==================== video_timing_gen_flat
Figure 1. Sequential cells coloured by netlist name (video_timing_gen_flat).
Other sequential cells in the stronger grey, the rest of the logic in the fainter grey.
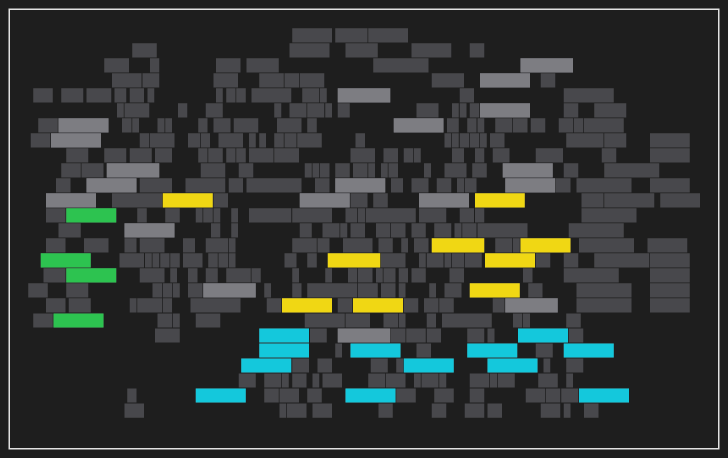

==> config.mk <==
export PLATFORM = sky130hd
export DESIGN_NAME = video_timing_gen_flat
export DESIGN_NICKNAME = d
export VERILOG_FILES = /design/src/rtl/video_timing_if.sv /design/src/rtl/video_timing_gen.sv /design/src/flat_wrapper.sv
export SDC_FILE = /design/constraint.sdc
export NUM_CORES = 1
export LEC_CHECK = 0
export CORE_ASPECT_RATIO = 0.6
export CORE_MARGIN = 3
export CORE_UTILIZATION = 31
export DETAILED_ROUTE_END_ITERATION = 10
export PLACE_DENSITY_LB_ADDON = 0.25
export SLEW_MARGIN = 20
export SYNTH_ARGS = -nofsm -noshare
export SYNTH_HDL_FRONTEND = slang
export SYNTH_SLANG_ARGS = --single-unit
==> constraint.sdc <==
create_clock -name clk -period 2.5 [get_ports clk]
set_clock_uncertainty 0.1 [all_clocks]
set_input_delay 0.25 -clock clk [delete_from_list [all_inputs] [get_ports clk]]
set_output_delay 0.25 -clock clk [all_outputs]
set_load 0.1 [all_outputs]
==> src/rtl/video_timing_if.sv <==
// Raster timing bundle between the timing generator and the game core.
//   ce          pixel clock-enable, one clk cycle wide
//   hofs/vofs   signed sync offsets (-8..+7), latched by the generator once per frame
//   flip        mirror the reported position on both axes, latched once per frame
//   core_rgb    pixel colour returned by the core for the current hpos/vpos
//   hpos/vpos   position presented to the core (combinational)
//   rgb         blanked colour output
//   hblk/vblk   blanking, active high
//   hsyn/vsyn   sync, active low
//   fstart      one-clk pulse at the start of each frame
// The master modport is the generator's view; slave is the core/driver view.
interface video_timing_if #(
  parameter int unsigned PW = 9,
  parameter int unsigned CW = 12
);
  logic          ce;
  logic [3:0]    hofs;
  logic [3:0]    vofs;
  logic          flip;
  logic [CW-1:0] core_rgb;
  logic [PW-1:0] hpos;
  logic [PW-1:0] vpos;
  logic [CW-1:0] rgb;
  logic          hblk;
  logic          vblk;
  logic          hsyn;
  logic          vsyn;
  logic          fstart;

  modport master (
    input  ce, hofs, vofs, flip, core_rgb,
    output hpos, vpos, rgb, hblk, vblk, hsyn, vsyn, fstart
  );

  modport slave (
    output ce, hofs, vofs, flip, core_rgb,
    input  hpos, vpos, rgb, hblk, vblk, hsyn, vsyn, fstart
  );
endinterface

==> src/rtl/video_timing_gen.sv <==
// Parametrised raster timing generator running on the system clock with a pixel
// clock-enable. Produces position, blanking, sync and a blanked colour path, with
// per-frame centering offsets and flip.
//   clk    system clock
//   rst_n  asynchronous active-low reset
//   vt     timing bundle (master side), see video_timing_if
module video_timing_gen #(
  parameter int unsigned HACT = 288,
  parameter int unsigned HFP  = 20,
  parameter int unsigned HSW  = 32,
  parameter int unsigned HBP  = 44,
  parameter int unsigned VACT = 224,
  parameter int unsigned VFP  = 11,
  parameter int unsigned VSW  = 7,
  parameter int unsigned VBP  = 22,
  parameter int unsigned PW   = 9,
  parameter int unsigned CW   = 12
) (
  input logic           clk,
  input logic           rst_n,
  video_timing_if.master vt
);

  localparam int unsigned HTOTAL = HACT + HFP + HSW + HBP;
  localparam int unsigned VTOTAL = VACT + VFP + VSW + VBP;

  localparam logic [PW-1:0] HLAST   = PW'(HTOTAL - 1);
  localparam logic [PW-1:0] VLAST   = PW'(VTOTAL - 1);
  localparam logic [PW-1:0] HACT_P  = PW'(HACT);
  localparam logic [PW-1:0] VACT_P  = PW'(VACT);
  localparam logic [PW-1:0] HACT_M1 = PW'(HACT - 1);
  localparam logic [PW-1:0] VACT_M1 = PW'(VACT - 1);

  logic [PW-1:0] hcnt_q, hcnt_d, vcnt_q, vcnt_d;
  logic [3:0]    hofs_q, vofs_q;
  logic          flip_q;
  logic          hblk_q, vblk_q, hsyn_q, vsyn_q, fstart_q;
  logic [CW-1:0] rgb_q;

  logic h_wrap, v_wrap, frame_wrap, h_act, v_act;
  logic signed [PW:0] hcnt_s, vcnt_s, hs0, hs1, vs0, vs1;
  logic in_hs, in_vs;

  always_comb begin
    h_wrap     = (hcnt_q == HLAST);
    v_wrap     = (vcnt_q == VLAST);
    frame_wrap = h_wrap && v_wrap;

    hcnt_d = h_wrap ? '0 : hcnt_q + 1'b1;
    vcnt_d = vcnt_q;
    if (h_wrap) begin
      vcnt_d = v_wrap ? '0 : vcnt_q + 1'b1;
    end

    h_act = (hcnt_q < HACT_P);
    v_act = (vcnt_q < VACT_P);

    // Sync windows in PW+1-bit signed arithmetic so negative offsets subtract cleanly.
    hcnt_s = $signed({1'b0, hcnt_q});
    vcnt_s = $signed({1'b0, vcnt_q});
    hs0    = $signed((PW+1)'(HACT + HFP)) + $signed({{(PW-3){hofs_q[3]}}, hofs_q});
    vs0    = $signed((PW+1)'(VACT + VFP)) + $signed({{(PW-3){vofs_q[3]}}, vofs_q});
    hs1    = hs0 + $signed((PW+1)'(HSW));
    vs1    = vs0 + $signed((PW+1)'(VSW));
    in_hs  = (hcnt_s >= hs0) && (hcnt_s < hs1);
    in_vs  = (vcnt_s >= vs0) && (vcnt_s < vs1);
  end

  // Position is mirrored only inside the active picture; blanking reports raw counts.
  always_comb begin
    vt.hpos = hcnt_q;
    vt.vpos = vcnt_q;
    if (flip_q && h_act && v_act) begin
      vt.hpos = HACT_M1 - hcnt_q;
      vt.vpos = VACT_M1 - vcnt_q;
    end
  end

  always_ff @(posedge clk or negedge rst_n) begin
    if (!rst_n) begin
      hcnt_q   <= '0;
      vcnt_q   <= '0;
      hofs_q   <= '0;
      vofs_q   <= '0;
      flip_q   <= 1'b0;
      hblk_q   <= 1'b1;
      vblk_q   <= 1'b1;
      hsyn_q   <= 1'b1;
      vsyn_q   <= 1'b1;
      rgb_q    <= '0;
      fstart_q <= 1'b0;
    end else begin
      fstart_q <= 1'b0;
      if (vt.ce) begin
        hcnt_q <= hcnt_d;
        vcnt_q <= vcnt_d;
        // Outputs follow the pre-increment counters: one CE behind hpos/vpos.
        hblk_q <= !h_act;
        vblk_q <= !v_act;
        hsyn_q <= !in_hs;
        if (hcnt_q == '0) begin
          vsyn_q <= !in_vs;
        end
        rgb_q <= (h_act && v_act) ? vt.core_rgb : '0;
        if (frame_wrap) begin
          hofs_q   <= vt.hofs;
          vofs_q   <= vt.vofs;
          flip_q   <= vt.flip;
          fstart_q <= 1'b1;
        end
      end
    end
  end

  assign vt.hblk   = hblk_q;
  assign vt.vblk   = vblk_q;
  assign vt.hsyn   = hsyn_q;
  assign vt.vsyn   = vsyn_q;
  assign vt.rgb    = rgb_q;
  assign vt.fstart = fstart_q;

endmodule
==> src/flat_wrapper.sv <==
// flat-port wrapper written by rule: the top's interface ports become plain ports
module video_timing_gen_flat 
#(
  parameter int unsigned HACT = 288,
  parameter int unsigned HFP  = 20,
  parameter int unsigned HSW  = 32,
  parameter int unsigned HBP  = 44,
  parameter int unsigned VACT = 224,
  parameter int unsigned VFP  = 11,
  parameter int unsigned VSW  = 7,
  parameter int unsigned VBP  = 22,
  parameter int unsigned PW   = 9,
  parameter int unsigned CW   = 12
)
  (clk, rst_n, vt_ce, vt_hofs, vt_vofs, vt_flip, vt_core_rgb, vt_hpos, vt_vpos, vt_rgb, vt_hblk, vt_vblk, vt_hsyn, vt_vsyn, vt_fstart);
  video_timing_if #(.PW(PW), .CW(CW)) vt_i ();
  input logic clk;
  input logic rst_n;
  input wire logic [$bits(vt_i.ce)-1:0] vt_ce;
  input wire logic [$bits(vt_i.hofs)-1:0] vt_hofs;
  input wire logic [$bits(vt_i.vofs)-1:0] vt_vofs;
  input wire logic [$bits(vt_i.flip)-1:0] vt_flip;
  input wire logic [$bits(vt_i.core_rgb)-1:0] vt_core_rgb;
  output wire logic [$bits(vt_i.hpos)-1:0] vt_hpos;
  output wire logic [$bits(vt_i.vpos)-1:0] vt_vpos;
  output wire logic [$bits(vt_i.rgb)-1:0] vt_rgb;
  output wire logic [$bits(vt_i.hblk)-1:0] vt_hblk;
  output wire logic [$bits(vt_i.vblk)-1:0] vt_vblk;
  output wire logic [$bits(vt_i.hsyn)-1:0] vt_hsyn;
  output wire logic [$bits(vt_i.vsyn)-1:0] vt_vsyn;
  output wire logic [$bits(vt_i.fstart)-1:0] vt_fstart;
  assign vt_i.ce = vt_ce;
  assign vt_i.hofs = vt_hofs;
  assign vt_i.vofs = vt_vofs;
  assign vt_i.flip = vt_flip;
  assign vt_i.core_rgb = vt_core_rgb;
  assign vt_hpos = vt_i.hpos;
  assign vt_vpos = vt_i.vpos;
  assign vt_rgb = vt_i.rgb;
  assign vt_hblk = vt_i.hblk;
  assign vt_vblk = vt_i.vblk;
  assign vt_hsyn = vt_i.hsyn;
  assign vt_vsyn = vt_i.vsyn;
  assign vt_fstart = vt_i.fstart;
  video_timing_gen #(.HACT(HACT), .HFP(HFP), .HSW(HSW), .HBP(HBP), .VACT(VACT), .VFP(VFP), .VSW(VSW), .VBP(VBP), .PW(PW), .CW(CW)) u_core (.clk(clk), .rst_n(rst_n), .vt(vt_i));
endmodule
==================== spi_sl_regs_flat
File: src/rtl/spi_sl_regs_if.sv
// SPI pin bundle between an SPI master and spi_sl_regs.
// miso_oe drives the pad tristate enable for miso.
interface spi_sl_regs_if;
  logic sclk;
  logic cs_n;
  logic mosi;
  logic miso;
  logic miso_oe;

  modport master (
    output sclk, cs_n, mosi,
    input  miso, miso_oe
  );

  modport slave (
    input  sclk, cs_n, mosi,
    output miso, miso_oe
  );
endinterface

File: src/rtl/spi_sl_regs.sv
// Oversampling SPI slave with a register file.
// Read data is returned on miso within the same frame.
module spi_sl_regs #(
  parameter int ADDR_W    = 6,
  parameter int DATA_W    = 12,
  parameter int NREGS     = 64,
  parameter int FRAME_W   = 32,
  parameter int ADDR_LSB  = 8,
  parameter int DATA_LSB  = 16,
  parameter int CPOL_CPHA = 0,
  parameter logic [DATA_W-1:0] RESET_VAL = '0
) (
  input  logic                    sys_clk,
  input  logic                    rstn,
  spi_sl_regs_if.slave            spi,
  output logic [NREGS*DATA_W-1:0] reg_q,
  output logic                    wr_stb,
  output logic [ADDR_W-1:0]       wr_addr,
  output logic                    frame_err
);

  if (CPOL_CPHA != 0 && CPOL_CPHA != 3) begin : g_mode_chk
    $error("spi_sl_regs: CPOL_CPHA must be 0 or 3");
  end
  if (DATA_LSB < ADDR_LSB + ADDR_W + 1 ||
      DATA_LSB + DATA_W > FRAME_W) begin : g_frame_chk
    $error("spi_sl_regs: illegal frame layout");
  end
  if (NREGS < 1 || NREGS > 2**ADDR_W) begin : g_nregs_chk
    $error("spi_sl_regs: NREGS out of range");
  end

  localparam int CW = $clog2(FRAME_W + 1);
  localparam logic SCK_IDLE = (CPOL_CPHA == 3);
  localparam logic [CW-1:0] A_LO = CW'(ADDR_LSB);
  localparam logic [CW-1:0] A_HI = CW'(ADDR_LSB + ADDR_W);
  localparam logic [CW-1:0] D_LO = CW'(DATA_LSB);
  localparam logic [CW-1:0] D_HI = CW'(DATA_LSB + DATA_W);
  localparam logic [CW-1:0] F_END = CW'(FRAME_W);

  typedef enum logic [1:0] {
    IDLE,
    SHIFT,
    DONE
  } state_t;

  logic [1:0] sck_s;
  logic [1:0] cs_s;
  logic [1:0] mosi_s;
  logic       sck_q;
  logic [1:0] arm_v;
  logic       armed;
  logic       lead;

  // armed stays low until cs_n is seen high after reset, so a
  // frame already running when rstn rises is never picked up
  always_ff @(posedge sys_clk or negedge rstn) begin
    if (!rstn) begin
      sck_s  <= {2{SCK_IDLE}};
      sck_q  <= SCK_IDLE;
      cs_s   <= 2'b11;
      mosi_s <= 2'b00;
      arm_v  <= 2'b00;
      armed  <= 1'b0;
    end else begin
      sck_s  <= {sck_s[0], spi.sclk};
      sck_q  <= sck_s[1];
      cs_s   <= {cs_s[0], spi.cs_n};
      mosi_s <= {mosi_s[0], spi.mosi};
      arm_v  <= {arm_v[0], 1'b1};
      armed  <= armed | (arm_v[1] & cs_s[1]);
    end
  end

  assign lead = SCK_IDLE ? (sck_q & ~sck_s[1])
                         : (sck_s[1] & ~sck_q);
  assign spi.miso_oe = ~cs_s[1];

  state_t              st;
  logic [CW-1:0]       bitcnt;
  logic [CW-1:0]       nxt;
  logic                rwb;
  logic [ADDR_W-1:0]   addr;
  logic [DATA_W-1:0]   data;
  logic [DATA_W-1:0]   tx;
  logic [DATA_W-1:0]   rd_val;
  logic                in_rng;
  logic                miso_r;

  assign nxt = bitcnt + 1'b1;
  assign in_rng = {1'b0, addr} < (ADDR_W + 1)'(NREGS);
  assign spi.miso = miso_r;

  always_comb begin
    rd_val = '0;
    for (int k = 0; k < NREGS; k++) begin
      if (addr == ADDR_W'(k)) rd_val = reg_q[k*DATA_W +: DATA_W];
    end
  end

  always_ff @(posedge sys_clk or negedge rstn) begin
    if (!rstn) begin
      st        <= IDLE;
      bitcnt    <= '0;
      rwb       <= 1'b0;
      addr      <= '0;
      data      <= '0;
      tx        <= '0;
      miso_r    <= 1'b0;
      wr_stb    <= 1'b0;
      wr_addr   <= '0;
      frame_err <= 1'b0;
      reg_q     <= {NREGS{RESET_VAL}};
    end else begin
      wr_stb    <= 1'b0;
      frame_err <= 1'b0;
      unique case (st)
        IDLE: begin
          if (armed && !cs_s[1]) begin
            st     <= SHIFT;
            bitcnt <= '0;
            tx     <= '0;
            miso_r <= 1'b0;
          end
        end
        SHIFT: begin
          if (bitcnt == F_END) begin
            st     <= DONE;
            miso_r <= 1'b0;
            if (!in_rng) begin
              frame_err <= 1'b1;
            end else if (!rwb) begin
              for (int k = 0; k < NREGS; k++) begin
                if (addr == ADDR_W'(k))
                  reg_q[k*DATA_W +: DATA_W] <= data;
              end
              wr_stb  <= 1'b1;
              wr_addr <= addr;
            end
          end else if (cs_s[1]) begin
            st        <= IDLE;
            miso_r    <= 1'b0;
            frame_err <= 1'b1;
          end else if (lead) begin
            bitcnt <= nxt;
            if (bitcnt == '0) rwb <= mosi_s[1];
            if (bitcnt >= A_LO && bitcnt < A_HI)
              addr <= {mosi_s[1], addr[ADDR_W-1:1]};
            if (bitcnt >= D_LO && bitcnt < D_HI)
              data <= {mosi_s[1], data[DATA_W-1:1]};
            // present the bit the master samples on its next edge
            if (nxt >= D_LO && nxt < D_HI) begin
              miso_r <= tx[0];
              tx     <= tx >> 1;
            end else begin
              miso_r <= 1'b0;
            end
          end else if (bitcnt == A_HI) begin
            tx <= rwb ? rd_val : '0;
          end
        end
        DONE: begin
          if (cs_s[1]) st <= IDLE;
        end
        default: st <= IDLE;
      endcase
    end
  end

endmodule

File: src/flat_wrapper.sv
// flat-port wrapper written by rule: the top's interface ports become plain ports
module spi_sl_regs_flat 
#(
  parameter int ADDR_W    = 6,
  parameter int DATA_W    = 12,
  parameter int NREGS     = 64,
  parameter int FRAME_W   = 32,
  parameter int ADDR_LSB  = 8,
  parameter int DATA_LSB  = 16,
  parameter int CPOL_CPHA = 0,
  parameter logic [DATA_W-1:0] RESET_VAL = '0
)
  (sys_clk, rstn, reg_q, wr_stb, wr_addr, frame_err, spi_sclk, spi_cs_n, spi_mosi, spi_miso, spi_miso_oe);
  spi_sl_regs_if spi_i ();
  input  logic sys_clk;
  input  logic rstn;
  output logic [NREGS*DATA_W-1:0] reg_q;
  output logic wr_stb;
  output logic [ADDR_W-1:0] wr_addr;
  output logic frame_err;
  input wire logic [$bits(spi_i.sclk)-1:0] spi_sclk;
  input wire logic [$bits(spi_i.cs_n)-1:0] spi_cs_n;
  input wire logic [$bits(spi_i.mosi)-1:0] spi_mosi;
  output wire logic [$bits(spi_i.miso)-1:0] spi_miso;
  output wire logic [$bits(spi_i.miso_oe)-1:0] spi_miso_oe;
  assign spi_i.sclk = spi_sclk;
  assign spi_i.cs_n = spi_cs_n;
  assign spi_i.mosi = spi_mosi;
  assign spi_miso = spi_i.miso;
  assign spi_miso_oe = spi_i.miso_oe;
  spi_sl_regs #(.ADDR_W(ADDR_W), .DATA_W(DATA_W), .NREGS(NREGS), .FRAME_W(FRAME_W), .ADDR_LSB(ADDR_LSB), .DATA_LSB(DATA_LSB), .CPOL_CPHA(CPOL_CPHA), .RESET_VAL(RESET_VAL)) u_core (.sys_clk(sys_clk), .rstn(rstn), .spi(spi_i), .reg_q(reg_q), .wr_stb(wr_stb), .wr_addr(wr_addr), .frame_err(frame_err));
endmodule
File: config.mk
export PLATFORM = sky130hd
export DESIGN_NAME = spi_sl_regs_flat
export DESIGN_NICKNAME = d
export VERILOG_FILES = /design/src/rtl/spi_sl_regs_if.sv /design/src/rtl/spi_sl_regs.sv /design/src/flat_wrapper.sv
export SDC_FILE = /design/constraint.sdc
export NUM_CORES = 1
export LEC_CHECK = 0
export CORE_ASPECT_RATIO = 1.5
export CORE_MARGIN = 1
export CORE_UTILIZATION = 28
export CTS_BUF_LIST = sky130_fd_sc_hd__clkbuf_4 sky130_fd_sc_hd__clkbuf_8
export CTS_CLUSTER_SIZE = 24
export DETAILED_ROUTE_END_ITERATION = 10
export PLACE_DENSITY = 0.51
export SLEW_MARGIN = 20
export SYNTH_ARGS = -nofsm -noshare
export SYNTH_HDL_FRONTEND = slang
export SYNTH_SLANG_ARGS = --single-unit
File: constraint.sdc
create_clock -name sys_clk -period 3.5 [get_ports sys_clk]
set_input_delay 0.35 -clock sys_clk [delete_from_list [all_inputs] [get_ports sys_clk]]
set_output_delay 0.35 -clock sys_clk [all_outputs]
set_load 0.005 [all_outputs]
==================== bus_arbiter_rr
$ cat config.mk
export PLATFORM = sky130hd
export DESIGN_NAME = bus_arbiter_rr
export DESIGN_NICKNAME = d
export VERILOG_FILES = /design/src/rtl/bus_arbiter_rr.sv
export SDC_FILE = /design/constraint.sdc
export NUM_CORES = 1
export LEC_CHECK = 0
export ABC_AREA = 0
export CAP_MARGIN = 10
export CORE_ASPECT_RATIO = 0.8
export CORE_MARGIN = 5
export CORE_UTILIZATION = 44
export DETAILED_ROUTE_END_ITERATION = 12
export PLACE_DENSITY = 0.85
export REMOVE_ABC_BUFFERS = 1
export SYNTH_ARGS = -nofsm -noshare
export SYNTH_HDL_FRONTEND = slang
export SYNTH_SLANG_ARGS = --single-unit
$ cat constraint.sdc
create_clock -name clk -period 1.4 [get_ports clk]
set_input_delay 0.14 -clock clk [delete_from_list [all_inputs] [get_ports clk]]
set_output_delay 0.14 -clock clk [all_outputs]
set_load 0.005 [all_outputs]
$ cat src/rtl/bus_arbiter_rr.sv
// N-master bus arbiter with a registered one-hot grant.
// Round-robin or fixed priority (chosen while idle), grant held while the
// owner keeps its request, optional hold-timeout preemption when others wait.
// A release or preemption always returns to IDLE, which gives one all-zero
// grant cycle of bus turnaround between owners.
module bus_arbiter_rr #(
  parameter int N_MASTERS = 4,
  parameter int MAX_HOLD  = 16,
  localparam int IDXW     = (N_MASTERS > 1) ? $clog2(N_MASTERS) : 1
) (
  input  logic                 clk,
  input  logic                 rst,
  input  logic                 mode_fixed,
  input  logic [N_MASTERS-1:0] req,
  input  logic                 busbusy,
  output logic [N_MASTERS-1:0] grant,
  output logic                 grant_valid,
  output logic [IDXW-1:0]      grant_idx,
  output logic                 preempt,
  output logic [IDXW-1:0]      dbg_ptr
);

  // Counter stops at MAX_HOLD-1 so a late second requester still triggers
  // the timeout compare on the following edge.
  localparam int CNT_MAX = (MAX_HOLD > 0) ? MAX_HOLD - 1 : 0;
  localparam int CNTW    = (MAX_HOLD > 1) ? $clog2(MAX_HOLD) : 1;

  typedef enum logic {S_IDLE, S_GRANTED} state_t;

  state_t                r_state, w_state_nxt;
  logic [N_MASTERS-1:0]  r_grant, w_grant_nxt;
  logic [IDXW-1:0]       r_idx, w_idx_nxt;
  logic [IDXW-1:0]       r_ptr, w_ptr_nxt;
  logic [CNTW-1:0]       r_cnt, w_cnt_nxt;
  logic                  r_preempt, w_preempt_nxt;

  logic [IDXW-1:0]       w_win_rr, w_win_fix, w_win;
  logic [IDXW-1:0]       w_owner_inc;
  logic                  w_req_owner, w_others, w_timeout;

  // Round-robin winner: first set request searching upward from the pointer.
  always_comb begin
    logic found;
    found    = 1'b0;
    w_win_rr = '0;
    for (int i = 0; i < N_MASTERS; i++) begin
      int j;
      j = int'(r_ptr) + i;
      if (j >= N_MASTERS) j = j - N_MASTERS;
      if (!found && req[j]) begin
        found    = 1'b1;
        w_win_rr = IDXW'(j);
      end
    end
  end

  // Fixed-priority winner: lowest set index.
  always_comb begin
    w_win_fix = '0;
    for (int i = N_MASTERS - 1; i >= 0; i--) begin
      if (req[i]) w_win_fix = IDXW'(i);
    end
  end

  assign w_win       = mode_fixed ? w_win_fix : w_win_rr;
  assign w_owner_inc = (r_idx == IDXW'(N_MASTERS - 1)) ? '0 : r_idx + 1'b1;
  assign w_req_owner = req[r_idx];
  assign w_others    = |(req & ~r_grant);
  assign w_timeout   = (MAX_HOLD > 0) && (r_cnt == CNTW'(CNT_MAX)) &&
                       w_req_owner && w_others;

  // Next-state and next-output logic for the IDLE/GRANTED machine.
  always_comb begin
    w_state_nxt   = r_state;
    w_grant_nxt   = r_grant;
    w_idx_nxt     = r_idx;
    w_ptr_nxt     = r_ptr;
    w_cnt_nxt     = r_cnt;
    w_preempt_nxt = 1'b0;
    case (r_state)
      S_IDLE: begin
        w_grant_nxt = '0;
        if (!busbusy && (|req)) begin
          w_grant_nxt        = '0;
          w_grant_nxt[w_win] = 1'b1;
          w_idx_nxt          = w_win;
          w_cnt_nxt          = '0;
          w_state_nxt        = S_GRANTED;
        end
      end
      S_GRANTED: begin
        if (!w_req_owner) begin
          // release wins over a coincident timeout: no preempt pulse
          w_grant_nxt = '0;
          w_ptr_nxt   = w_owner_inc;
          w_state_nxt = S_IDLE;
        end else if (w_timeout) begin
          w_grant_nxt   = '0;
          w_ptr_nxt     = w_owner_inc;
          w_preempt_nxt = 1'b1;
          w_state_nxt   = S_IDLE;
        end else if (r_cnt != CNTW'(CNT_MAX)) begin
          w_cnt_nxt = r_cnt + 1'b1;
        end
      end
      default: begin
        w_grant_nxt = '0;
        w_state_nxt = S_IDLE;
      end
    endcase
  end

  // State and output registers, asynchronously cleared.
  always_ff @(posedge clk or posedge rst) begin
    if (rst) begin
      r_state   <= S_IDLE;
      r_grant   <= '0;
      r_idx     <= '0;
      r_ptr     <= '0;
      r_cnt     <= '0;
      r_preempt <= 1'b0;
    end else begin
      r_state   <= w_state_nxt;
      r_grant   <= w_grant_nxt;
      r_idx     <= w_idx_nxt;
      r_ptr     <= w_ptr_nxt;
      r_cnt     <= w_cnt_nxt;
      r_preempt <= w_preempt_nxt;
    end
  end

  assign grant       = r_grant;
  assign grant_valid = |r_grant;
  assign grant_idx   = r_idx;
  assign preempt     = r_preempt;
  assign dbg_ptr     = r_ptr;

endmodule

==================== mem_arbiter_flat
`src/rtl/mem_arbiter_if.sv`:
```
// Bus bundle for mem_arbiter: fetch port, data port, shared memory port,
// pipeline stall outputs and the watchdog error flag.
interface mem_arbiter_if #(
  parameter int AW = 32,
  parameter int DW = 32
);
  logic          if_req;
  logic [AW-1:0] if_addr;
  logic [DW-1:0] if_data;
  logic          if_ready;
  logic          if_stall;

  logic          dm_read;
  logic          dm_write;
  logic [AW-1:0] dm_addr;
  logic [DW-1:0] dm_wdata;
  logic [DW-1:0] dm_rdata;
  logic          dm_ready;
  logic          dm_stall;

  logic          mem_req;
  logic          mem_we;
  logic [AW-1:0] mem_addr;
  logic [DW-1:0] mem_wdata;
  logic [DW-1:0] mem_rdata;
  logic          mem_ack;

  logic          err;

  modport slave (
    input  if_req, if_addr, dm_read, dm_write, dm_addr, dm_wdata, mem_rdata, mem_ack,
    output if_data, if_ready, if_stall, dm_rdata, dm_ready, dm_stall,
           mem_req, mem_we, mem_addr, mem_wdata, err
  );

  modport master (
    output if_req, if_addr, dm_read, dm_write, dm_addr, dm_wdata, mem_rdata, mem_ack,
    input  if_data, if_ready, if_stall, dm_rdata, dm_ready, dm_stall,
           mem_req, mem_we, mem_addr, mem_wdata, err
  );
endinterface

```
`src/rtl/mem_arbiter.sv`:
```
// Two-requester arbiter (instruction fetch, data load/store) sharing one
// memory port, with alternating priority under contention and an ack watchdog.
module mem_arbiter #(
  parameter int AW       = 32,
  parameter int DW       = 32,
  parameter int MAX_WAIT = 15
) (
  input  logic          clk,
  input  logic          reset,
  mem_arbiter_if.slave  bus
);

  typedef enum logic [1:0] {IDLE, IF_BUSY, DM_BUSY} state_t;

  localparam int            CW        = $clog2(MAX_WAIT + 1);
  localparam logic [CW-1:0] LAST_WAIT = CW'(MAX_WAIT - 1);

  state_t        state, state_nx;
  logic [CW-1:0] wait_cnt;
  logic          last_dm;
  logic          if_pend, dm_pend;
  logic          grant_if, grant_dm, finish, timeout;

  // A requester whose ready is high this cycle is still showing the request
  // that just completed, so it does not count as pending.
  assign if_pend = bus.if_req & ~bus.if_ready;
  assign dm_pend = (bus.dm_read | bus.dm_write) & ~bus.dm_ready;

  assign bus.if_stall = bus.if_req & ~bus.if_ready;
  assign bus.dm_stall = (bus.dm_read | bus.dm_write) & ~bus.dm_ready;

  always_ff @(posedge clk) begin
    if (reset) state <= IDLE;
    else       state <= state_nx;
  end

  always_comb begin
    state_nx = state;
    grant_if = 1'b0;
    grant_dm = 1'b0;
    finish   = 1'b0;
    timeout  = 1'b0;
    case (state)
      IDLE: begin
        if (dm_pend && !(if_pend && last_dm)) begin
          grant_dm = 1'b1;
          state_nx = DM_BUSY;
        end else if (if_pend) begin
          grant_if = 1'b1;
          state_nx = IF_BUSY;
        end
      end
      IF_BUSY, DM_BUSY: begin
        // ack wins over a timeout landing in the same cycle
        if (bus.mem_ack) begin
          finish   = 1'b1;
          state_nx = IDLE;
        end else if (wait_cnt == LAST_WAIT) begin
          timeout  = 1'b1;
          state_nx = IDLE;
        end
      end
      default: state_nx = IDLE;
    endcase
  end

  always_ff @(posedge clk) begin
    if (reset) begin
      bus.mem_req   <= 1'b0;
      bus.mem_we    <= 1'b0;
      bus.mem_addr  <= {AW{1'b0}};
      bus.mem_wdata <= {DW{1'b0}};
      bus.if_data   <= {DW{1'b0}};
      bus.dm_rdata  <= {DW{1'b0}};
      bus.if_ready  <= 1'b0;
      bus.dm_ready  <= 1'b0;
      bus.err       <= 1'b0;
      wait_cnt      <= '0;
      last_dm       <= 1'b0;
    end else begin
      bus.if_ready <= 1'b0;
      bus.dm_ready <= 1'b0;

      if (grant_dm) begin
        bus.mem_req   <= 1'b1;
        bus.mem_we    <= bus.dm_write;
        bus.mem_addr  <= bus.dm_addr;
        bus.mem_wdata <= bus.dm_wdata;
        wait_cnt      <= '0;
      end else if (grant_if) begin
        bus.mem_req   <= 1'b1;
        bus.mem_we    <= 1'b0;
        bus.mem_addr  <= bus.if_addr;
        bus.mem_wdata <= {DW{1'b0}};
        wait_cnt      <= '0;
      end

      // An aborted transaction still hands back a ready, carrying zero data
      if (finish || timeout) begin
        bus.mem_req <= 1'b0;
        last_dm     <= (state == DM_BUSY);
        if (state == IF_BUSY) begin
          bus.if_ready <= 1'b1;
          bus.if_data  <= finish ? bus.mem_rdata : {DW{1'b0}};
        end else begin
          bus.dm_ready <= 1'b1;
          bus.dm_rdata <= finish ? bus.mem_rdata : {DW{1'b0}};
        end
        if (timeout) bus.err <= 1'b1;
      end else if (state != IDLE) begin
        wait_cnt <= wait_cnt + 1'b1;
      end
    end
  end

endmodule

```
`src/flat_wrapper.sv`:
```
// flat-port wrapper written by rule: the top's interface ports become plain ports
module mem_arbiter_flat 
#(
  parameter int AW       = 32,
  parameter int DW       = 32,
  parameter int MAX_WAIT = 15
)
  (clk, reset, bus_if_req, bus_if_addr, bus_dm_read, bus_dm_write, bus_dm_addr, bus_dm_wdata, bus_mem_rdata, bus_mem_ack, bus_if_data, bus_if_ready, bus_if_stall, bus_dm_rdata, bus_dm_ready, bus_dm_stall, bus_mem_req, bus_mem_we, bus_mem_addr, bus_mem_wdata, bus_err);
  mem_arbiter_if #(.AW(AW), .DW(DW)) bus_i ();
  input  logic clk;
  input  logic reset;
  input wire logic [$bits(bus_i.if_req)-1:0] bus_if_req;
  input wire logic [$bits(bus_i.if_addr)-1:0] bus_if_addr;
  input wire logic [$bits(bus_i.dm_read)-1:0] bus_dm_read;
  input wire logic [$bits(bus_i.dm_write)-1:0] bus_dm_write;
  input wire logic [$bits(bus_i.dm_addr)-1:0] bus_dm_addr;
  input wire logic [$bits(bus_i.dm_wdata)-1:0] bus_dm_wdata;
  input wire logic [$bits(bus_i.mem_rdata)-1:0] bus_mem_rdata;
  input wire logic [$bits(bus_i.mem_ack)-1:0] bus_mem_ack;
  output wire logic [$bits(bus_i.if_data)-1:0] bus_if_data;
  output wire logic [$bits(bus_i.if_ready)-1:0] bus_if_ready;
  output wire logic [$bits(bus_i.if_stall)-1:0] bus_if_stall;
  output wire logic [$bits(bus_i.dm_rdata)-1:0] bus_dm_rdata;
  output wire logic [$bits(bus_i.dm_ready)-1:0] bus_dm_ready;
  output wire logic [$bits(bus_i.dm_stall)-1:0] bus_dm_stall;
  output wire logic [$bits(bus_i.mem_req)-1:0] bus_mem_req;
  output wire logic [$bits(bus_i.mem_we)-1:0] bus_mem_we;
  output wire logic [$bits(bus_i.mem_addr)-1:0] bus_mem_addr;
  output wire logic [$bits(bus_i.mem_wdata)-1:0] bus_mem_wdata;
  output wire logic [$bits(bus_i.err)-1:0] bus_err;
  assign bus_i.if_req = bus_if_req;
  assign bus_i.if_addr = bus_if_addr;
  assign bus_i.dm_read = bus_dm_read;
  assign bus_i.dm_write = bus_dm_write;
  assign bus_i.dm_addr = bus_dm_addr;
  assign bus_i.dm_wdata = bus_dm_wdata;
  assign bus_i.mem_rdata = bus_mem_rdata;
  assign bus_i.mem_ack = bus_mem_ack;
  assign bus_if_data = bus_i.if_data;
  assign bus_if_ready = bus_i.if_ready;
  assign bus_if_stall = bus_i.if_stall;
  assign bus_dm_rdata = bus_i.dm_rdata;
  assign bus_dm_ready = bus_i.dm_ready;
  assign bus_dm_stall = bus_i.dm_stall;
  assign bus_mem_req = bus_i.mem_req;
  assign bus_mem_we = bus_i.mem_we;
  assign bus_mem_addr = bus_i.mem_addr;
  assign bus_mem_wdata = bus_i.mem_wdata;
  assign bus_err = bus_i.err;
  mem_arbiter #(.AW(AW), .DW(DW), .MAX_WAIT(MAX_WAIT)) u_core (.clk(clk), .reset(reset), .bus(bus_i));
endmodule
```
`config.mk`:
```
export PLATFORM = sky130hd
export DESIGN_NAME = mem_arbiter_flat
export DESIGN_NICKNAME = d
export VERILOG_FILES = /design/src/rtl/mem_arbiter_if.sv /design/src/rtl/mem_arbiter.sv /design/src/flat_wrapper.sv
export SDC_FILE = /design/constraint.sdc
export NUM_CORES = 1
export LEC_CHECK = 0
export ABC_AREA = 1
export CAP_MARGIN = 20
export CORE_MARGIN = 5
export CORE_UTILIZATION = 42
export CTS_CLUSTER_DIAMETER = 40
export DETAILED_ROUTE_END_ITERATION = 10
export MAX_ROUTING_LAYER = met4
export PLACE_DENSITY = 0.79
export SYNTH_ARGS = -nofsm -noshare
export SYNTH_HDL_FRONTEND = slang
export SYNTH_SLANG_ARGS = --single-unit
```
`constraint.sdc`:
```
create_clock -name clk -period 1.7 [get_ports clk]
set_input_delay 0.34 -clock clk [delete_from_list [all_inputs] [get_ports clk]]
set_output_delay 0.34 -clock clk [all_outputs]
set_load 0.02 [all_outputs]
```
Figure 2. Sequential cells coloured by netlist name (spi_sl_regs_flat).
Other sequential cells in the stronger grey, the rest of the logic in the fainter grey.
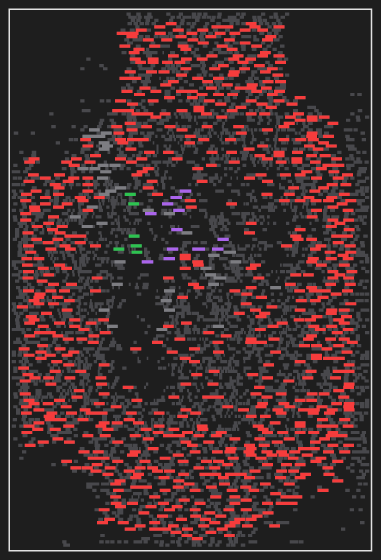
[u_core.bitcnt] green | sequential cells: 6
[u_core.reg_q] red | sequential cells: 768 | where: widely spread
[u_core.data] purple | sequential cells: 12 | where: centre
register area: 20700 um2
final core utilization: 39.1%

==> results.tsv, spi_sl_regs_flat <==
stage	metric	value	unit
outcome	status	finished clean	
timing	fmax	0.290	GHz
power_and_ir_drop	irDropWorstVdd	0.000355	V
floorplanning	io_pins	783	
setup_path	cp_slowest_cell	dfrtp_4	
timing	hold_violations	0	
cts	path_clk_slew	0.06	ns
detailed_routing	num_vias	33780	
place	io_buffers	782	
place	place_congestion	0.996	
timing	relSlewSlack	21.9	%
logic_synthesis	ys_sh_simple	6.92	%
setup_path	max_stage_delay	0.57	ns
setup_path	worstSetupStartpoint	u_core.addr[0]$_DFFE_PN0P_	
setup_path	regToRegStartpoint	u_core.addr[0]$_DFFE_PN0P_	
setup_path	cp_data_required_time	4.24	ns
logic_synthesis	top_cell_area_share	53.5	%
logic_synthesis	ys_seq_share	53.7	%
setup_path	worst-path-stages	10	
logic_synthesis	adder_share	0.0650	%
Figure 3. Gate families picked out (video_timing_gen_flat).
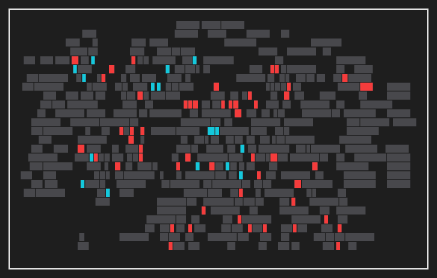
[inv cells] cyan | cells: 16 | most used: inv_1
[nand cells] red | cells: 51 | most used: nand2_1

About Figure 1:
[u_core.hofs_q] green | sequential cells: 4 | where: west
[u_core.hcnt_q] yellow | sequential cells: 9
[u_core.vt.rgb] cyan | sequential cells: 12

==> results.tsv, video_timing_gen_flat <==
stage	metric	value	unit
outcome	status	finished with violations	
outcome	violations	negative setup slack	
timing	setup_viol	1	
setup_path	max_stage_delay	0.44	ns
global_routing	top_usage_layer	met1	
logic_synthesis	flop_cell	dfrtp_1	
detailed_routing	wl	7450	um
timing	setup_tns	-0.00712	ns
timing	fin_crit_sh	100	%
final_layout	n_all_inverters	16	
setup_path	critical_path_class	flop to output port	
timing	hold_violations	0	
final_layout	stdcell_area	4370	um2
floorplanning	fp_util	32.3	%
flow_run	cap_violations	0	
place	io_buffers	58	
logic_synthesis	mux_area_share	4.41	%
logic_synthesis	ys_sh_simple	15.3	%
detailed_routing	num_vias	2419	
final_layout	logic_gate_count	212	
logic_synthesis	ys_seq_share	39.7	%
logic_synthesis	xor_share	8.81	%
timing	layout_setup_ws	-0.00712	ns
timing	period_needed	2.51	ns
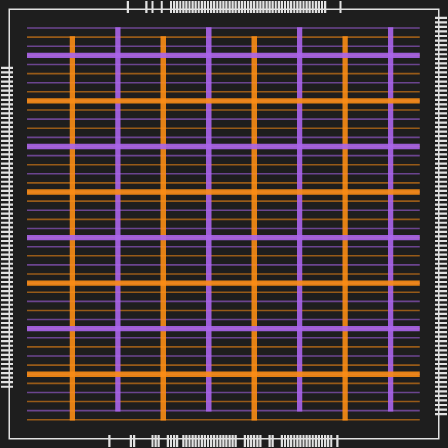
Figure 4: mem_arbiter_flat, supply network.
Pins as bars on the die edge.
[VSS] orange
[VDD] purple
met4 straps: 8
rows: 43

Figure 5. Sequential cells coloured by netlist name (mem_arbiter_flat).
Other sequential cells in the stronger grey, the rest of the logic in the fainter grey.
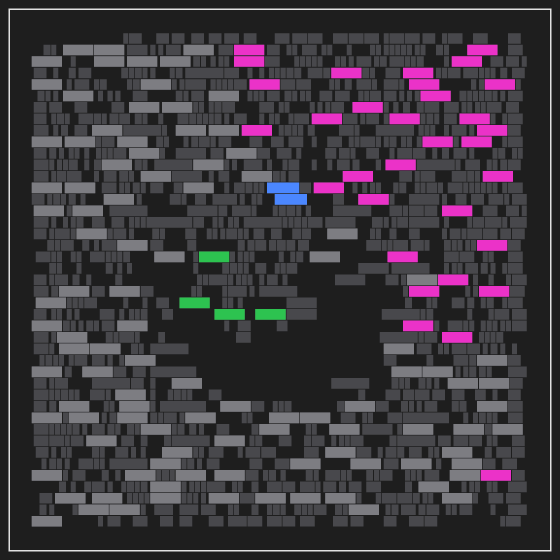
[u_core.bus.mem_addr] magenta | sequential cells: 32
[u_core.wait_cnt] green | sequential cells: 4 | where: centre
[u_core.state] blue | sequential cells: 2
not coloured: 102
final core utilization: 69.1%
Seq area share: 29.6%
register area: 2810 um2
Sequential Power: 3.76 mW

==> results.tsv, mem_arbiter_flat <==
stage	metric	value	unit
outcome	status	finished clean	
final_layout	nonClkBufAreaFrac	31.9	%
place	place_congestion	0.875	
setup_path	crit_chain	clkdlybuf4s50_1 -> nand2_1 -> inv_1 -> dlygate4sd2_1	
global_routing	grt_max_degree	56	
logic_synthesis	async_reset_ff_share	0	%
setup_path	critical_path_class	input pin to output port	
detailed_routing	drt_first_pass_iters	4	
timing	setup_tns	0	ns
final_layout	logic_area	2370	um2
flow_run	warning_count	29	
timing	fin_crit_sh	97.7	%
hold_path	min_from	reset	
logic_synthesis	ys_types	21	
global_routing	grt_pass1_wl	28700	um
logic_synthesis	most_common_cell	nand2_1	
global_routing	first_global_vias	5839	
Figure 6. Supply network (bus_arbiter_rr).
Pins as bars on the die edge.
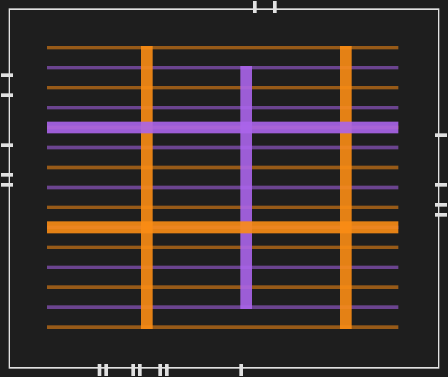
[VDD] purple
[VSS] orange
signal pins: 18
rows: 14
met5 straps: 2
met1 rails: 15
Max VDD drop: 0.00139 V
DIE WIDTH: 58.3 um
Die Y: 48.7 um

==> results.tsv, bus_arbiter_rr <==
stage	metric	value	unit
outcome	status	finished with violations	
outcome	violations	negative setup slack	
final_layout	sh_comb_area	39.5	%
logic_synthesis	synthTopLogicFamily	AND-OR/OR-AND gates	
logic_synthesis	ys_top_cells_by_count	dfrtp_1 (14), inv_1 (8), nand2_1 (4), nor2b_1 (4), o211ai_1 (4)	
timing	relSlewSlack	65.1	%
final_layout	num-clock-buffers	4	
final_layout	seq_area	352	um2
logic_synthesis	ys_types	35	
logic_synthesis	top_cell_area_share	42.6	%
logic_synthesis	edf_count	0	
logic_synthesis	avgSynthCellArea	10.3	um2
detailed_routing	drc	0	
final_layout	stdcell_area	1300	um2
timing	setup_viol	13	
detailed_routing	dr_wl_met3	266	um
logic_synthesis	synth-seq-cells	14	
timing	layout_setup_ws	-0.202	ns
detailed_routing	wl	2730	um
setup_path	crit_family	flip-flops	
setup_path	cp.buffers_inverters	0	
final_layout	logic_gate_count	57	
timing	fmax	0.624	GHz
setup_path	ff2ff_path_depth	5	
flow_run	cap_violations	0	
place	place_ws	-0.539	ns
timing	fin_crit_sh	114	%
power_and_ir_drop	combinationalPower	1.20	mW
logic_synthesis	syn_area	822	um2
setup_path	worst-path-stages	5	
flow_run	warning_count	27	
floorplanning	fp_util	45.1	%
power_and_ir_drop	p_total	2.18	mW
cts	path_clk_slew	0.09	ns
timing	whs	0.177	ns
global_routing	grt.overflow.total	0	
setup_path	cp_data_required_time	1.58	ns
global_routing	grt_use_met2	32.0	%
floorplanning	taps	24	
detailed_routing	drt_first_pass_iters	4	
detailed_routing	wl_met1	1060	um
logic_synthesis	synth_area_leader_cell	dfrtp_1	
logic_synthesis	ys_seq_share	42.6	%
global_routing	antenna_found_initial	0	
floorplanning	io_pins	18	
logic_synthesis	ys_cells	80	
cts	htreeDepth	1	
power_and_ir_drop	largestPowerGroup	combinational cells	
logic_synthesis	ys_sh_simple	18.0	%
final_layout	fill_cells	140	
timing	setup_tns	-1.44	ns
place	place_area	1130	um2
timing	period_needed	1.60	ns
timing	grt_setup_unrepaired	true	
logic_synthesis	synthCells	80	
final_layout	utilization	71.5	%

==> notes/layouts.md <==
Pictures saved along the way, in no particular order.

Met1 routing.
Supply wires on this layer in grey.
image #1
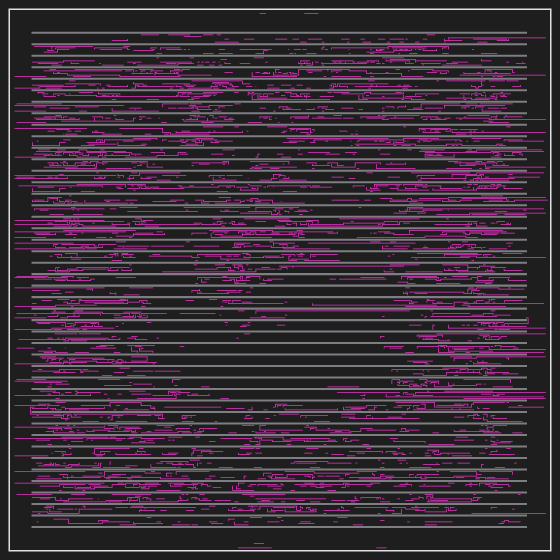
image #2
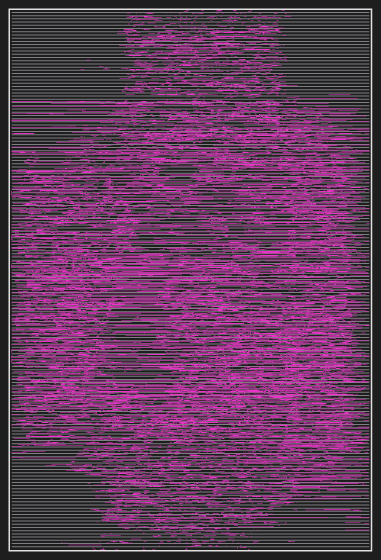
image #3
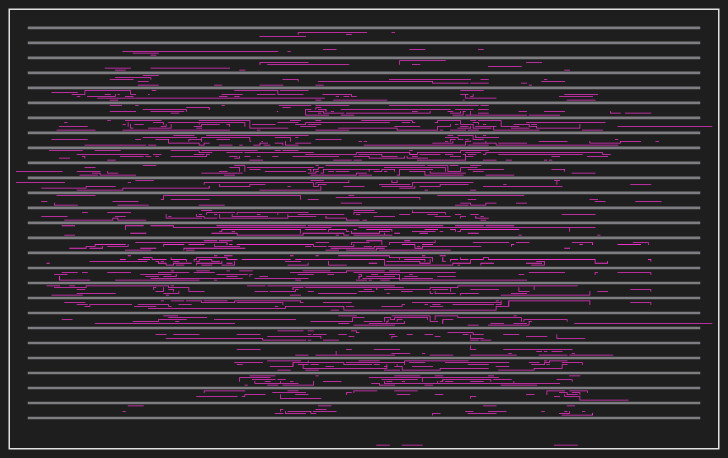
image #4
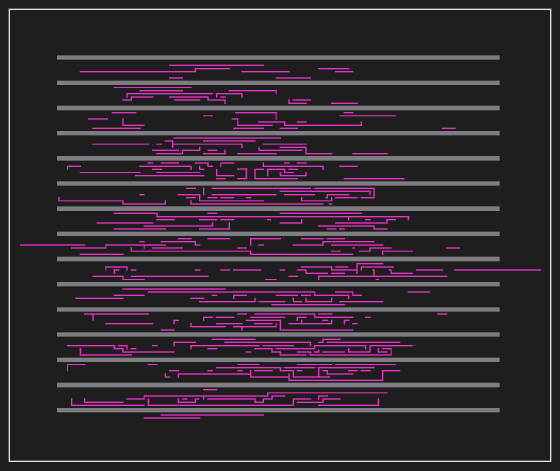
spi_sl_regs_flat -> image #2
video_timing_gen_flat -> image #3
mem_arbiter_flat -> image #1
bus_arbiter_rr -> image #4


==================== uart_tx_fsm
==> src/rtl/uart_tx_fsm.sv <==
// rtl/uart_tx_fsm.sv - UART transmit frame controller
// Sequences start/data/parity/stop bits and drives the external TX serializer.
module uart_tx_fsm #(
    parameter int DATA_WIDTH = 8
) (
    input  logic                  clk,
    input  logic                  ARSTn,
    input  logic [DATA_WIDTH-1:0] P_DATA,
    input  logic                  DATA_VALID,
    input  logic                  PAR_EN,
    input  logic                  PAR_TYP,
    input  logic                  ser_done,
    input  logic                  ser_data,
    output logic                  ser_en,
    output logic [DATA_WIDTH-1:0] ser_DATA,
    output logic                  TX_OUT,
    output logic                  busy
);

    typedef enum logic [2:0] {
        S_IDLE   = 3'd0,
        S_START  = 3'd1,
        S_DATA   = 3'd2,
        S_PARITY = 3'd3,
        S_STOP   = 3'd4
    } state_t;

    state_t                r_state;
    state_t                w_next;
    logic [DATA_WIDTH-1:0] r_data;
    logic                  r_par_en;
    logic                  r_par_bit;
    logic                  w_accept;
    logic                  w_tx;
    logic                  w_busy;
    logic                  w_ser_en;

    // A new byte is only taken while the line is idle or sending its stop bit.
    assign w_accept = DATA_VALID && ((r_state == S_IDLE) || (r_state == S_STOP));

    always_ff @(posedge clk or negedge ARSTn) begin
        if (!ARSTn) begin
            r_state <= S_IDLE;
        end else begin
            r_state <= w_next;
        end
    end

    always_ff @(posedge clk or negedge ARSTn) begin
        if (!ARSTn) begin
            r_data    <= '0;
            r_par_en  <= 1'b0;
            r_par_bit <= 1'b0;
        end else if (w_accept) begin
            r_data    <= P_DATA;
            r_par_en  <= PAR_EN;
            r_par_bit <= (^P_DATA) ^ PAR_TYP;
        end
    end

    always_comb begin
        w_next   = S_IDLE;
        w_tx     = 1'b1;
        w_busy   = 1'b0;
        w_ser_en = 1'b0;
        case (r_state)
            S_IDLE: begin
                w_next = w_accept ? S_START : S_IDLE;
            end
            S_START: begin
                w_tx     = 1'b0;
                w_busy   = 1'b1;
                w_ser_en = 1'b1;
                w_next   = S_DATA;
            end
            S_DATA: begin
                // ser_done is also high during START, so it is only honoured here.
                w_tx     = ser_data;
                w_busy   = 1'b1;
                w_ser_en = 1'b1;
                if (ser_done) begin
                    w_next = r_par_en ? S_PARITY : S_STOP;
                end else begin
                    w_next = S_DATA;
                end
            end
            S_PARITY: begin
                w_tx   = r_par_bit;
                w_busy = 1'b1;
                w_next = S_STOP;
            end
            S_STOP: begin
                w_busy = 1'b1;
                w_next = w_accept ? S_START : S_IDLE;
            end
            default: begin
                w_next = S_IDLE;
            end
        endcase
    end

    assign TX_OUT   = w_tx;
    assign busy     = w_busy;
    assign ser_en   = w_ser_en;
    assign ser_DATA = r_data;

endmodule

==> config.mk <==
export PLATFORM = sky130hd
export DESIGN_NAME = uart_tx_fsm
export DESIGN_NICKNAME = d
export VERILOG_FILES = /design/src/rtl/uart_tx_fsm.sv
export SDC_FILE = /design/constraint.sdc
export NUM_CORES = 1
export LEC_CHECK = 0
export ABC_AREA = 1
export CORE_UTILIZATION = 43
export CTS_CLUSTER_DIAMETER = 50
export DETAILED_ROUTE_END_ITERATION = 16
export GPL_ROUTABILITY_DRIVEN = 1
export GPL_TIMING_DRIVEN = 0
export PLACE_DENSITY = 0.77
export REMOVE_ABC_BUFFERS = 1
export SLEW_MARGIN = 25
export SYNTH_ARGS = -nofsm -noshare
export SYNTH_HDL_FRONTEND = slang
export SYNTH_SLANG_ARGS = --single-unit
export TNS_END_PERCENT = 20
==> constraint.sdc <==
create_clock -name clk -period 1.1 [get_ports clk]
set_input_delay 0.165 -clock clk [delete_from_list [all_inputs] [get_ports clk]]
set_output_delay 0.165 -clock clk [all_outputs]
set_load 0.01 [all_outputs]
==================== data_mem_lat_flat
$ cat src/rtl/data_mem_pkg.sv
// Package for the latency data memory.
// Holds the FSM state encoding, the default parameter values and the
// even-parity helper shared by the top level and the storage array.
// Optional feature macro: DATA_MEM_PARITY_EN (stored parity per word).
package data_mem_pkg;

  localparam int DEF_DATA_W  = 8;
  localparam int DEF_ADDR_W  = 8;
  localparam int DEF_DEPTH   = 256;
  localparam int DEF_LATENCY = 10;

  typedef enum logic [1:0] {
    IDLE = 2'd0,
    BUSY = 2'd1,
    DONE = 2'd2
  } state_e;

  // Even parity over a word zero-extended to 64 bits (DATA_W <= 64).
  function automatic logic even_parity(input logic [63:0] d);
    return ^d;
  endfunction

endpackage

$ cat src/rtl/data_mem_lat_if.sv
// Bus between the CPU core (master) and the latency data memory (slave).
// Signals: read/write level requests, address, write_data, parity_inj
// from the core; read_data, busy_wait, err, parity_err back to the core.
//
// Handshake: a request is valid when exactly one of read/write is high.
// busy_wait acts as an inverted ready: it rises combinationally in the
// same cycle a valid request is seen in IDLE and stays high until the
// access completes; the cycle it first drops again is the completion
// cycle, in which read_data/err/parity_err are valid. Requests still
// held during that completion cycle are ignored.
interface data_mem_lat_if #(
  parameter int DATA_W = 8,
  parameter int ADDR_W = 8
);
  logic              read;
  logic              write;
  logic [ADDR_W-1:0] address;
  logic [DATA_W-1:0] write_data;
  logic              parity_inj;
  logic [DATA_W-1:0] read_data;
  logic              busy_wait;
  logic              err;
  logic              parity_err;

  modport master (
    output read, write, address, write_data, parity_inj,
    input  read_data, busy_wait, err, parity_err
  );

  modport slave (
    input  read, write, address, write_data, parity_inj,
    output read_data, busy_wait, err, parity_err
  );
endinterface

$ cat src/rtl/data_mem_array.sv
// Single-port word storage for the latency data memory.
// Ports: clk, rst (async clear of every word), we_i (synchronous write
// enable), addr_i (shared read/write address, must be < DEPTH when used),
// wdata_i, rdata_o (combinational read). With DATA_MEM_PARITY_EN defined
// an extra parity bit per word is stored (wpar_i) and read (rpar_o).
module data_mem_array #(
  parameter int DATA_W = 8,
  parameter int ADDR_W = 8,
  parameter int DEPTH  = 256
) (
  input  logic              clk,
  input  logic              rst,
  input  logic              we_i,
  input  logic [ADDR_W-1:0] addr_i,
  input  logic [DATA_W-1:0] wdata_i,
`ifdef DATA_MEM_PARITY_EN
  input  logic              wpar_i,
  output logic              rpar_o,
`endif
  output logic [DATA_W-1:0] rdata_o
);

  logic [DATA_W-1:0] mem_q [DEPTH];

  always_ff @(posedge clk or posedge rst) begin
    if (rst) begin
      for (int i = 0; i < DEPTH; i++) mem_q[i] <= '0;
    end else if (we_i) begin
      mem_q[addr_i] <= wdata_i;
    end
  end

  assign rdata_o = mem_q[addr_i];

`ifdef DATA_MEM_PARITY_EN
  // Cleared parity 0 matches the parity of cleared (zero) data.
  logic par_q [DEPTH];

  always_ff @(posedge clk or posedge rst) begin
    if (rst) begin
      for (int i = 0; i < DEPTH; i++) par_q[i] <= 1'b0;
    end else if (we_i) begin
      par_q[addr_i] <= wpar_i;
    end
  end

  assign rpar_o = par_q[addr_i];
`endif

endmodule

$ cat src/rtl/data_mem_lat.sv
// Parametrised single-port data memory with configurable access latency
// and a busy_wait stall toward the core.
// Ports: clk, rst (async, active-high), bus (data_mem_lat_if slave:
// read, write, address, write_data, parity_inj in; read_data, busy_wait,
// err, parity_err out), state_o (current FSM state, for observation).
// Optional feature macro: DATA_MEM_PARITY_EN adds a stored even-parity
// bit per word and the parity_err pulse; without it parity_err is 0 and
// parity_inj is ignored.
module data_mem_lat
  import data_mem_pkg::*;
#(
  parameter int DATA_W  = DEF_DATA_W,
  parameter int ADDR_W  = DEF_ADDR_W,
  parameter int DEPTH   = DEF_DEPTH,
  parameter int LATENCY = DEF_LATENCY
) (
  input  logic          clk,
  input  logic          rst,
  data_mem_lat_if.slave bus,
  output state_e        state_o
);

  localparam int CNT_W = (LATENCY > 1) ? $clog2(LATENCY) : 1;
  localparam logic [CNT_W-1:0] CNT_LOAD = CNT_W'(LATENCY - 1);
  // One extra bit so DEPTH == 2**ADDR_W is representable.
  localparam logic [ADDR_W:0]  DEPTH_X  = (ADDR_W + 1)'(DEPTH);

  state_e            state_q, state_d;
  logic [CNT_W-1:0]  cnt_q, cnt_d;
  logic              wr_cmd_q;
  logic [ADDR_W-1:0] addr_q;
  logic [DATA_W-1:0] wdata_q;
  logic [DATA_W-1:0] rdata_q;
  logic              err_q;

  logic              req_valid;
  logic              req_conflict;
  logic              accept;
  logic              busy;
  logic              mem_we;
  logic              last_cycle;
  logic              oob;
  logic [DATA_W-1:0] arr_rdata;

  assign req_valid    = bus.read ^ bus.write;
  assign req_conflict = bus.read & bus.write;
  assign oob          = {1'b0, addr_q} >= DEPTH_X;
  // The access itself happens on the edge that ends this cycle.
  assign last_cycle   = (state_q == BUSY) && (cnt_q == '0);

  // State register
  always_ff @(posedge clk or posedge rst) begin
    if (rst) state_q <= IDLE;
    else     state_q <= state_d;
  end

  // Next-state logic
  always_comb begin
    state_d = state_q;
    unique case (state_q)
      IDLE:    if (req_valid) state_d = BUSY;
      BUSY:    if (cnt_q == '0) state_d = DONE;
      DONE:    state_d = IDLE;
      default: state_d = IDLE;
    endcase
  end

  // Output logic
  always_comb begin
    busy   = 1'b0;
    accept = 1'b0;
    mem_we = 1'b0;
    unique case (state_q)
      IDLE: begin
        // Combinational so the core stalls in the request cycle itself.
        busy   = req_valid & ~rst;
        accept = req_valid & ~rst;
      end
      BUSY: begin
        busy   = 1'b1;
        mem_we = last_cycle & wr_cmd_q & ~oob;
      end
      default: ;
    endcase
  end

  always_comb begin
    cnt_d = cnt_q;
    if (accept)                                 cnt_d = CNT_LOAD;
    else if (state_q == BUSY && cnt_q != '0)    cnt_d = cnt_q - 1'b1;
  end

  always_ff @(posedge clk or posedge rst) begin
    if (rst) cnt_q <= '0;
    else     cnt_q <= cnt_d;
  end

  // Command latch: later bus changes cannot affect an accepted access.
  always_ff @(posedge clk or posedge rst) begin
    if (rst) begin
      wr_cmd_q <= 1'b0;
      addr_q   <= '0;
      wdata_q  <= '0;
    end else if (accept) begin
      wr_cmd_q <= bus.write;
      addr_q   <= bus.address;
      wdata_q  <= bus.write_data;
    end
  end

  // read_data holds until the next completed read.
  always_ff @(posedge clk or posedge rst) begin
    if (rst) begin
      rdata_q <= '0;
    end else if (last_cycle && !wr_cmd_q) begin
      rdata_q <= oob ? '0 : arr_rdata;
    end
  end

  always_ff @(posedge clk or posedge rst) begin
    if (rst) err_q <= 1'b0;
    else     err_q <= ((state_q == IDLE) && req_conflict) || (last_cycle && oob);
  end

`ifdef DATA_MEM_PARITY_EN
  logic inj_q;
  logic perr_q;
  logic arr_rpar;
  logic wpar;

  assign wpar = even_parity(64'(wdata_q)) ^ inj_q;

  always_ff @(posedge clk or posedge rst) begin
    if (rst)         inj_q <= 1'b0;
    else if (accept) inj_q <= bus.parity_inj;
  end

  always_ff @(posedge clk or posedge rst) begin
    if (rst) perr_q <= 1'b0;
    else     perr_q <= last_cycle && !wr_cmd_q && !oob &&
                       (even_parity(64'(arr_rdata)) != arr_rpar);
  end

  assign bus.parity_err = perr_q;
`else
  logic unused_parity_inj;
  assign unused_parity_inj = bus.parity_inj;
  assign bus.parity_err    = 1'b0;
`endif

  data_mem_array #(
    .DATA_W (DATA_W),
    .ADDR_W (ADDR_W),
    .DEPTH  (DEPTH)
  ) u_array (
    .clk     (clk),
    .rst     (rst),
    .we_i    (mem_we),
    .addr_i  (addr_q),
    .wdata_i (wdata_q),
`ifdef DATA_MEM_PARITY_EN
    .wpar_i  (wpar),
    .rpar_o  (arr_rpar),
`endif
    .rdata_o (arr_rdata)
  );

  assign bus.read_data = rdata_q;
  assign bus.busy_wait = busy;
  assign bus.err       = err_q;
  assign state_o       = state_q;

endmodule

$ cat src/flat_wrapper.sv
// flat-port wrapper written by rule: the top's interface ports become plain ports
module data_mem_lat_flat import data_mem_pkg::*;
#(
  parameter int DATA_W  = DEF_DATA_W,
  parameter int ADDR_W  = DEF_ADDR_W,
  parameter int DEPTH   = DEF_DEPTH,
  parameter int LATENCY = DEF_LATENCY
)
  (clk, rst, state_o, bus_read, bus_write, bus_address, bus_write_data, bus_parity_inj, bus_read_data, bus_busy_wait, bus_err, bus_parity_err);
  data_mem_lat_if #(.DATA_W(DATA_W), .ADDR_W(ADDR_W)) bus_i ();
  input  logic clk;
  input  logic rst;
  output state_e state_o;
  input wire logic [$bits(bus_i.read)-1:0] bus_read;
  input wire logic [$bits(bus_i.write)-1:0] bus_write;
  input wire logic [$bits(bus_i.address)-1:0] bus_address;
  input wire logic [$bits(bus_i.write_data)-1:0] bus_write_data;
  input wire logic [$bits(bus_i.parity_inj)-1:0] bus_parity_inj;
  output wire logic [$bits(bus_i.read_data)-1:0] bus_read_data;
  output wire logic [$bits(bus_i.busy_wait)-1:0] bus_busy_wait;
  output wire logic [$bits(bus_i.err)-1:0] bus_err;
  output wire logic [$bits(bus_i.parity_err)-1:0] bus_parity_err;
  assign bus_i.read = bus_read;
  assign bus_i.write = bus_write;
  assign bus_i.address = bus_address;
  assign bus_i.write_data = bus_write_data;
  assign bus_i.parity_inj = bus_parity_inj;
  assign bus_read_data = bus_i.read_data;
  assign bus_busy_wait = bus_i.busy_wait;
  assign bus_err = bus_i.err;
  assign bus_parity_err = bus_i.parity_err;
  data_mem_lat #(.DATA_W(DATA_W), .ADDR_W(ADDR_W), .DEPTH(DEPTH), .LATENCY(LATENCY)) u_core (.clk(clk), .rst(rst), .bus(bus_i), .state_o(state_o));
endmodule
$ cat config.mk
export PLATFORM = sky130hd
export DESIGN_NAME = data_mem_lat_flat
export DESIGN_NICKNAME = d
export VERILOG_FILES = /design/src/rtl/data_mem_pkg.sv /design/src/rtl/data_mem_lat_if.sv /design/src/rtl/data_mem_array.sv /design/src/rtl/data_mem_lat.sv /design/src/flat_wrapper.sv
export SDC_FILE = /design/constraint.sdc
export NUM_CORES = 2
export LEC_CHECK = 0
export ABC_AREA = 0
export ABC_CLOCK_PERIOD_IN_PS = 64000
export CORE_UTILIZATION = 52
export DETAILED_ROUTE_END_ITERATION = 12
export GPL_TIMING_DRIVEN = 0
export PLACE_DENSITY = 0.7
export SLEW_MARGIN = 15
export SYNTH_ARGS = -nofsm -noshare
export SYNTH_HDL_FRONTEND = slang
export SYNTH_SLANG_ARGS = --single-unit
$ cat constraint.sdc
create_clock -name clk -period 64 [get_ports clk]
set_input_delay 6.4 -clock clk [delete_from_list [all_inputs] [get_ports clk]]
set_output_delay 6.4 -clock clk [all_outputs]
set_load 0.01 [all_outputs]
==================== sram_uart_writer
## src/rtl/sram_uart_writer.sv

```systemverilog
// sram_uart_writer: packs UART bytes into 16-bit words, queues them in a small
// FIFO and writes them to sequential SRAM addresses during VGA blanking.
//
// state | meaning
// IDLE  | bus released; waits for a buffered word and blanking
// SETUP | bus owned, address/data driven, WE_N high
// WRITE | WE_N low for WE_CYCLES cycles
// HOLD  | WE_N high, data still driven; pointer advances on exit
module sram_uart_writer #(
  parameter int ADDR_W      = 20,
  parameter int FRAME_WORDS = 307200,
  parameter int FIFO_DEPTH  = 4,
  parameter int WE_CYCLES   = 2
) (
  input  logic                            pixel_clk,
  input  logic                            nRST,
  input  logic [7:0]                      rx_data,
  input  logic                            rx_valid,
  input  logic                            addr_clr,
  input  logic                            blank_n,
  output logic [ADDR_W-1:0]               SRAM_ADDR,
  output logic [15:0]                     SRAM_DQ_out,
  output logic                            SRAM_DQ_oe,
  output logic                            SRAM_WE_N,
  output logic                            SRAM_CE_N,
  output logic                            SRAM_UB_N,
  output logic                            SRAM_LB_N,
  output logic                            wr_active,
  output logic [$clog2(FIFO_DEPTH):0]     fifo_level,
  output logic                            overflow
);

  localparam int PTR_W = $clog2(FIFO_DEPTH);
  localparam int LVL_W = PTR_W + 1;
  localparam int CNT_W = (WE_CYCLES > 1) ? $clog2(WE_CYCLES) : 1;

  typedef enum logic [1:0] {IDLE, SETUP, WRITE, HOLD} stateT;

  stateT              state;
  logic               hasLow;
  logic [7:0]         lowByte;
  logic               pushValid;
  logic [15:0]        pushData;
  logic [15:0]        mem [FIFO_DEPTH];
  logic [PTR_W-1:0]   wrPtr;
  logic [PTR_W-1:0]   rdPtr;
  logic [LVL_W-1:0]   level;
  logic               fifoFull;
  logic               fifoEmpty;
  logic               pop;
  logic               accept;
  logic               clrPending;
  logic [CNT_W-1:0]   weCnt;
  logic [ADDR_W-1:0]  addrPtr;

  assign fifoFull   = (level == LVL_W'(FIFO_DEPTH));
  assign fifoEmpty  = (level == '0);
  // addr_clr in IDLE wins over a pop so the flushed FIFO is never read
  assign pop        = (state == IDLE) && !fifoEmpty && !blank_n && !addr_clr;
  assign accept     = pushValid && (!fifoFull || pop) && !addr_clr;
  assign fifo_level = level;
  assign SRAM_ADDR  = addrPtr;

  // Byte packer: low byte first, completed word pushed one cycle after the strobe
  always_ff @(posedge pixel_clk or negedge nRST) begin
    if (!nRST) begin
      hasLow    <= 1'b0;
      lowByte   <= '0;
      pushValid <= 1'b0;
      pushData  <= '0;
    end else begin
      pushValid <= 1'b0;
      if (addr_clr) begin
        hasLow <= 1'b0;
      end else if (rx_valid) begin
        if (!hasLow) begin
          lowByte <= rx_data;
          hasLow  <= 1'b1;
        end else begin
          pushData  <= {rx_data, lowByte};
          pushValid <= 1'b1;
          hasLow    <= 1'b0;
        end
      end
    end
  end

  // FIFO storage; contents need no reset since level gates every read
  always_ff @(posedge pixel_clk) begin
    if (accept) mem[wrPtr] <= pushData;
  end

  // FIFO pointers, level and sticky overflow
  always_ff @(posedge pixel_clk or negedge nRST) begin
    if (!nRST) begin
      wrPtr    <= '0;
      rdPtr    <= '0;
      level    <= '0;
      overflow <= 1'b0;
    end else if (addr_clr) begin
      wrPtr    <= '0;
      rdPtr    <= '0;
      level    <= '0;
      overflow <= 1'b0;
    end else begin
      if (accept) wrPtr <= wrPtr + PTR_W'(1);
      if (pop)    rdPtr <= rdPtr + PTR_W'(1);
      if (accept && !pop)      level <= level + LVL_W'(1);
      else if (!accept && pop) level <= level - LVL_W'(1);
      if (pushValid && fifoFull && !pop) overflow <= 1'b1;
    end
  end

  // Write sequencer with registered SRAM controls and write pointer
  always_ff @(posedge pixel_clk or negedge nRST) begin
    if (!nRST) begin
      state       <= IDLE;
      SRAM_DQ_out <= '0;
      SRAM_DQ_oe  <= 1'b0;
      SRAM_WE_N   <= 1'b1;
      SRAM_CE_N   <= 1'b1;
      SRAM_UB_N   <= 1'b1;
      SRAM_LB_N   <= 1'b1;
      wr_active   <= 1'b0;
      weCnt       <= '0;
      addrPtr     <= '0;
      clrPending  <= 1'b0;
    end else begin
      case (state)
        IDLE: begin
          if (addr_clr) begin
            addrPtr <= '0;
          end else if (pop) begin
            SRAM_DQ_out <= mem[rdPtr];
            SRAM_DQ_oe  <= 1'b1;
            SRAM_WE_N   <= 1'b1;
            SRAM_CE_N   <= 1'b0;
            SRAM_UB_N   <= 1'b0;
            SRAM_LB_N   <= 1'b0;
            wr_active   <= 1'b1;
            state       <= SETUP;
          end
        end
        SETUP: begin
          if (addr_clr) clrPending <= 1'b1;
          SRAM_WE_N <= 1'b0;
          weCnt     <= CNT_W'(WE_CYCLES - 1);
          state     <= WRITE;
        end
        WRITE: begin
          if (addr_clr) clrPending <= 1'b1;
          if (weCnt == '0) begin
            SRAM_WE_N <= 1'b1;
            state     <= HOLD;
          end else begin
            weCnt <= weCnt - CNT_W'(1);
          end
        end
        HOLD: begin
          // a clear seen during the write lands here instead of the increment
          if (addr_clr || clrPending)                addrPtr <= '0;
          else if (addrPtr == ADDR_W'(FRAME_WORDS - 1)) addrPtr <= '0;
          else                                       addrPtr <= addrPtr + ADDR_W'(1);
          clrPending <= 1'b0;
          SRAM_DQ_oe <= 1'b0;
          SRAM_CE_N  <= 1'b1;
          SRAM_UB_N  <= 1'b1;
          SRAM_LB_N  <= 1'b1;
          wr_active  <= 1'b0;
          state      <= IDLE;
        end
        default: state <= IDLE;
      endcase
    end
  end

endmodule

```

## config.mk

```make
export PLATFORM = sky130hd
export DESIGN_NAME = sram_uart_writer
export DESIGN_NICKNAME = d
export VERILOG_FILES = /design/src/rtl/sram_uart_writer.sv
export SDC_FILE = /design/constraint.sdc
export NUM_CORES = 1
export LEC_CHECK = 0
export CELL_PAD_IN_SITES_DETAIL_PLACEMENT = 2
export CELL_PAD_IN_SITES_GLOBAL_PLACEMENT = 2
export CORE_MARGIN = 3
export CORE_UTILIZATION = 39
export DETAILED_ROUTE_END_ITERATION = 10
export PLACE_DENSITY_LB_ADDON = 0.1
export SYNTH_ARGS = -nofsm -noshare
export SYNTH_HDL_FRONTEND = slang
export SYNTH_SLANG_ARGS = --single-unit
```

## constraint.sdc

```tcl
create_clock -name pixel_clk -period 3.2 [get_ports pixel_clk]
set_clock_uncertainty 0.2 [all_clocks]
set_input_delay 0.8 -clock pixel_clk [delete_from_list [all_inputs] [get_ports pixel_clk]]
set_output_delay 0.8 -clock pixel_clk [all_outputs]
set_load 0.02 [all_outputs]
```

==================== cpu64_l1_refill_ctrl
===== config.mk =====
export PLATFORM = sky130hd
export DESIGN_NAME = cpu64_l1_refill_ctrl
export DESIGN_NICKNAME = d
export VERILOG_FILES = /design/src/rtl/cpu64_l1_refill_ctrl_pkg.sv /design/src/rtl/cpu64_l1_victim_sel.sv /design/src/rtl/cpu64_l1_refill_ctrl.sv
export SDC_FILE = /design/constraint.sdc
export NUM_CORES = 1
export LEC_CHECK = 0
export ABC_AREA = 1
export CAP_MARGIN = 0
export CORE_AREA = 2 2 259 261
export DETAILED_ROUTE_END_ITERATION = 8
export DIE_AREA = 0 0 261 263
export PLACE_DENSITY_LB_ADDON = 0.05
export SLEW_MARGIN = 5
export SYNTH_ARGS = -nofsm -noshare
export SYNTH_HDL_FRONTEND = slang
export SYNTH_HIERARCHICAL = 1
export SYNTH_SLANG_ARGS = --single-unit
export TNS_END_PERCENT = 50

===== constraint.sdc =====
create_clock -name clk_i -period 1.9 [get_ports clk_i]
set_input_delay 0.38 -clock clk_i [delete_from_list [all_inputs] [get_ports clk_i]]
set_output_delay 0.38 -clock clk_i [all_outputs]
set_load 0.02 [all_outputs]

===== src/rtl/cpu64_l1_refill_ctrl_pkg.sv =====
// rtl/cpu64_l1_refill_ctrl_pkg.sv - shared encodings and tree-PLRU helpers for the L1 refill controller
package cpu64_l1_refill_ctrl_pkg;

    localparam int SETS       = 32;
    localparam int WAYS       = 8;
    localparam int TAG_W      = 53;
    localparam int INDEX_W    = 5;
    localparam int LINE_BYTES = 64;
    localparam int BEATS      = 8;

    typedef enum logic [1:0] {
        MESI_N  = 2'd0,
        MESI_B  = 2'd1,
        MESI_T  = 2'd2,
        MESI_TT = 2'd3
    } mesi_e;

    typedef enum logic [2:0] {
        ST_IDLE   = 3'd0,
        ST_VICTIM = 3'd1,
        ST_EVICT  = 3'd2,
        ST_FILL   = 3'd3,
        ST_DONE   = 3'd4
    } fsm_e;

    // Tree nodes: 0 = root, 1..2 = halves, 3..6 = pairs; each bit points toward the LRU side.
    function automatic logic [2:0] plru_victim(input logic [6:0] t);
        logic [2:0] v;
        logic [2:0] n1;
        logic [2:0] n2;
        v[2] = t[0];
        n1   = 3'd1 + {2'b00, v[2]};
        v[1] = t[n1];
        n2   = 3'd3 + {1'b0, v[2:1]};
        v[0] = t[n2];
        return v;
    endfunction

    function automatic logic [6:0] plru_touch(input logic [6:0] t, input logic [2:0] w);
        logic [6:0] r;
        logic [2:0] n1;
        logic [2:0] n2;
        r     = t;
        n1    = 3'd1 + {2'b00, w[2]};
        n2    = 3'd3 + {1'b0, w[2:1]};
        r[0]  = ~w[2];
        r[n1] = ~w[1];
        r[n2] = ~w[0];
        return r;
    endfunction

endpackage


===== src/rtl/cpu64_l1_victim_sel.sv =====
// rtl/cpu64_l1_victim_sel.sv - invalid-way-first victim pick over PLRU (L1_PLRU_EN) or round-robin
module cpu64_l1_victim_sel
    import cpu64_l1_refill_ctrl_pkg::*;
#(
    parameter int SETS_P    = SETS,
    parameter int INDEX_W_P = INDEX_W
) (
    input  logic                 clk_i,
    input  logic                 rst_i,
    input  logic [INDEX_W_P-1:0] index_i,
    input  logic [WAYS*2-1:0]    state_flat_i,
    input  logic                 use_i,
    input  logic                 touch_i,
    input  logic [INDEX_W_P-1:0] touch_index_i,
    input  logic [2:0]           touch_way_i,
    output logic [2:0]           victim_o,
    output logic                 invalid_hit_o
);

    logic [2:0] inv_way;
    logic [2:0] policy_way;

    always_comb begin
        invalid_hit_o = 1'b0;
        inv_way       = 3'd0;
        for (int w = WAYS - 1; w >= 0; w--) begin
            if (state_flat_i[2*w +: 2] == MESI_N) begin
                invalid_hit_o = 1'b1;
                inv_way       = 3'(w);
            end
        end
    end

    assign victim_o = invalid_hit_o ? inv_way : policy_way;

`ifdef L1_PLRU_EN
    logic [6:0] plru_q [SETS_P];
    logic       unused_use;

    assign unused_use = use_i;
    assign policy_way = plru_victim(plru_q[index_i]);

    always_ff @(posedge clk_i) begin
        if (rst_i) begin
            for (int s = 0; s < SETS_P; s++) plru_q[s] <= 7'd0;
        end else if (touch_i) begin
            plru_q[touch_index_i] <= plru_touch(plru_q[touch_index_i], touch_way_i);
        end
    end
`else
    logic [2:0]           rr_q;
    logic                 unused_touch;
    logic [INDEX_W_P-1:0] unused_touch_index;
    logic [INDEX_W_P-1:0] unused_index;
    logic [2:0]           unused_touch_way;

    assign unused_touch       = touch_i;
    assign unused_touch_index = touch_index_i;
    assign unused_index       = index_i;
    assign unused_touch_way   = touch_way_i;
    assign policy_way         = rr_q;

    always_ff @(posedge clk_i) begin
        if (rst_i) rr_q <= 3'd0;
        else if (use_i) rr_q <= rr_q + 3'd1;
    end
`endif

endmodule


===== src/rtl/cpu64_l1_refill_ctrl.sv =====
// rtl/cpu64_l1_refill_ctrl.sv - L1 array arbiter and miss sequencer; L1_PLRU_EN selects tree-PLRU replacement
module cpu64_l1_refill_ctrl
    import cpu64_l1_refill_ctrl_pkg::*;
#(
    parameter int SETS_P    = SETS,
    parameter int INDEX_W_P = INDEX_W,
    parameter int TAG_W_P   = TAG_W
) (
    input  logic                 clk_i,
    input  logic                 rst_i,
    input  logic                 cpu_wr_valid_i,
    output logic                 cpu_wr_ready_o,
    input  logic [INDEX_W_P-1:0] cpu_wr_index_i,
    input  logic [2:0]           cpu_wr_word_i,
    input  logic [2:0]           cpu_wr_way_i,
    input  logic [TAG_W_P-1:0]   cpu_wr_tag_i,
    input  logic [1:0]           cpu_wr_state_i,
    input  logic [7:0]           cpu_wr_be_i,
    input  logic [63:0]          cpu_wr_data_i,
    input  logic                 miss_valid_i,
    output logic                 miss_ready_o,
    input  logic [INDEX_W_P-1:0] miss_index_i,
    input  logic [TAG_W_P-1:0]   miss_tag_i,
    input  logic [1:0]           miss_state_i,
    output logic                 wb_valid_o,
    input  logic                 wb_ready_i,
    output logic [63:0]          wb_data_o,
    output logic [TAG_W_P-1:0]   wb_tag_o,
    output logic [INDEX_W_P-1:0] wb_index_o,
    output logic                 wb_last_o,
    input  logic                 fill_valid_i,
    output logic                 fill_ready_o,
    input  logic [63:0]          fill_data_i,
    output logic                 done_o,
    output logic [2:0]           done_way_o,
    output logic [INDEX_W_P-1:0] arr_index_o,
    output logic [2:0]           arr_word_sel_o,
    output logic [2:0]           arr_way_sel_o,
    output logic                 arr_write_en_o,
    output logic [1:0]           arr_state_o,
    output logic [7:0]           arr_be_o,
    output logic [TAG_W_P-1:0]   arr_tag_o,
    output logic [63:0]          arr_wdata_o,
    input  logic [63:0]          arr_rdata_selected_i,
    input  logic [TAG_W_P-1:0]   arr_tag_selected_i,
    input  logic [WAYS*2-1:0]    arr_state_way_flat_i
);

    fsm_e                 state_q;
    logic [2:0]           beat_q;
    logic                 fair_q;
    logic [2:0]           victim_q;
    logic [INDEX_W_P-1:0] idx_q;
    logic [TAG_W_P-1:0]   tag_q;
    logic [1:0]           mst_q;

    logic       live, idle, both, cpu_go, miss_go, wb_fire, fill_fire;
    logic [2:0] victim_way;
    logic       invalid_hit;
    logic [1:0] victim_state;

    assign live    = ~rst_i;
    assign idle    = (state_q == ST_IDLE);
    assign both    = cpu_wr_valid_i & miss_valid_i;
    // Contested IDLE cycle: fairness bit 0 favours the CPU store, 1 favours the miss.
    assign cpu_wr_ready_o = live & idle & ~(both & fair_q);
    assign miss_ready_o   = live & idle & ~(both & ~fair_q);
    assign cpu_go    = cpu_wr_valid_i & cpu_wr_ready_o;
    assign miss_go   = miss_valid_i & miss_ready_o;
    assign wb_fire   = wb_valid_o & wb_ready_i;
    assign fill_fire = fill_valid_i & fill_ready_o;
    assign wb_data_o = (live & wb_valid_o) ? arr_rdata_selected_i : 64'd0;
    assign victim_state = arr_state_way_flat_i[{victim_way, 1'b0} +: 2];

    cpu64_l1_victim_sel #(
        .SETS_P    (SETS_P),
        .INDEX_W_P (INDEX_W_P)
    ) u_victim_sel (
        .clk_i         (clk_i),
        .rst_i         (rst_i),
        .index_i       (idx_q),
        .state_flat_i  (arr_state_way_flat_i),
        .use_i         (live && state_q == ST_VICTIM && !invalid_hit),
        .touch_i       (cpu_go || (live && state_q == ST_DONE)),
        .touch_index_i (cpu_go ? cpu_wr_index_i : idx_q),
        .touch_way_i   (cpu_go ? cpu_wr_way_i : victim_q),
        .victim_o      (victim_way),
        .invalid_hit_o (invalid_hit)
    );

    always_comb begin
        arr_index_o    = '0;
        arr_word_sel_o = 3'd0;
        arr_way_sel_o  = 3'd0;
        arr_write_en_o = 1'b0;
        arr_state_o    = MESI_N;
        arr_be_o       = 8'd0;
        arr_tag_o      = '0;
        arr_wdata_o    = 64'd0;
        if (live) begin
            case (state_q)
                ST_IDLE: if (cpu_go) begin
                    arr_index_o    = cpu_wr_index_i;
                    arr_word_sel_o = cpu_wr_word_i;
                    arr_way_sel_o  = cpu_wr_way_i;
                    arr_write_en_o = 1'b1;
                    arr_state_o    = cpu_wr_state_i;
                    arr_be_o       = cpu_wr_be_i;
                    arr_tag_o      = cpu_wr_tag_i;
                    arr_wdata_o    = cpu_wr_data_i;
                end
                ST_VICTIM: begin
                    arr_index_o   = idx_q;
                    arr_way_sel_o = victim_way;
                end
                ST_EVICT: begin
                    arr_index_o    = idx_q;
                    arr_way_sel_o  = victim_q;
                    arr_word_sel_o = beat_q;
                end
                ST_FILL: begin
                    arr_index_o    = idx_q;
                    arr_way_sel_o  = victim_q;
                    arr_word_sel_o = beat_q;
                    arr_write_en_o = fill_fire;
                    arr_be_o       = 8'hFF;
                    arr_tag_o      = tag_q;
                    arr_wdata_o    = fill_data_i;
                    // The line only turns valid with its final beat.
                    arr_state_o    = (beat_q == 3'd7) ? mst_q : MESI_N;
                end
                default: ;
            endcase
        end
    end

    always_ff @(posedge clk_i) begin
        if (rst_i) begin
            state_q      <= ST_IDLE;
            beat_q       <= 3'd0;
            fair_q       <= 1'b0;
            victim_q     <= 3'd0;
            idx_q        <= '0;
            tag_q        <= '0;
            mst_q        <= 2'd0;
            wb_valid_o   <= 1'b0;
            wb_last_o    <= 1'b0;
            wb_tag_o     <= '0;
            wb_index_o   <= '0;
            fill_ready_o <= 1'b0;
            done_o       <= 1'b0;
            done_way_o   <= 3'd0;
        end else begin
            case (state_q)
                ST_IDLE: begin
                    if (cpu_go && both) fair_q <= 1'b1;
                    if (miss_go) begin
                        fair_q  <= 1'b0;
                        idx_q   <= miss_index_i;
                        tag_q   <= miss_tag_i;
                        mst_q   <= miss_state_i;
                        state_q <= ST_VICTIM;
                    end
                end
                ST_VICTIM: begin
                    victim_q   <= victim_way;
                    wb_tag_o   <= arr_tag_selected_i;
                    wb_index_o <= idx_q;
                    beat_q     <= 3'd0;
                    if (victim_state == MESI_TT) begin
                        state_q    <= ST_EVICT;
                        wb_valid_o <= 1'b1;
                    end else begin
                        state_q      <= ST_FILL;
                        fill_ready_o <= 1'b1;
                    end
                end
                ST_EVICT: if (wb_fire) begin
                    beat_q    <= beat_q + 3'd1;
                    wb_last_o <= (beat_q == 3'd6);
                    if (beat_q == 3'd7) begin
                        wb_valid_o   <= 1'b0;
                        state_q      <= ST_FILL;
                        fill_ready_o <= 1'b1;
                    end
                end
                ST_FILL: if (fill_fire) begin
                    beat_q <= beat_q + 3'd1;
                    if (beat_q == 3'd7) begin
                        fill_ready_o <= 1'b0;
                        state_q      <= ST_DONE;
                        done_o       <= 1'b1;
                        done_way_o   <= victim_q;
                    end
                end
                ST_DONE: begin
                    done_o     <= 1'b0;
                    done_way_o <= 3'd0;
                    state_q    <= ST_IDLE;
                end
                default: state_q <= ST_IDLE;
            endcase
        end
    end

endmodule


Figure 7. Met1 routing (uart_tx_fsm).
Supply wires on this layer in grey.
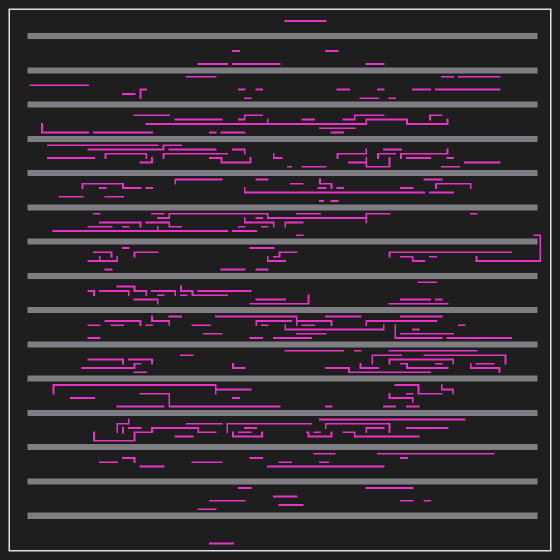
main direction: horizontal
wire length on this layer: 607 um
nets with wire on the layer: 125
share of all routed wire: 39%

Figure 8. Supply network (uart_tx_fsm).
Pins as bars on the die edge.
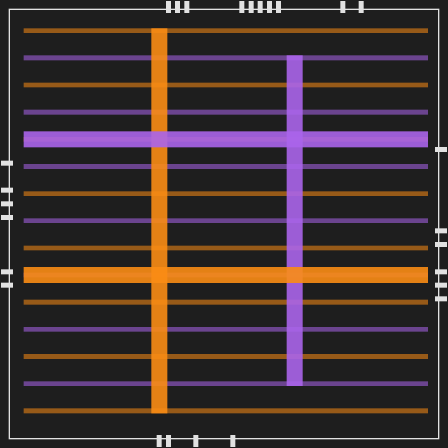
[VSS] orange
[VDD] purple
met5 straps: 2
met1 rails: 15
met4 straps: 2
core footprint: 1540 um2
Die Y: 42.9 um
DIE WIDTH: 42.9 um

==> results.tsv, uart_tx_fsm <==
stage	metric	value	unit
timing	tightest_slew	0.608	ns
power_and_ir_drop	largestPowerGroup	combinational cells	
power_and_ir_drop	power_clock	0.302	mW
logic_synthesis	ys_sh_simple	34.0	%
flow_run	warning_count	27	
final_layout	logic_area	362	um2
place	dp.cells	135	
cts	htreeDepth	1	
setup_path	crit_end	TX_OUT	
timing	layout_setup_ws	-0.248	ns
setup_path	critical_path_class	flop to output port	
floorplanning	taps	16	
timing	setup_viol	14	
final_layout	drive_above_1_share	31.8	%
place	place_hpwl	1100	um
logic_synthesis	ys_cells	95	
detailed_routing	num_vias	709	
logic_synthesis	top_cells_by_area	dfrtp_1 (45%), nand2_1 (20%), o21ai_2 (7.3%), nand3_1 (4.9%), inv_2 (3.7%)	
timing	grt_setup_unrepaired	true	
global_routing	grt_use_met2	32.7	%
final_layout	nonClkBufAreaFrac	26.7	%
setup_path	worstSetupStartpoint	r_state[2]$_DFF_PN0_	
final_layout	final_cell_mix	nand2_1 (37), clkdlybuf4s50_1 (14), dfrtp_1 (11)	
global_routing	antenna_found_initial	0	
setup_path	ff2ff_path_depth	7	
final_layout	seq_area	328	um2
global_routing	top_usage_layer	met2	
cts	clk_latency	0.28	ns
setup_path	regToRegSetupSlack	-0.09	ns
detailed_routing	highest_layer	met4	
outcome	status	finished with violations	
floorplanning	io_pins	26	
detailed_routing	wl_met1	607	um
timing	skew	0.00684	ns
final_layout	seq-cell-share	30.4	%
global_routing	use_met1	19.6	%
power_and_ir_drop	pwr-share-comb	53.5	%
outcome	violations	negative setup slack	
final_layout	logic_gate_count	67	
setup_path	crit_chain	inv_2 -> nand2_4 -> o22ai_2 -> nand2_1 -> buf_2	
final_layout	largest_register_ffs	8	
cts	cts_tree	done	
final_layout	fin_cells	145	
setup_path	endpoint_kind	output port	
timing	fmax	0.742	GHz
global_routing	grt_max_degree	18	
setup_path	startpoint_type	flop	
floorplanning	row_count	14	
power_and_ir_drop	seqPwrFrac	34.5	%
setup_path	worst-path-stages	5	
final_layout	dominant-cell-class	logic gates	
hold_path	worst_hold_path_type	input pin to async pin	
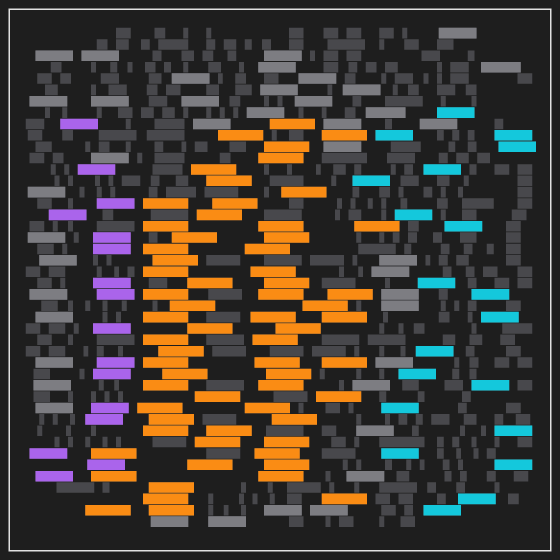
Figure 9: sram_uart_writer, sequential cells coloured by netlist name.
Other sequential cells in the stronger grey, the rest of the logic in the fainter grey.
[mem] orange | sequential cells: 64
[pushData] purple | sequential cells: 16
[SRAM_ADDR] cyan | sequential cells: 20
not coloured: 41
register area: 3850 um2
Seq area share: 52.0%
Sequential Power: 2.46 mW

==> results.tsv, sram_uart_writer <==
stage	metric	value	unit
setup_path	worstSetupStartpoint	state[1]$_DFFE_PN0P_	
power_and_ir_drop	pwr-share-comb	21.9	%
detailed_routing	routed_via_density	5.29	
cts	clockBufferDepth	2	
logic_synthesis	ys_sh_simple	13.5	%
timing	slew_violations	0	
floorplanning	die_w	129	um
cts	htreeDepth	4	
floorplanning	io_pins	59	
place	place_hpwl	10100	um
final_layout	dominant-cell-class	flip-flops and latches	
final_layout	n_antenna_cell	0	
timing	layout_setup_ws	0.445	ns
setup_path	startpoint_type	flop	
outcome	status	finished clean	
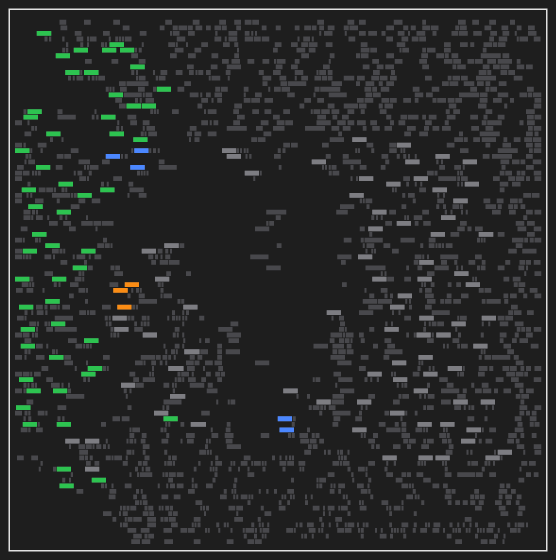
Figure 10: cpu64_l1_refill_ctrl, sequential cells coloured by netlist name.
Other sequential cells in the stronger grey, the rest of the logic in the fainter grey.
[wb_index_o] blue | sequential cells: 5
[done_way_o] orange | sequential cells: 3
[wb_tag_o] green | sequential cells: 53 | where: a vertical strip on the left
not coloured: 77
final core utilization: 28.0%
Sequential Power: 3.74 mW

Figure 11. Supply network (cpu64_l1_refill_ctrl).
Pins as bars on the die edge.
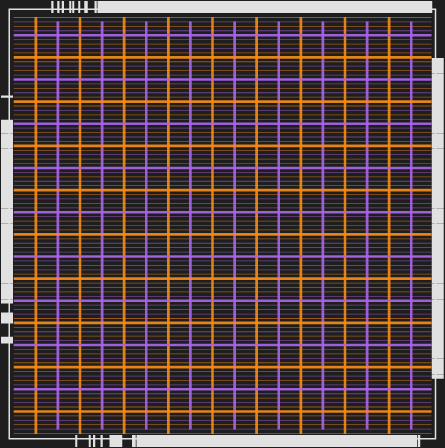
[VSS] orange
[VDD] purple
signal pins: 671
rows: 94
Max VDD drop: 0.000697 V
Die Y: 263 um

==> results.tsv, cpu64_l1_refill_ctrl <==
stage	metric	value	unit
outcome	status	finished with violations	
outcome	violations	negative setup slack	
final_layout	seq_area	2770	um2
timing	slew_violations	0	
place	place_ws	-1.17	ns
power_and_ir_drop	power_clock	3.53	mW
floorplanning	row_count	94	
setup_path	worst-path-stages	11	
final_layout	n_antenna_cell	4	
logic_synthesis	syn_area	7570	um2
detailed_routing	routed_via_density	3.80	
cts	htreeDepth	4	
setup_path	arrival	2.14	ns
timing	relSlewSlack	47.1	%
floorplanning	fp_util	11.5	%
final_layout	sh_comb_area	26.8	%
global_routing	top_usage_layer	met2	
setup_path	crit_family	buffers and inverters	
final_layout	clock_cell_area_share	3.27	%
final_layout	final_cell_mix	clkdlybuf4s50_1 (424), nor2_1 (227), nand2_1 (162)	
cts	clockBufferDepth	2	
global_routing	grt_pass1_wl	77700	um
final_layout	fill_cells	7128	
global_routing	antenna_found_initial	6	
floorplanning	taps	864	
hold_path	hold-path-endpoint	wb_tag_o[21]$_SDFFE_PP0N_	
final_layout	synthToLayoutAreaGrowth	143	%
cts	holdBufCountCts	0	
final_layout	logic_gate_count	838	
setup_path	endpoint_kind	output port	
power_and_ir_drop	combinationalPower	8.13	mW
timing	layout_setup_ws	-0.616	ns
place	place_congestion	0.820	
global_routing	first_global_vias	10686	
final_layout	fin_cells	2819	
global_routing	grt_use_met3	5.33	%
timing	tightest_slew	0.794	ns
setup_path	regToRegStartpoint	state_q[2]$_SDFFE_PP0P_	
final_layout	seq-cell-share	15.1	%
cts	path_clk_slew	0.07	ns
floorplanning	core-area	65600	um2
timing	setup_viol	141	
power_and_ir_drop	swShare	38.8	%
floorplanning	die_area	68600	um2
setup_path	crit_end	arr_wdata_o[9]	
detailed_routing	drc	0	
power_and_ir_drop	cellLeakagePower	7.90	nW
final_layout	n_all_buffers	840	
power_and_ir_drop	power.density	837	nW/um2
place	io_buffers	670	
final_layout	num-clock-buffers	18	
final_layout	stdcell_area	18400	um2
place	place_area	16200	um2
final_layout	nNetsFinal	2343	
logic_synthesis	synthCells	1168	
timing	hold_violations	0	
timing	grt_setup_unrepaired	true	
power_and_ir_drop	clkPwrFrac	22.9	%
timing	setup_tns	-71.09	ns
place	dp.cells	2711	
cts	cts_root_buffer	clkbuf_16	
cts	cts_setup_buffers	36	
detailed_routing	wl_per_cell	19.8	um
final_layout	logic_area	4930	um2
hold_path	worst_hold_path_type	input pin to flop	
Figure 12. Supply network (data_mem_lat_flat).
Pins as bars on the die edge.
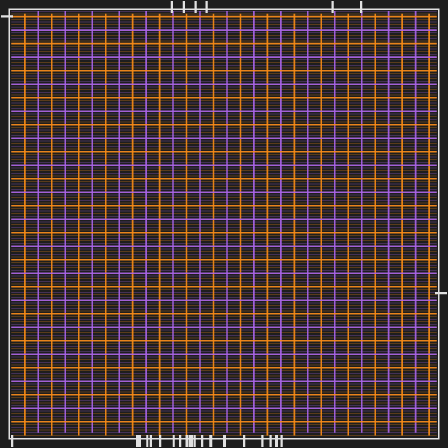
[VSS] orange
[VDD] purple
met1 rails: 158
rows: 157
met4 straps: 31
signal pins: 34
DIE WIDTH: 431 um
core footprint: 183000 um2
Die Y: 431 um
Max VDD drop: 0.0000517 V

Figure 13. Met1 routing (data_mem_lat_flat).
Supply wires on this layer in grey.
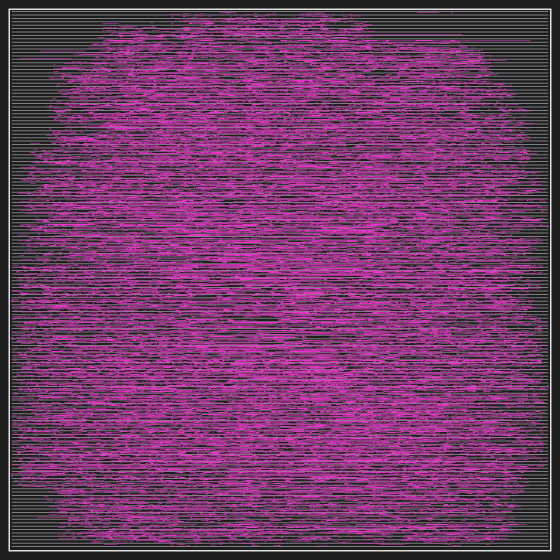
main direction: horizontal
longest straight run: 156 um
wire length on this layer: 156 mm
Vias: 67278
drt total wl: 439000 um
met1 GRT Util: 58.1%

==> results.tsv, data_mem_lat_flat <==
stage	metric	value	unit
outcome	status	finished clean	
final_layout	num-clock-buffers	318	
logic_synthesis	ys_types	76	
global_routing	grt_use_met2	62.6	%
global_routing	top_usage_layer	met2	
logic_synthesis	ys_top_cells_by_count	dfrtp_1 (2080), mux2_2 (2067), mux4_2 (436)	
power_and_ir_drop	power_clock	1.34	mW
cts	cts_setup_buffers	0	
final_layout	stdcell_area	109000	um2
logic_synthesis	synthTopLogicFamily	multiplexers	
power_and_ir_drop	seqPwrFrac	30.2	%
final_layout	logic_gate_count	3696	
final_layout	final_cell_mix	dfrtp_1 (2080), mux2_2 (2067), mux4_2 (436)	
place	place_area	101000	um2
global_routing	grt_use_total	47.5	%
setup_path	crit_end	bus_busy_wait	
cts	cts_buffers	218	
final_layout	clock_cell_area_share	6.82	%
final_layout	n_all_buffers	610	
flow_run	cap_violations	0	
final_layout	seq-cell-share	47.7	%
place	place_congestion	1.10	

==> notes/layouts.md <==
Pictures saved along the way, in no particular order.

The clock network.
(a)
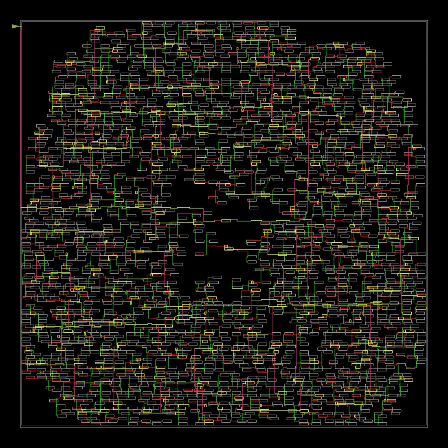
(b)
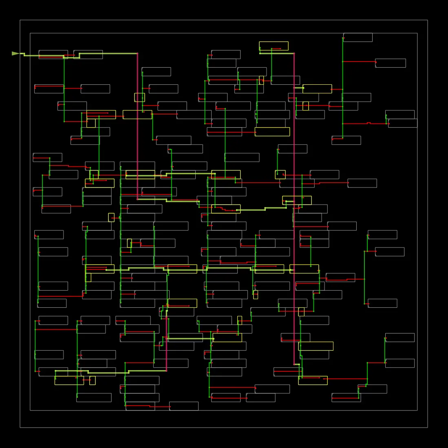
(c)
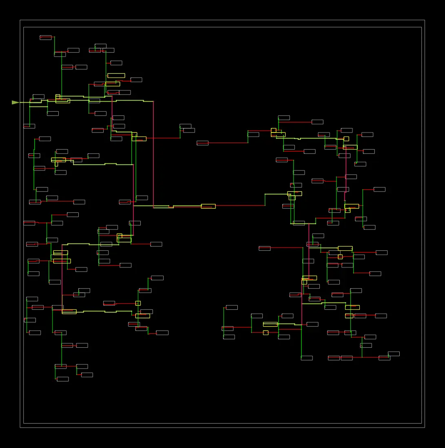
(d)
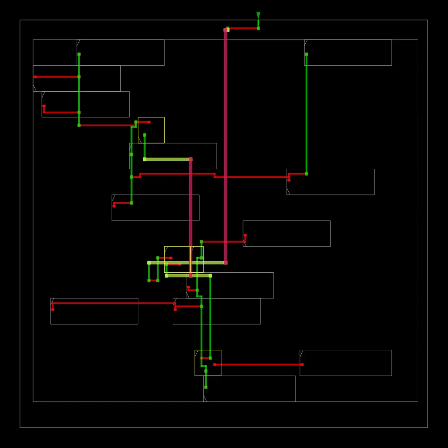
- fewest clock buffers: (d)
| from | picture |
|---|---|
| sram_uart_writer | (b) |
| cpu64_l1_refill_ctrl | (c) |
| uart_tx_fsm | (d) |
| data_mem_lat_flat | (a) |


==================== mem_wrapper_pkt
Figure 14. Gate families picked out (mem_wrapper_pkt).
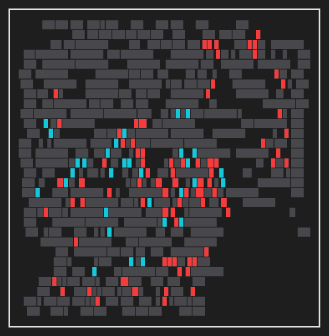

$ cat config.mk
export PLATFORM = sky130hd
export DESIGN_NAME = mem_wrapper_pkt
export DESIGN_NICKNAME = d
export VERILOG_FILES = /design/src/rtl/mem_wrapper_pkt.sv
export SDC_FILE = /design/constraint.sdc
export NUM_CORES = 1
export LEC_CHECK = 0
export ABC_AREA = 1
export CAP_MARGIN = 15
export CORE_AREA = 2 2 83 85
export CTS_BUF_LIST = sky130_fd_sc_hd__clkbuf_16
export DETAILED_ROUTE_END_ITERATION = 6
export DIE_AREA = 0 0 85 87
export PLACE_DENSITY = 0.78
export SLEW_MARGIN = 20
export SYNTH_ARGS = -nofsm -noshare
export SYNTH_HDL_FRONTEND = slang
export SYNTH_SLANG_ARGS = --single-unit
$ cat constraint.sdc
create_clock -name clk -period 2.96 [get_ports clk]
set_clock_uncertainty 0.2 [all_clocks]
set_input_delay 0.296 -clock clk [delete_from_list [all_inputs] [get_ports clk]]
set_output_delay 0.296 -clock clk [all_outputs]
set_load 0.005 [all_outputs]
$ cat src/rtl/mem_wrapper_pkt.sv
// Memory-wrapper NoC endpoint: streams one filter row and one ifmap row per PE out of
// the local ROMs as 33-bit packets, and collects the spike packets the PEs send back.
module mem_wrapper_pkt #(
    parameter int         NUM_PE        = 4,
    parameter logic [3:0] MEM_ADDR      = 4'd13,
    parameter int         SPIKES_PER_PE = 1
) (
    input  logic        clk,
    input  logic        rst_n,
    input  logic        start,
    output logic        busy,
    output logic        done,
    output logic [3:0]  filt_raddr,
    input  logic [23:0] filt_rdata,
    output logic [3:0]  ifm_raddr,
    input  logic [8:0]  ifm_rdata,
    output logic        tx_valid,
    input  logic        tx_ready,
    output logic [32:0] tx_data,
    input  logic        rx_valid,
    output logic        rx_ready,
    input  logic [32:0] rx_data,
    output logic        spike_valid,
    output logic [3:0]  spike_pe,
    output logic        spike_bit,
    output logic        rx_err
);
    localparam logic [3:0] LAST_IDX = 4'(NUM_PE - 1);
    localparam logic [7:0] TARGET   = 8'(NUM_PE * SPIKES_PER_PE);

    typedef enum logic [2:0] {IDLE, RD0, RD1, TX, WAIT, DONE} state_t;

    state_t     state;
    logic       phase;
    logic [3:0] idx;
    logic [7:0] count;
    logic [7:0] count_next;
    logic       rx_hs;
    logic       pkt_ok;
    logic       spike_acc;

    // Both ROMs are addressed by the current PE index; phase only picks which one is packetized.
    assign filt_raddr = idx;
    assign ifm_raddr  = idx;

    assign rx_hs  = rx_valid && rx_ready;
    assign pkt_ok = !rx_data[32]
                 && (rx_data[31:28] == MEM_ADDR)
                 && ({1'b0, rx_data[27:24]} < 5'(NUM_PE))
                 && (rx_data[23:1] == 23'd0);

    // The count saturates at the target and ignores spikes that arrive outside a round.
    assign spike_acc  = rx_hs && pkt_ok && busy && (count < TARGET);
    assign count_next = count + {7'd0, spike_acc};

    // NOTE: all state here is updated with non-blocking assignments so every branch
    // sees the pre-edge values of state, idx and count regardless of statement order.
    always_ff @(posedge clk or negedge rst_n) begin
        if (!rst_n) begin
            state    <= IDLE;
            phase    <= 1'b0;
            idx      <= 4'd0;
            count    <= 8'd0;
            busy     <= 1'b0;
            done     <= 1'b0;
            tx_valid <= 1'b0;
            tx_data  <= 33'd0;
        end else begin
            done  <= 1'b0;
            count <= count_next;
            case (state)
                IDLE: begin
                    if (start) begin
                        phase <= 1'b0;
                        idx   <= 4'd0;
                        count <= 8'd0;
                        busy  <= 1'b1;
                        state <= RD0;
                    end
                end
                RD0: state <= RD1;
                RD1: begin
                    tx_valid <= 1'b1;
                    tx_data  <= phase ? {1'b1, idx, MEM_ADDR, 15'd0, ifm_rdata}
                                      : {1'b0, idx, MEM_ADDR, filt_rdata};
                    state    <= TX;
                end
                TX: begin
                    if (tx_ready) begin
                        tx_valid <= 1'b0;
                        if (idx < LAST_IDX) begin
                            idx   <= idx + 4'd1;
                            state <= RD0;
                        end else if (!phase) begin
                            phase <= 1'b1;
                            idx   <= 4'd0;
                            state <= RD0;
                        end else if (count_next == TARGET) begin
                            done  <= 1'b1;
                            state <= DONE;
                        end else begin
                            state <= WAIT;
                        end
                    end
                end
                WAIT: begin
                    if (count_next == TARGET) begin
                        done  <= 1'b1;
                        state <= DONE;
                    end
                end
                DONE: begin
                    busy  <= 1'b0;
                    state <= IDLE;
                end
                default: state <= IDLE;
            endcase
        end
    end

    // Receive path: always ready, one-cycle report of every accepted packet.
    always_ff @(posedge clk or negedge rst_n) begin
        if (!rst_n) begin
            rx_ready    <= 1'b0;
            spike_valid <= 1'b0;
            spike_pe    <= 4'd0;
            spike_bit   <= 1'b0;
            rx_err      <= 1'b0;
        end else begin
            rx_ready    <= 1'b1;
            spike_valid <= rx_hs && pkt_ok;
            rx_err      <= rx_hs && !pkt_ok;
            if (rx_hs && pkt_ok) begin
                spike_pe  <= rx_data[27:24];
                spike_bit <= rx_data[0];
            end
        end
    end

endmodule

==================== calc_operand_entry_flat
--- src/rtl/calc_pkg.sv ---
// Shared definitions for the 4-bit calculator front-end:
// widths, entry states, debounce default and prompt glyphs.
package calc_pkg;

    localparam int W                  = 4;
    localparam int OPW                = 3;
    localparam int DB_CYCLES_DEFAULT  = 500000;

    localparam logic [1:0] S_A    = 2'd0;
    localparam logic [1:0] S_B    = 2'd1;
    localparam logic [1:0] S_OP   = 2'd2;
    localparam logic [1:0] S_DONE = 2'd3;

    typedef enum logic [1:0] {
        ST_A    = S_A,
        ST_B    = S_B,
        ST_OP   = S_OP,
        ST_DONE = S_DONE
    } state_t;

    // Active-low segments, bit order gfedcba.
    localparam logic [6:0] GLYPH_A    = 7'b0001000;
    localparam logic [6:0] GLYPH_B    = 7'b0000011;
    localparam logic [6:0] GLYPH_OP   = 7'b0100011;
    localparam logic [6:0] GLYPH_DONE = 7'b0100001;

    function automatic logic [6:0] prompt_glyph(input logic [1:0] s);
        logic [6:0] g;
        g = GLYPH_A;
        case (s)
            S_B:     g = GLYPH_B;
            S_OP:    g = GLYPH_OP;
            S_DONE:  g = GLYPH_DONE;
            default: g = GLYPH_A;
        endcase
        return g;
    endfunction

endpackage

--- src/rtl/calc_operand_entry_if.sv ---
// Board-side bus of the operand entry block: raw keys and
// switches in, captured operands and entry progress out.
interface calc_operand_entry_if #(
    parameter int W   = calc_pkg::W,
    parameter int OPW = calc_pkg::OPW
);

    logic [1:0]     KEY_n;
    logic [W-1:0]   SW;
    logic [W-1:0]   A;
    logic [W-1:0]   B;
    logic [OPW-1:0] OP;
    logic           operands_valid;
    logic           start;
    logic [1:0]     stage;

    modport master (
        output KEY_n, SW,
        input  A, B, OP, operands_valid, start, stage
    );

    modport slave (
        input  KEY_n, SW,
        output A, B, OP, operands_valid, start, stage
    );

endinterface

--- src/rtl/calc_operand_entry_key_debounce.sv ---
// One pushbutton: 2-FF synchronizer, hold-time debouncer and a
// single-cycle press pulse on the released->pressed transition.
module key_debounce #(
    parameter int DB_CYCLES = calc_pkg::DB_CYCLES_DEFAULT
) (
    input  logic clk,
    input  logic reset,
    input  logic key_n,
    output logic press
);

    localparam int CW = $clog2(DB_CYCLES + 1);
    localparam logic [CW-1:0] CNT_MAX = CW'(DB_CYCLES);

    logic          sync1;
    logic          sync2;
    logic          stable_n;
    logic [CW-1:0] cnt;

    // Synchronize, then accept a new level only after it has held long enough.
    always_ff @(posedge clk) begin
        if (reset) begin
            sync1    <= 1'b1;
            sync2    <= 1'b1;
            stable_n <= 1'b1;
            cnt      <= '0;
            press    <= 1'b0;
        end else begin
            sync1 <= key_n;
            sync2 <= sync1;
            press <= 1'b0;
            if (sync2 == stable_n) begin
                cnt <= '0;
            end else if (cnt == CNT_MAX) begin
                stable_n <= sync2;
                cnt      <= '0;
                press    <= ~sync2;
            end else begin
                cnt <= cnt + 1'b1;
            end
        end
    end

endmodule

--- src/rtl/calc_operand_entry.sv ---
// Walks the user through entering A, B and OP from the switches,
// driven by debounced ENTER/CLEAR presses.
module calc_operand_entry
    import calc_pkg::*;
#(
    parameter int DB_CYCLES = DB_CYCLES_DEFAULT
) (
    input  logic                 CLOCK_50,
    input  logic                 reset,
    calc_operand_entry_if.slave  bus
);

    logic           enter_p;
    logic           clear_p;
    state_t         state;
    logic [W-1:0]   a_val;
    logic [W-1:0]   b_val;
    logic [OPW-1:0] op_val;
    logic           valid;
    logic           start_pulse;

    key_debounce #(.DB_CYCLES(DB_CYCLES)) u_enter (
        .clk   (CLOCK_50),
        .reset (reset),
        .key_n (bus.KEY_n[0]),
        .press (enter_p)
    );

    key_debounce #(.DB_CYCLES(DB_CYCLES)) u_clear (
        .clk   (CLOCK_50),
        .reset (reset),
        .key_n (bus.KEY_n[1]),
        .press (clear_p)
    );

    // Entry FSM; CLEAR takes priority and a coincident ENTER is dropped.
    always_ff @(posedge CLOCK_50) begin
        if (reset) begin
            state       <= ST_A;
            a_val       <= '0;
            b_val       <= '0;
            op_val      <= '0;
            valid       <= 1'b0;
            start_pulse <= 1'b0;
        end else begin
            start_pulse <= 1'b0;
            if (clear_p) begin
                unique case (state)
                    ST_A: a_val <= '0;
                    ST_B: begin
                        b_val <= '0;
                        state <= ST_A;
                    end
                    ST_OP: begin
                        op_val <= '0;
                        state  <= ST_B;
                    end
                    ST_DONE: begin
                        a_val  <= '0;
                        b_val  <= '0;
                        op_val <= '0;
                        valid  <= 1'b0;
                        state  <= ST_A;
                    end
                endcase
            end else if (enter_p) begin
                unique case (state)
                    ST_A: begin
                        a_val <= bus.SW;
                        state <= ST_B;
                    end
                    ST_B: begin
                        b_val <= bus.SW;
                        state <= ST_OP;
                    end
                    ST_OP: begin
                        op_val      <= bus.SW[OPW-1:0];
                        valid       <= 1'b1;
                        start_pulse <= 1'b1;
                        state       <= ST_DONE;
                    end
                    ST_DONE: begin
                        valid <= 1'b0;
                        state <= ST_A;
                    end
                endcase
            end
        end
    end

    assign bus.A              = a_val;
    assign bus.B              = b_val;
    assign bus.OP             = op_val;
    assign bus.operands_valid = valid;
    assign bus.start          = start_pulse;
    assign bus.stage          = state;

endmodule

--- src/flat_wrapper.sv ---
// flat-port wrapper written by rule: the top's interface ports become plain ports
module calc_operand_entry_flat import calc_pkg::*;
#(
    parameter int DB_CYCLES = DB_CYCLES_DEFAULT
)
  (CLOCK_50, reset, bus_KEY_n, bus_SW, bus_A, bus_B, bus_OP, bus_operands_valid, bus_start, bus_stage);
  calc_operand_entry_if bus_i ();
  input  logic CLOCK_50;
  input  logic reset;
  input wire logic [$bits(bus_i.KEY_n)-1:0] bus_KEY_n;
  input wire logic [$bits(bus_i.SW)-1:0] bus_SW;
  output wire logic [$bits(bus_i.A)-1:0] bus_A;
  output wire logic [$bits(bus_i.B)-1:0] bus_B;
  output wire logic [$bits(bus_i.OP)-1:0] bus_OP;
  output wire logic [$bits(bus_i.operands_valid)-1:0] bus_operands_valid;
  output wire logic [$bits(bus_i.start)-1:0] bus_start;
  output wire logic [$bits(bus_i.stage)-1:0] bus_stage;
  assign bus_i.KEY_n = bus_KEY_n;
  assign bus_i.SW = bus_SW;
  assign bus_A = bus_i.A;
  assign bus_B = bus_i.B;
  assign bus_OP = bus_i.OP;
  assign bus_operands_valid = bus_i.operands_valid;
  assign bus_start = bus_i.start;
  assign bus_stage = bus_i.stage;
  calc_operand_entry #(.DB_CYCLES(DB_CYCLES)) u_core (.CLOCK_50(CLOCK_50), .reset(reset), .bus(bus_i));
endmodule
--- config.mk ---
export PLATFORM = sky130hd
export DESIGN_NAME = calc_operand_entry_flat
export DESIGN_NICKNAME = d
export VERILOG_FILES = /design/src/rtl/calc_pkg.sv /design/src/rtl/calc_operand_entry_if.sv /design/src/rtl/calc_operand_entry_key_debounce.sv /design/src/rtl/calc_operand_entry.sv /design/src/flat_wrapper.sv
export SDC_FILE = /design/constraint.sdc
export NUM_CORES = 1
export LEC_CHECK = 0
export ABC_AREA = 1
export ABC_CLOCK_PERIOD_IN_PS = 1300
export CORE_ASPECT_RATIO = 1.5
export CORE_MARGIN = 2
export CORE_UTILIZATION = 51
export CTS_BUF_LIST = sky130_fd_sc_hd__clkbuf_8
export CTS_CLUSTER_SIZE = 30
export DETAILED_ROUTE_END_ITERATION = 8
export MAX_ROUTING_LAYER = met4
export PLACE_DENSITY = 0.8
export SLEW_MARGIN = 25
export SYNTH_ARGS = -nofsm -noshare
export SYNTH_HDL_FRONTEND = slang
export SYNTH_HIERARCHICAL = 1
export SYNTH_SLANG_ARGS = --single-unit
--- constraint.sdc ---
create_clock -name CLOCK_50 -period 1.3 [get_ports CLOCK_50]
set_input_delay 0.39 -clock CLOCK_50 [delete_from_list [all_inputs] [get_ports CLOCK_50]]
set_output_delay 0.39 -clock CLOCK_50 [all_outputs]
set_load 0.01 [all_outputs]
==================== mult
===== config.mk =====
export PLATFORM = sky130hd
export DESIGN_NAME = mult
export DESIGN_NICKNAME = d
export VERILOG_FILES = /design/src/rtl/mult.sv
export SDC_FILE = /design/constraint.sdc
export NUM_CORES = 1
export LEC_CHECK = 0
export ABC_AREA = 0
export CELL_PAD_IN_SITES_DETAIL_PLACEMENT = 1
export CELL_PAD_IN_SITES_GLOBAL_PLACEMENT = 1
export CORE_MARGIN = 1.5
export CORE_UTILIZATION = 35
export DETAILED_ROUTE_END_ITERATION = 10
export GPL_TIMING_DRIVEN = 0
export HOLD_SLACK_MARGIN = 0.15
export PLACE_DENSITY_LB_ADDON = 0.1
export SLEW_MARGIN = 0
export SYNTH_ARGS = -nofsm -noshare
export SYNTH_HDL_FRONTEND = slang
export SYNTH_SLANG_ARGS = --single-unit

===== constraint.sdc =====
create_clock -name clk -period 6 [get_ports clk]
set_input_delay 1.8 -clock clk [delete_from_list [all_inputs] [get_ports clk]]
set_output_delay 1.8 -clock clk [all_outputs]
set_load 0.01 [all_outputs]

===== src/rtl/mult.sv =====
`default_nettype none
// ============================================================================
// Module   : mult
// Purpose  : Sequential signed 32x32 radix-2 Booth multiplier for the MD path.
//            One Booth step per clock, 32 steps, 64-bit product on hi/lo.
// Revision : 1.0 - initial release
// ============================================================================
module mult (
  input  logic        clk,
  input  logic        reset,
  input  logic        MDControl,
  input  logic [31:0] multiplicando,
  input  logic [31:0] multiplicador,
  output logic [31:0] hi,
  output logic [31:0] lo,
  output logic        busy,
  output logic        done
);

  typedef enum logic [1:0] {
    IDLE = 2'd0,
    RUN  = 2'd1,
    FIN  = 2'd2
  } state_t;

  state_t      state;
  logic [32:0] acc;       // A, one guard bit so M = -2^31 cannot overflow
  logic [32:0] mcand;     // M, sign-extended multiplicand
  logic [31:0] mplier;    // Q, shifts out toward the low product word
  logic        q_m1;      // Q(-1), previous LSB of Q
  logic [4:0]  count;     // steps already completed

  logic [32:0] sum;
  logic [32:0] acc_next;
  logic [31:0] mplier_next;
  logic        q_m1_next;

  // One Booth step: add/subtract M by the bit pair, then arithmetic shift right
  always_comb begin
    sum = acc;
    case ({mplier[0], q_m1})
      2'b10:   sum = acc - mcand;
      2'b01:   sum = acc + mcand;
      default: sum = acc;
    endcase
    acc_next    = {sum[32], sum[32:1]};
    mplier_next = {sum[0], mplier[31:1]};
    q_m1_next   = mplier[0];
  end

  // Control FSM and datapath registers; hi/lo only written on the final step
  always_ff @(posedge clk or negedge reset) begin
    if (!reset) begin
      state  <= IDLE;
      acc    <= '0;
      mcand  <= '0;
      mplier <= '0;
      q_m1   <= 1'b0;
      count  <= '0;
      hi     <= '0;
      lo     <= '0;
      busy   <= 1'b0;
      done   <= 1'b0;
    end else begin
      case (state)
        IDLE: begin
          if (MDControl) begin
            acc    <= '0;
            mplier <= multiplicador;
            q_m1   <= 1'b0;
            mcand  <= {multiplicando[31], multiplicando};
            count  <= '0;
            busy   <= 1'b1;
            state  <= RUN;
          end
        end
        RUN: begin
          acc    <= acc_next;
          mplier <= mplier_next;
          q_m1   <= q_m1_next;
          count  <= count + 5'd1;
          if (count == 5'd31) begin
            // Lower 64 bits of {A,Q} after the last shift hold the product
            hi    <= acc_next[31:0];
            lo    <= mplier_next;
            busy  <= 1'b0;
            done  <= 1'b1;
            state <= FIN;
          end
        end
        FIN: begin
          done  <= 1'b0;
          state <= IDLE;
        end
        default: begin
          busy  <= 1'b0;
          done  <= 1'b0;
          state <= IDLE;
        end
      endcase
    end
  end

endmodule
`default_nettype wire

Figure 15. The clock network (mult).
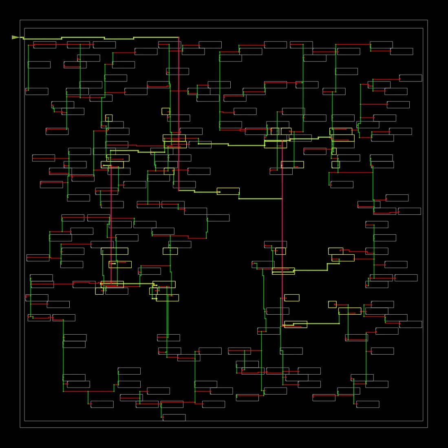
Clock Skew: 0.0172 ns
num sequential: 170
CTS sink count: 170
CTS Buf Count: 17

==> results.tsv, mult <==
stage	metric	value	unit
setup_path	cp_slowest_cell	clkbuf_1	
flow_run	warning_count	28	
place	place_area	11100	um2
logic_synthesis	flop_cell	dfrtp_1	
power_and_ir_drop	power.switching	3.82	mW
floorplanning	io_pins	133	
final_layout	num-clock-buffers	17	
power_and_ir_drop	p_total	8.17	mW
setup_path	ff2ff_path_depth	16	
power_and_ir_drop	seqPwrFrac	25.8	%
cts	post_cts_resized	0	
place	io_buffers	132	
logic_synthesis	synthTopLogicFamily	AND-OR/OR-AND gates	
power_and_ir_drop	largestPowerGroup	combinational cells	
cts	holdBufCountCts	0	
final_layout	fin_cells	1481	
power_and_ir_drop	pwr-share-comb	60.2	%
power_and_ir_drop	combinationalPower	4.92	mW
power_and_ir_drop	power_clock	1.14	mW
power_and_ir_drop	cellLeakagePower	4.77	nW
logic_synthesis	yosysChipArea	9360	um2
logic_synthesis	xor_share	5.52	%
setup_path	arrival	5.18	ns
logic_synthesis	mux_area_share	8.69	%
logic_synthesis	synth_area_leader_cell	dfrtp_1	
logic_synthesis	syn_area	9360	um2
final_layout	sh_comb_area	41.0	%
final_layout	n_all_buffers	189	
setup_path	crit_fanout	10	
global_routing	grt_use_total	21.8	%
floorplanning	taps	335	
global_routing	grt_use_met3	3.30	%
outcome	status	finished clean	
cts	cts_root_buffer	clkbuf_16	
detailed_routing	drt_first_pass_iters	7	
global_routing	grt_max_degree	107	
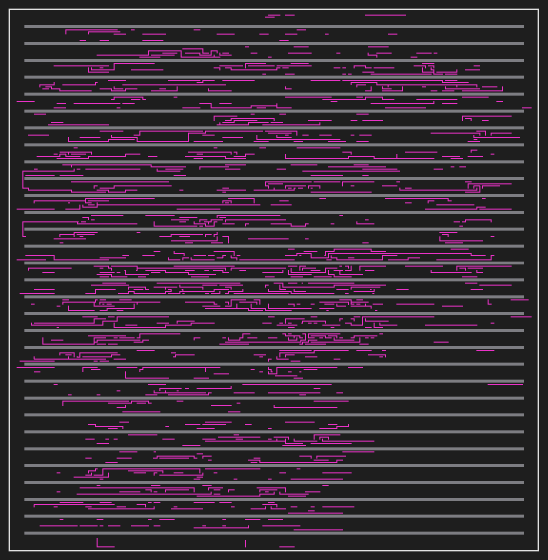
Figure 16: mem_wrapper_pkt, met1 routing.
Supply wires on this layer in grey.
wire length on this layer: 2850 um
longest straight run: 26.2 um
nets with wire on the layer: 434
main direction: horizontal
share of all routed wire: 42%

Figure 17. Sequential cells coloured by netlist name (mem_wrapper_pkt).
Other sequential cells in the stronger grey, the rest of the logic in the fainter grey.
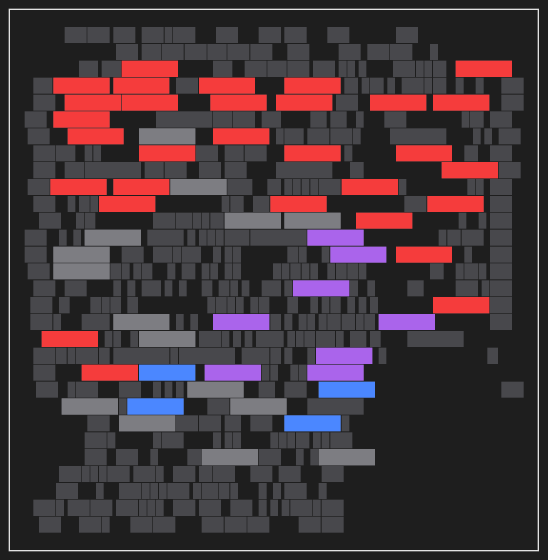
[count] purple | sequential cells: 8
[spike_pe] blue | sequential cells: 4 | where: south
[tx_data] red | sequential cells: 30
not coloured: 15
Seq area share: 34.8%
final core utilization: 62.4%
register area: 1430 um2
Sequential Power: 1.11 mW

## Picture notes: Figure 14
[inv cells] cyan | cells: 31 | most used: inv_1
[nand cells] red | cells: 78 | most used: nand2_1

==> results.tsv, mem_wrapper_pkt <==
stage	metric	value	unit
logic_synthesis	top_cells_by_area	dfrtp_1 (55%), nand2_1 (9.5%), nor2_1 (7.1%), a22o_1 (5.1%), inv_1 (4.2%)	
logic_synthesis	adder_share	1.46	%
setup_path	crit_fanout	3	
timing	grt_setup_unrepaired	false	
setup_path	ff2ff_path_depth	13	
logic_synthesis	async_reset_ff_share	100	%
power_and_ir_drop	clkPwrFrac	27.6	%
cts	clk_latency	0.32	ns
timing	period_needed	2.61	ns
setup_path	cp_data_required_time	3.02	ns
timing	hold_violations	0	
flow_run	warning_count	26	
global_routing	first_global_vias	2448	
power_and_ir_drop	cellLeakagePower	1.85	nW
cts	cts_setup_buffers	0	
place	place_congestion	0.918	
setup_path	worst_path_most_repeated_cell	nand2_1	
detailed_routing	routed_via_density	4.75	
logic_synthesis	xor_share	0.340	%
power_and_ir_drop	power_clock	0.863	mW
setup_path	critical_path_class	input pin to flop	
power_and_ir_drop	pwr-share-comb	36.8	%
global_routing	grt_use_met2	32.5	%
place	io_buffers	121	
cts	cts_buffers	9	
detailed_routing	num_vias	2369	
power_and_ir_drop	power.density	763	nW/um2
final_layout	seq_cells	57	
outcome	status	finished clean	
global_routing	grt_use_total	19.3	%
logic_synthesis	ys_top_cells_by_count	nand2_1 (65), dfrtp_1 (57), nor2_1 (49)	
power_and_ir_drop	p_int	2.12	mW
timing	slew_violations	0	
logic_synthesis	edf_count	0	
logic_synthesis	top_cell_area_share	55.4	%
power_and_ir_drop	irDropWorstVdd	0.000622	V
final_layout	nonClkBufAreaFrac	30.6	%
setup_path	startpoint_type	input pin	
timing	relSlewSlack	56.1	%
setup_path	cp.buffers_inverters	2	
final_layout	sh_comb_area	23.2	%
cts	path_clk_slew	0.05	ns
cts	cts_root_buffer	clkbuf_16	
floorplanning	die_area	7400	um2
logic_synthesis	yosysWarnings	0	
final_layout	largest_register_ffs	30	
logic_synthesis	avgSynthCellArea	8.85	um2
cts	clockBufferDepth	2	
power_and_ir_drop	seqPwrFrac	35.6	%
final_layout	n_all_inverters	31	
floorplanning	fp_util	39.2	%
global_routing	grt_use_met3	6.73	%
global_routing	antenna_found_initial	0	
timing	fmax	0.383	GHz
logic_synthesis	synth-seq-cells	57	
Figure 18. Met1 routing (calc_operand_entry_flat).
Supply wires on this layer in grey.
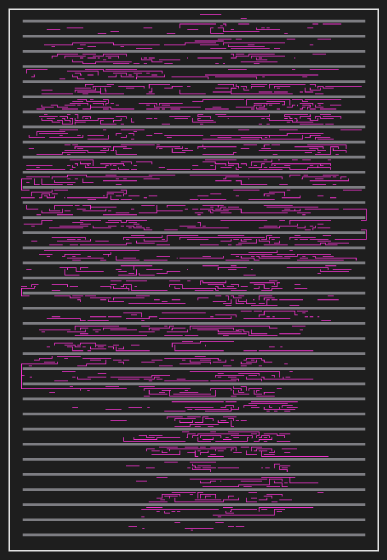
wire length on this layer: 2980 um
main direction: horizontal
share of all routed wire: 35%
longest straight run: 20.2 um

Figure 19. Sequential cells coloured by netlist name (calc_operand_entry_flat).
Other sequential cells in the stronger grey, the rest of the logic in the fainter grey.
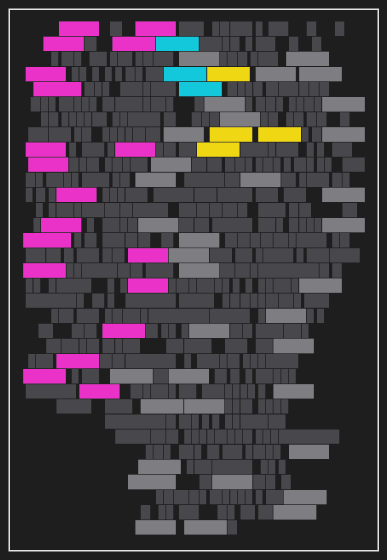
[u_core/u_clear/cnt] magenta | sequential cells: 19
[u_core/bus.OP] cyan | sequential cells: 3
[u_core/bus.A] yellow | sequential cells: 4 | where: north

==> results.tsv, calc_operand_entry_flat <==
stage	metric	value	unit
timing	setup_viol	30	
power_and_ir_drop	pg_seq	1.88	mW
logic_synthesis	top_cell_area_share	41.3	%
final_layout	logic_gate_count	313	
final_layout	synthToLayoutAreaGrowth	39.5	%
logic_synthesis	yosysWarnings	6	
final_layout	nonClkBufAreaFrac	9.57	%
outcome	status	finished with violations	
detailed_routing	dr_wl_met3	411	um
final_layout	seq_cells	61	
global_routing	grt_use_total	24.7	%
outcome	violations	negative setup slack	
global_routing	grt.overflow.total	0	
timing	layout_setup_ws	-0.0965	ns
setup_path	crit_chain	nor2_1 -> nand3_1 -> nor2_2 -> nand3_4 -> nor3b_1	

==> notes/layouts.md <==
Pictures saved along the way, in no particular order.

Supply network.
Pins as bars on the die edge.
shot_01.png
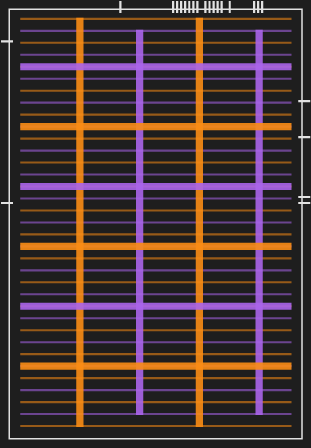
shot_02.png
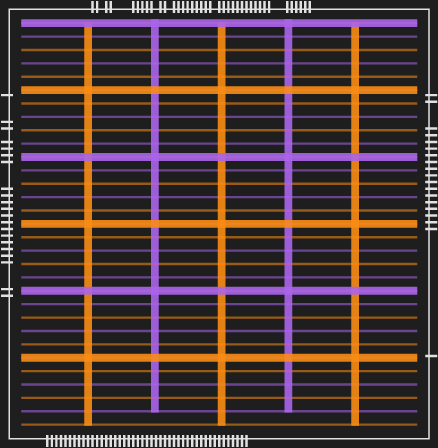
shot_03.png
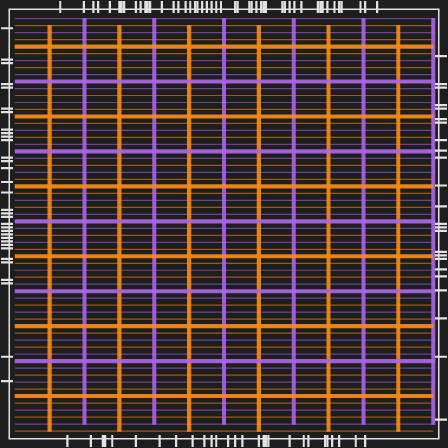
mem_wrapper_pkt -> shot_02.png
mult -> shot_03.png
calc_operand_entry_flat -> shot_01.png



## Gallery

Met1 routing.
Supply wires on this layer in grey.
picture 1
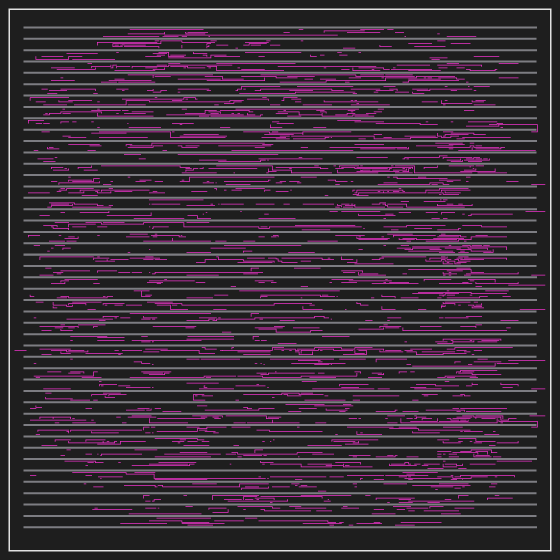
picture 2
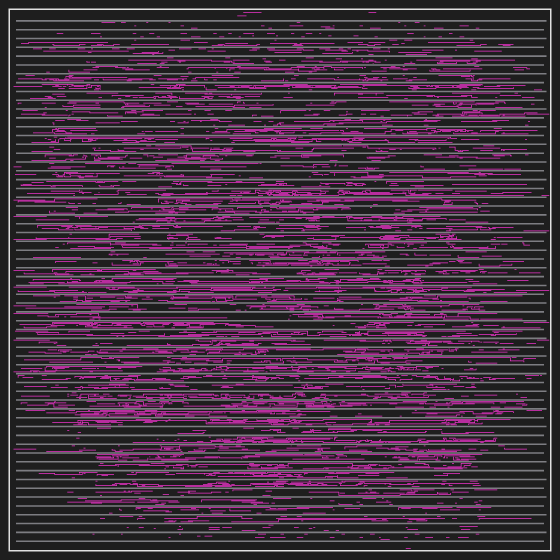
picture 3
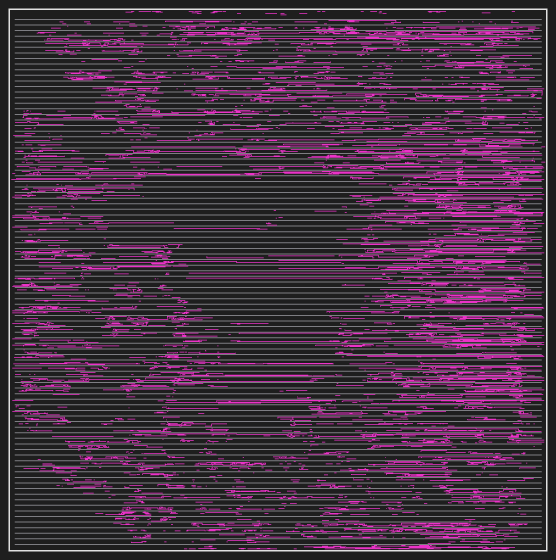
- picture 3 = cpu64_l1_refill_ctrl
- picture 1 = sram_uart_writer
- picture 2 = mult

Key to picture 3:
wire length on this layer: 23.5 mm
share of all routed wire: 42%
nets with wire on the layer: 2121
main direction: horizontal


==> notes/layouts.md <==
Pictures saved along the way, in no particular order.

Gate families picked out.
Plate I
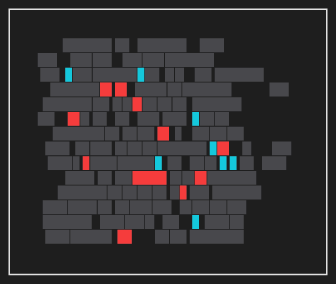
Plate II
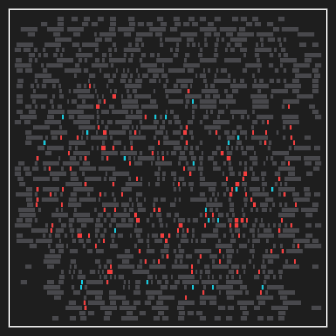
Plate III
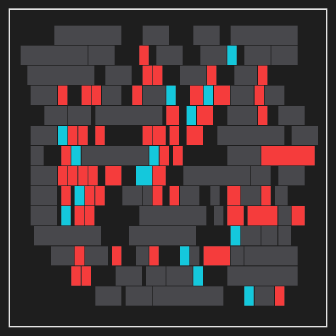
Plate IV
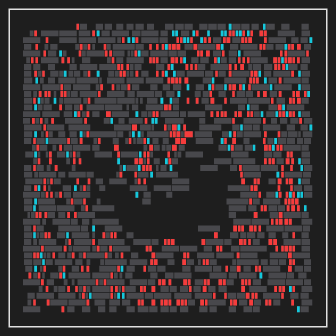
Plate V
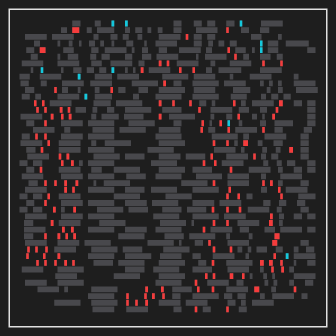
Plate VI
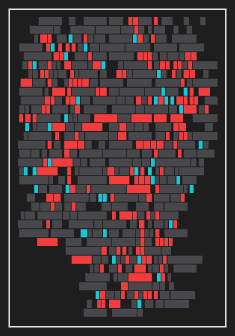
mem_arbiter_flat is Plate IV.
bus_arbiter_rr is Plate I.
calc_operand_entry_flat is Plate VI.
sram_uart_writer is Plate V.
uart_tx_fsm is Plate III.
mult is Plate II.

Power and IR drop assume default switching activity.
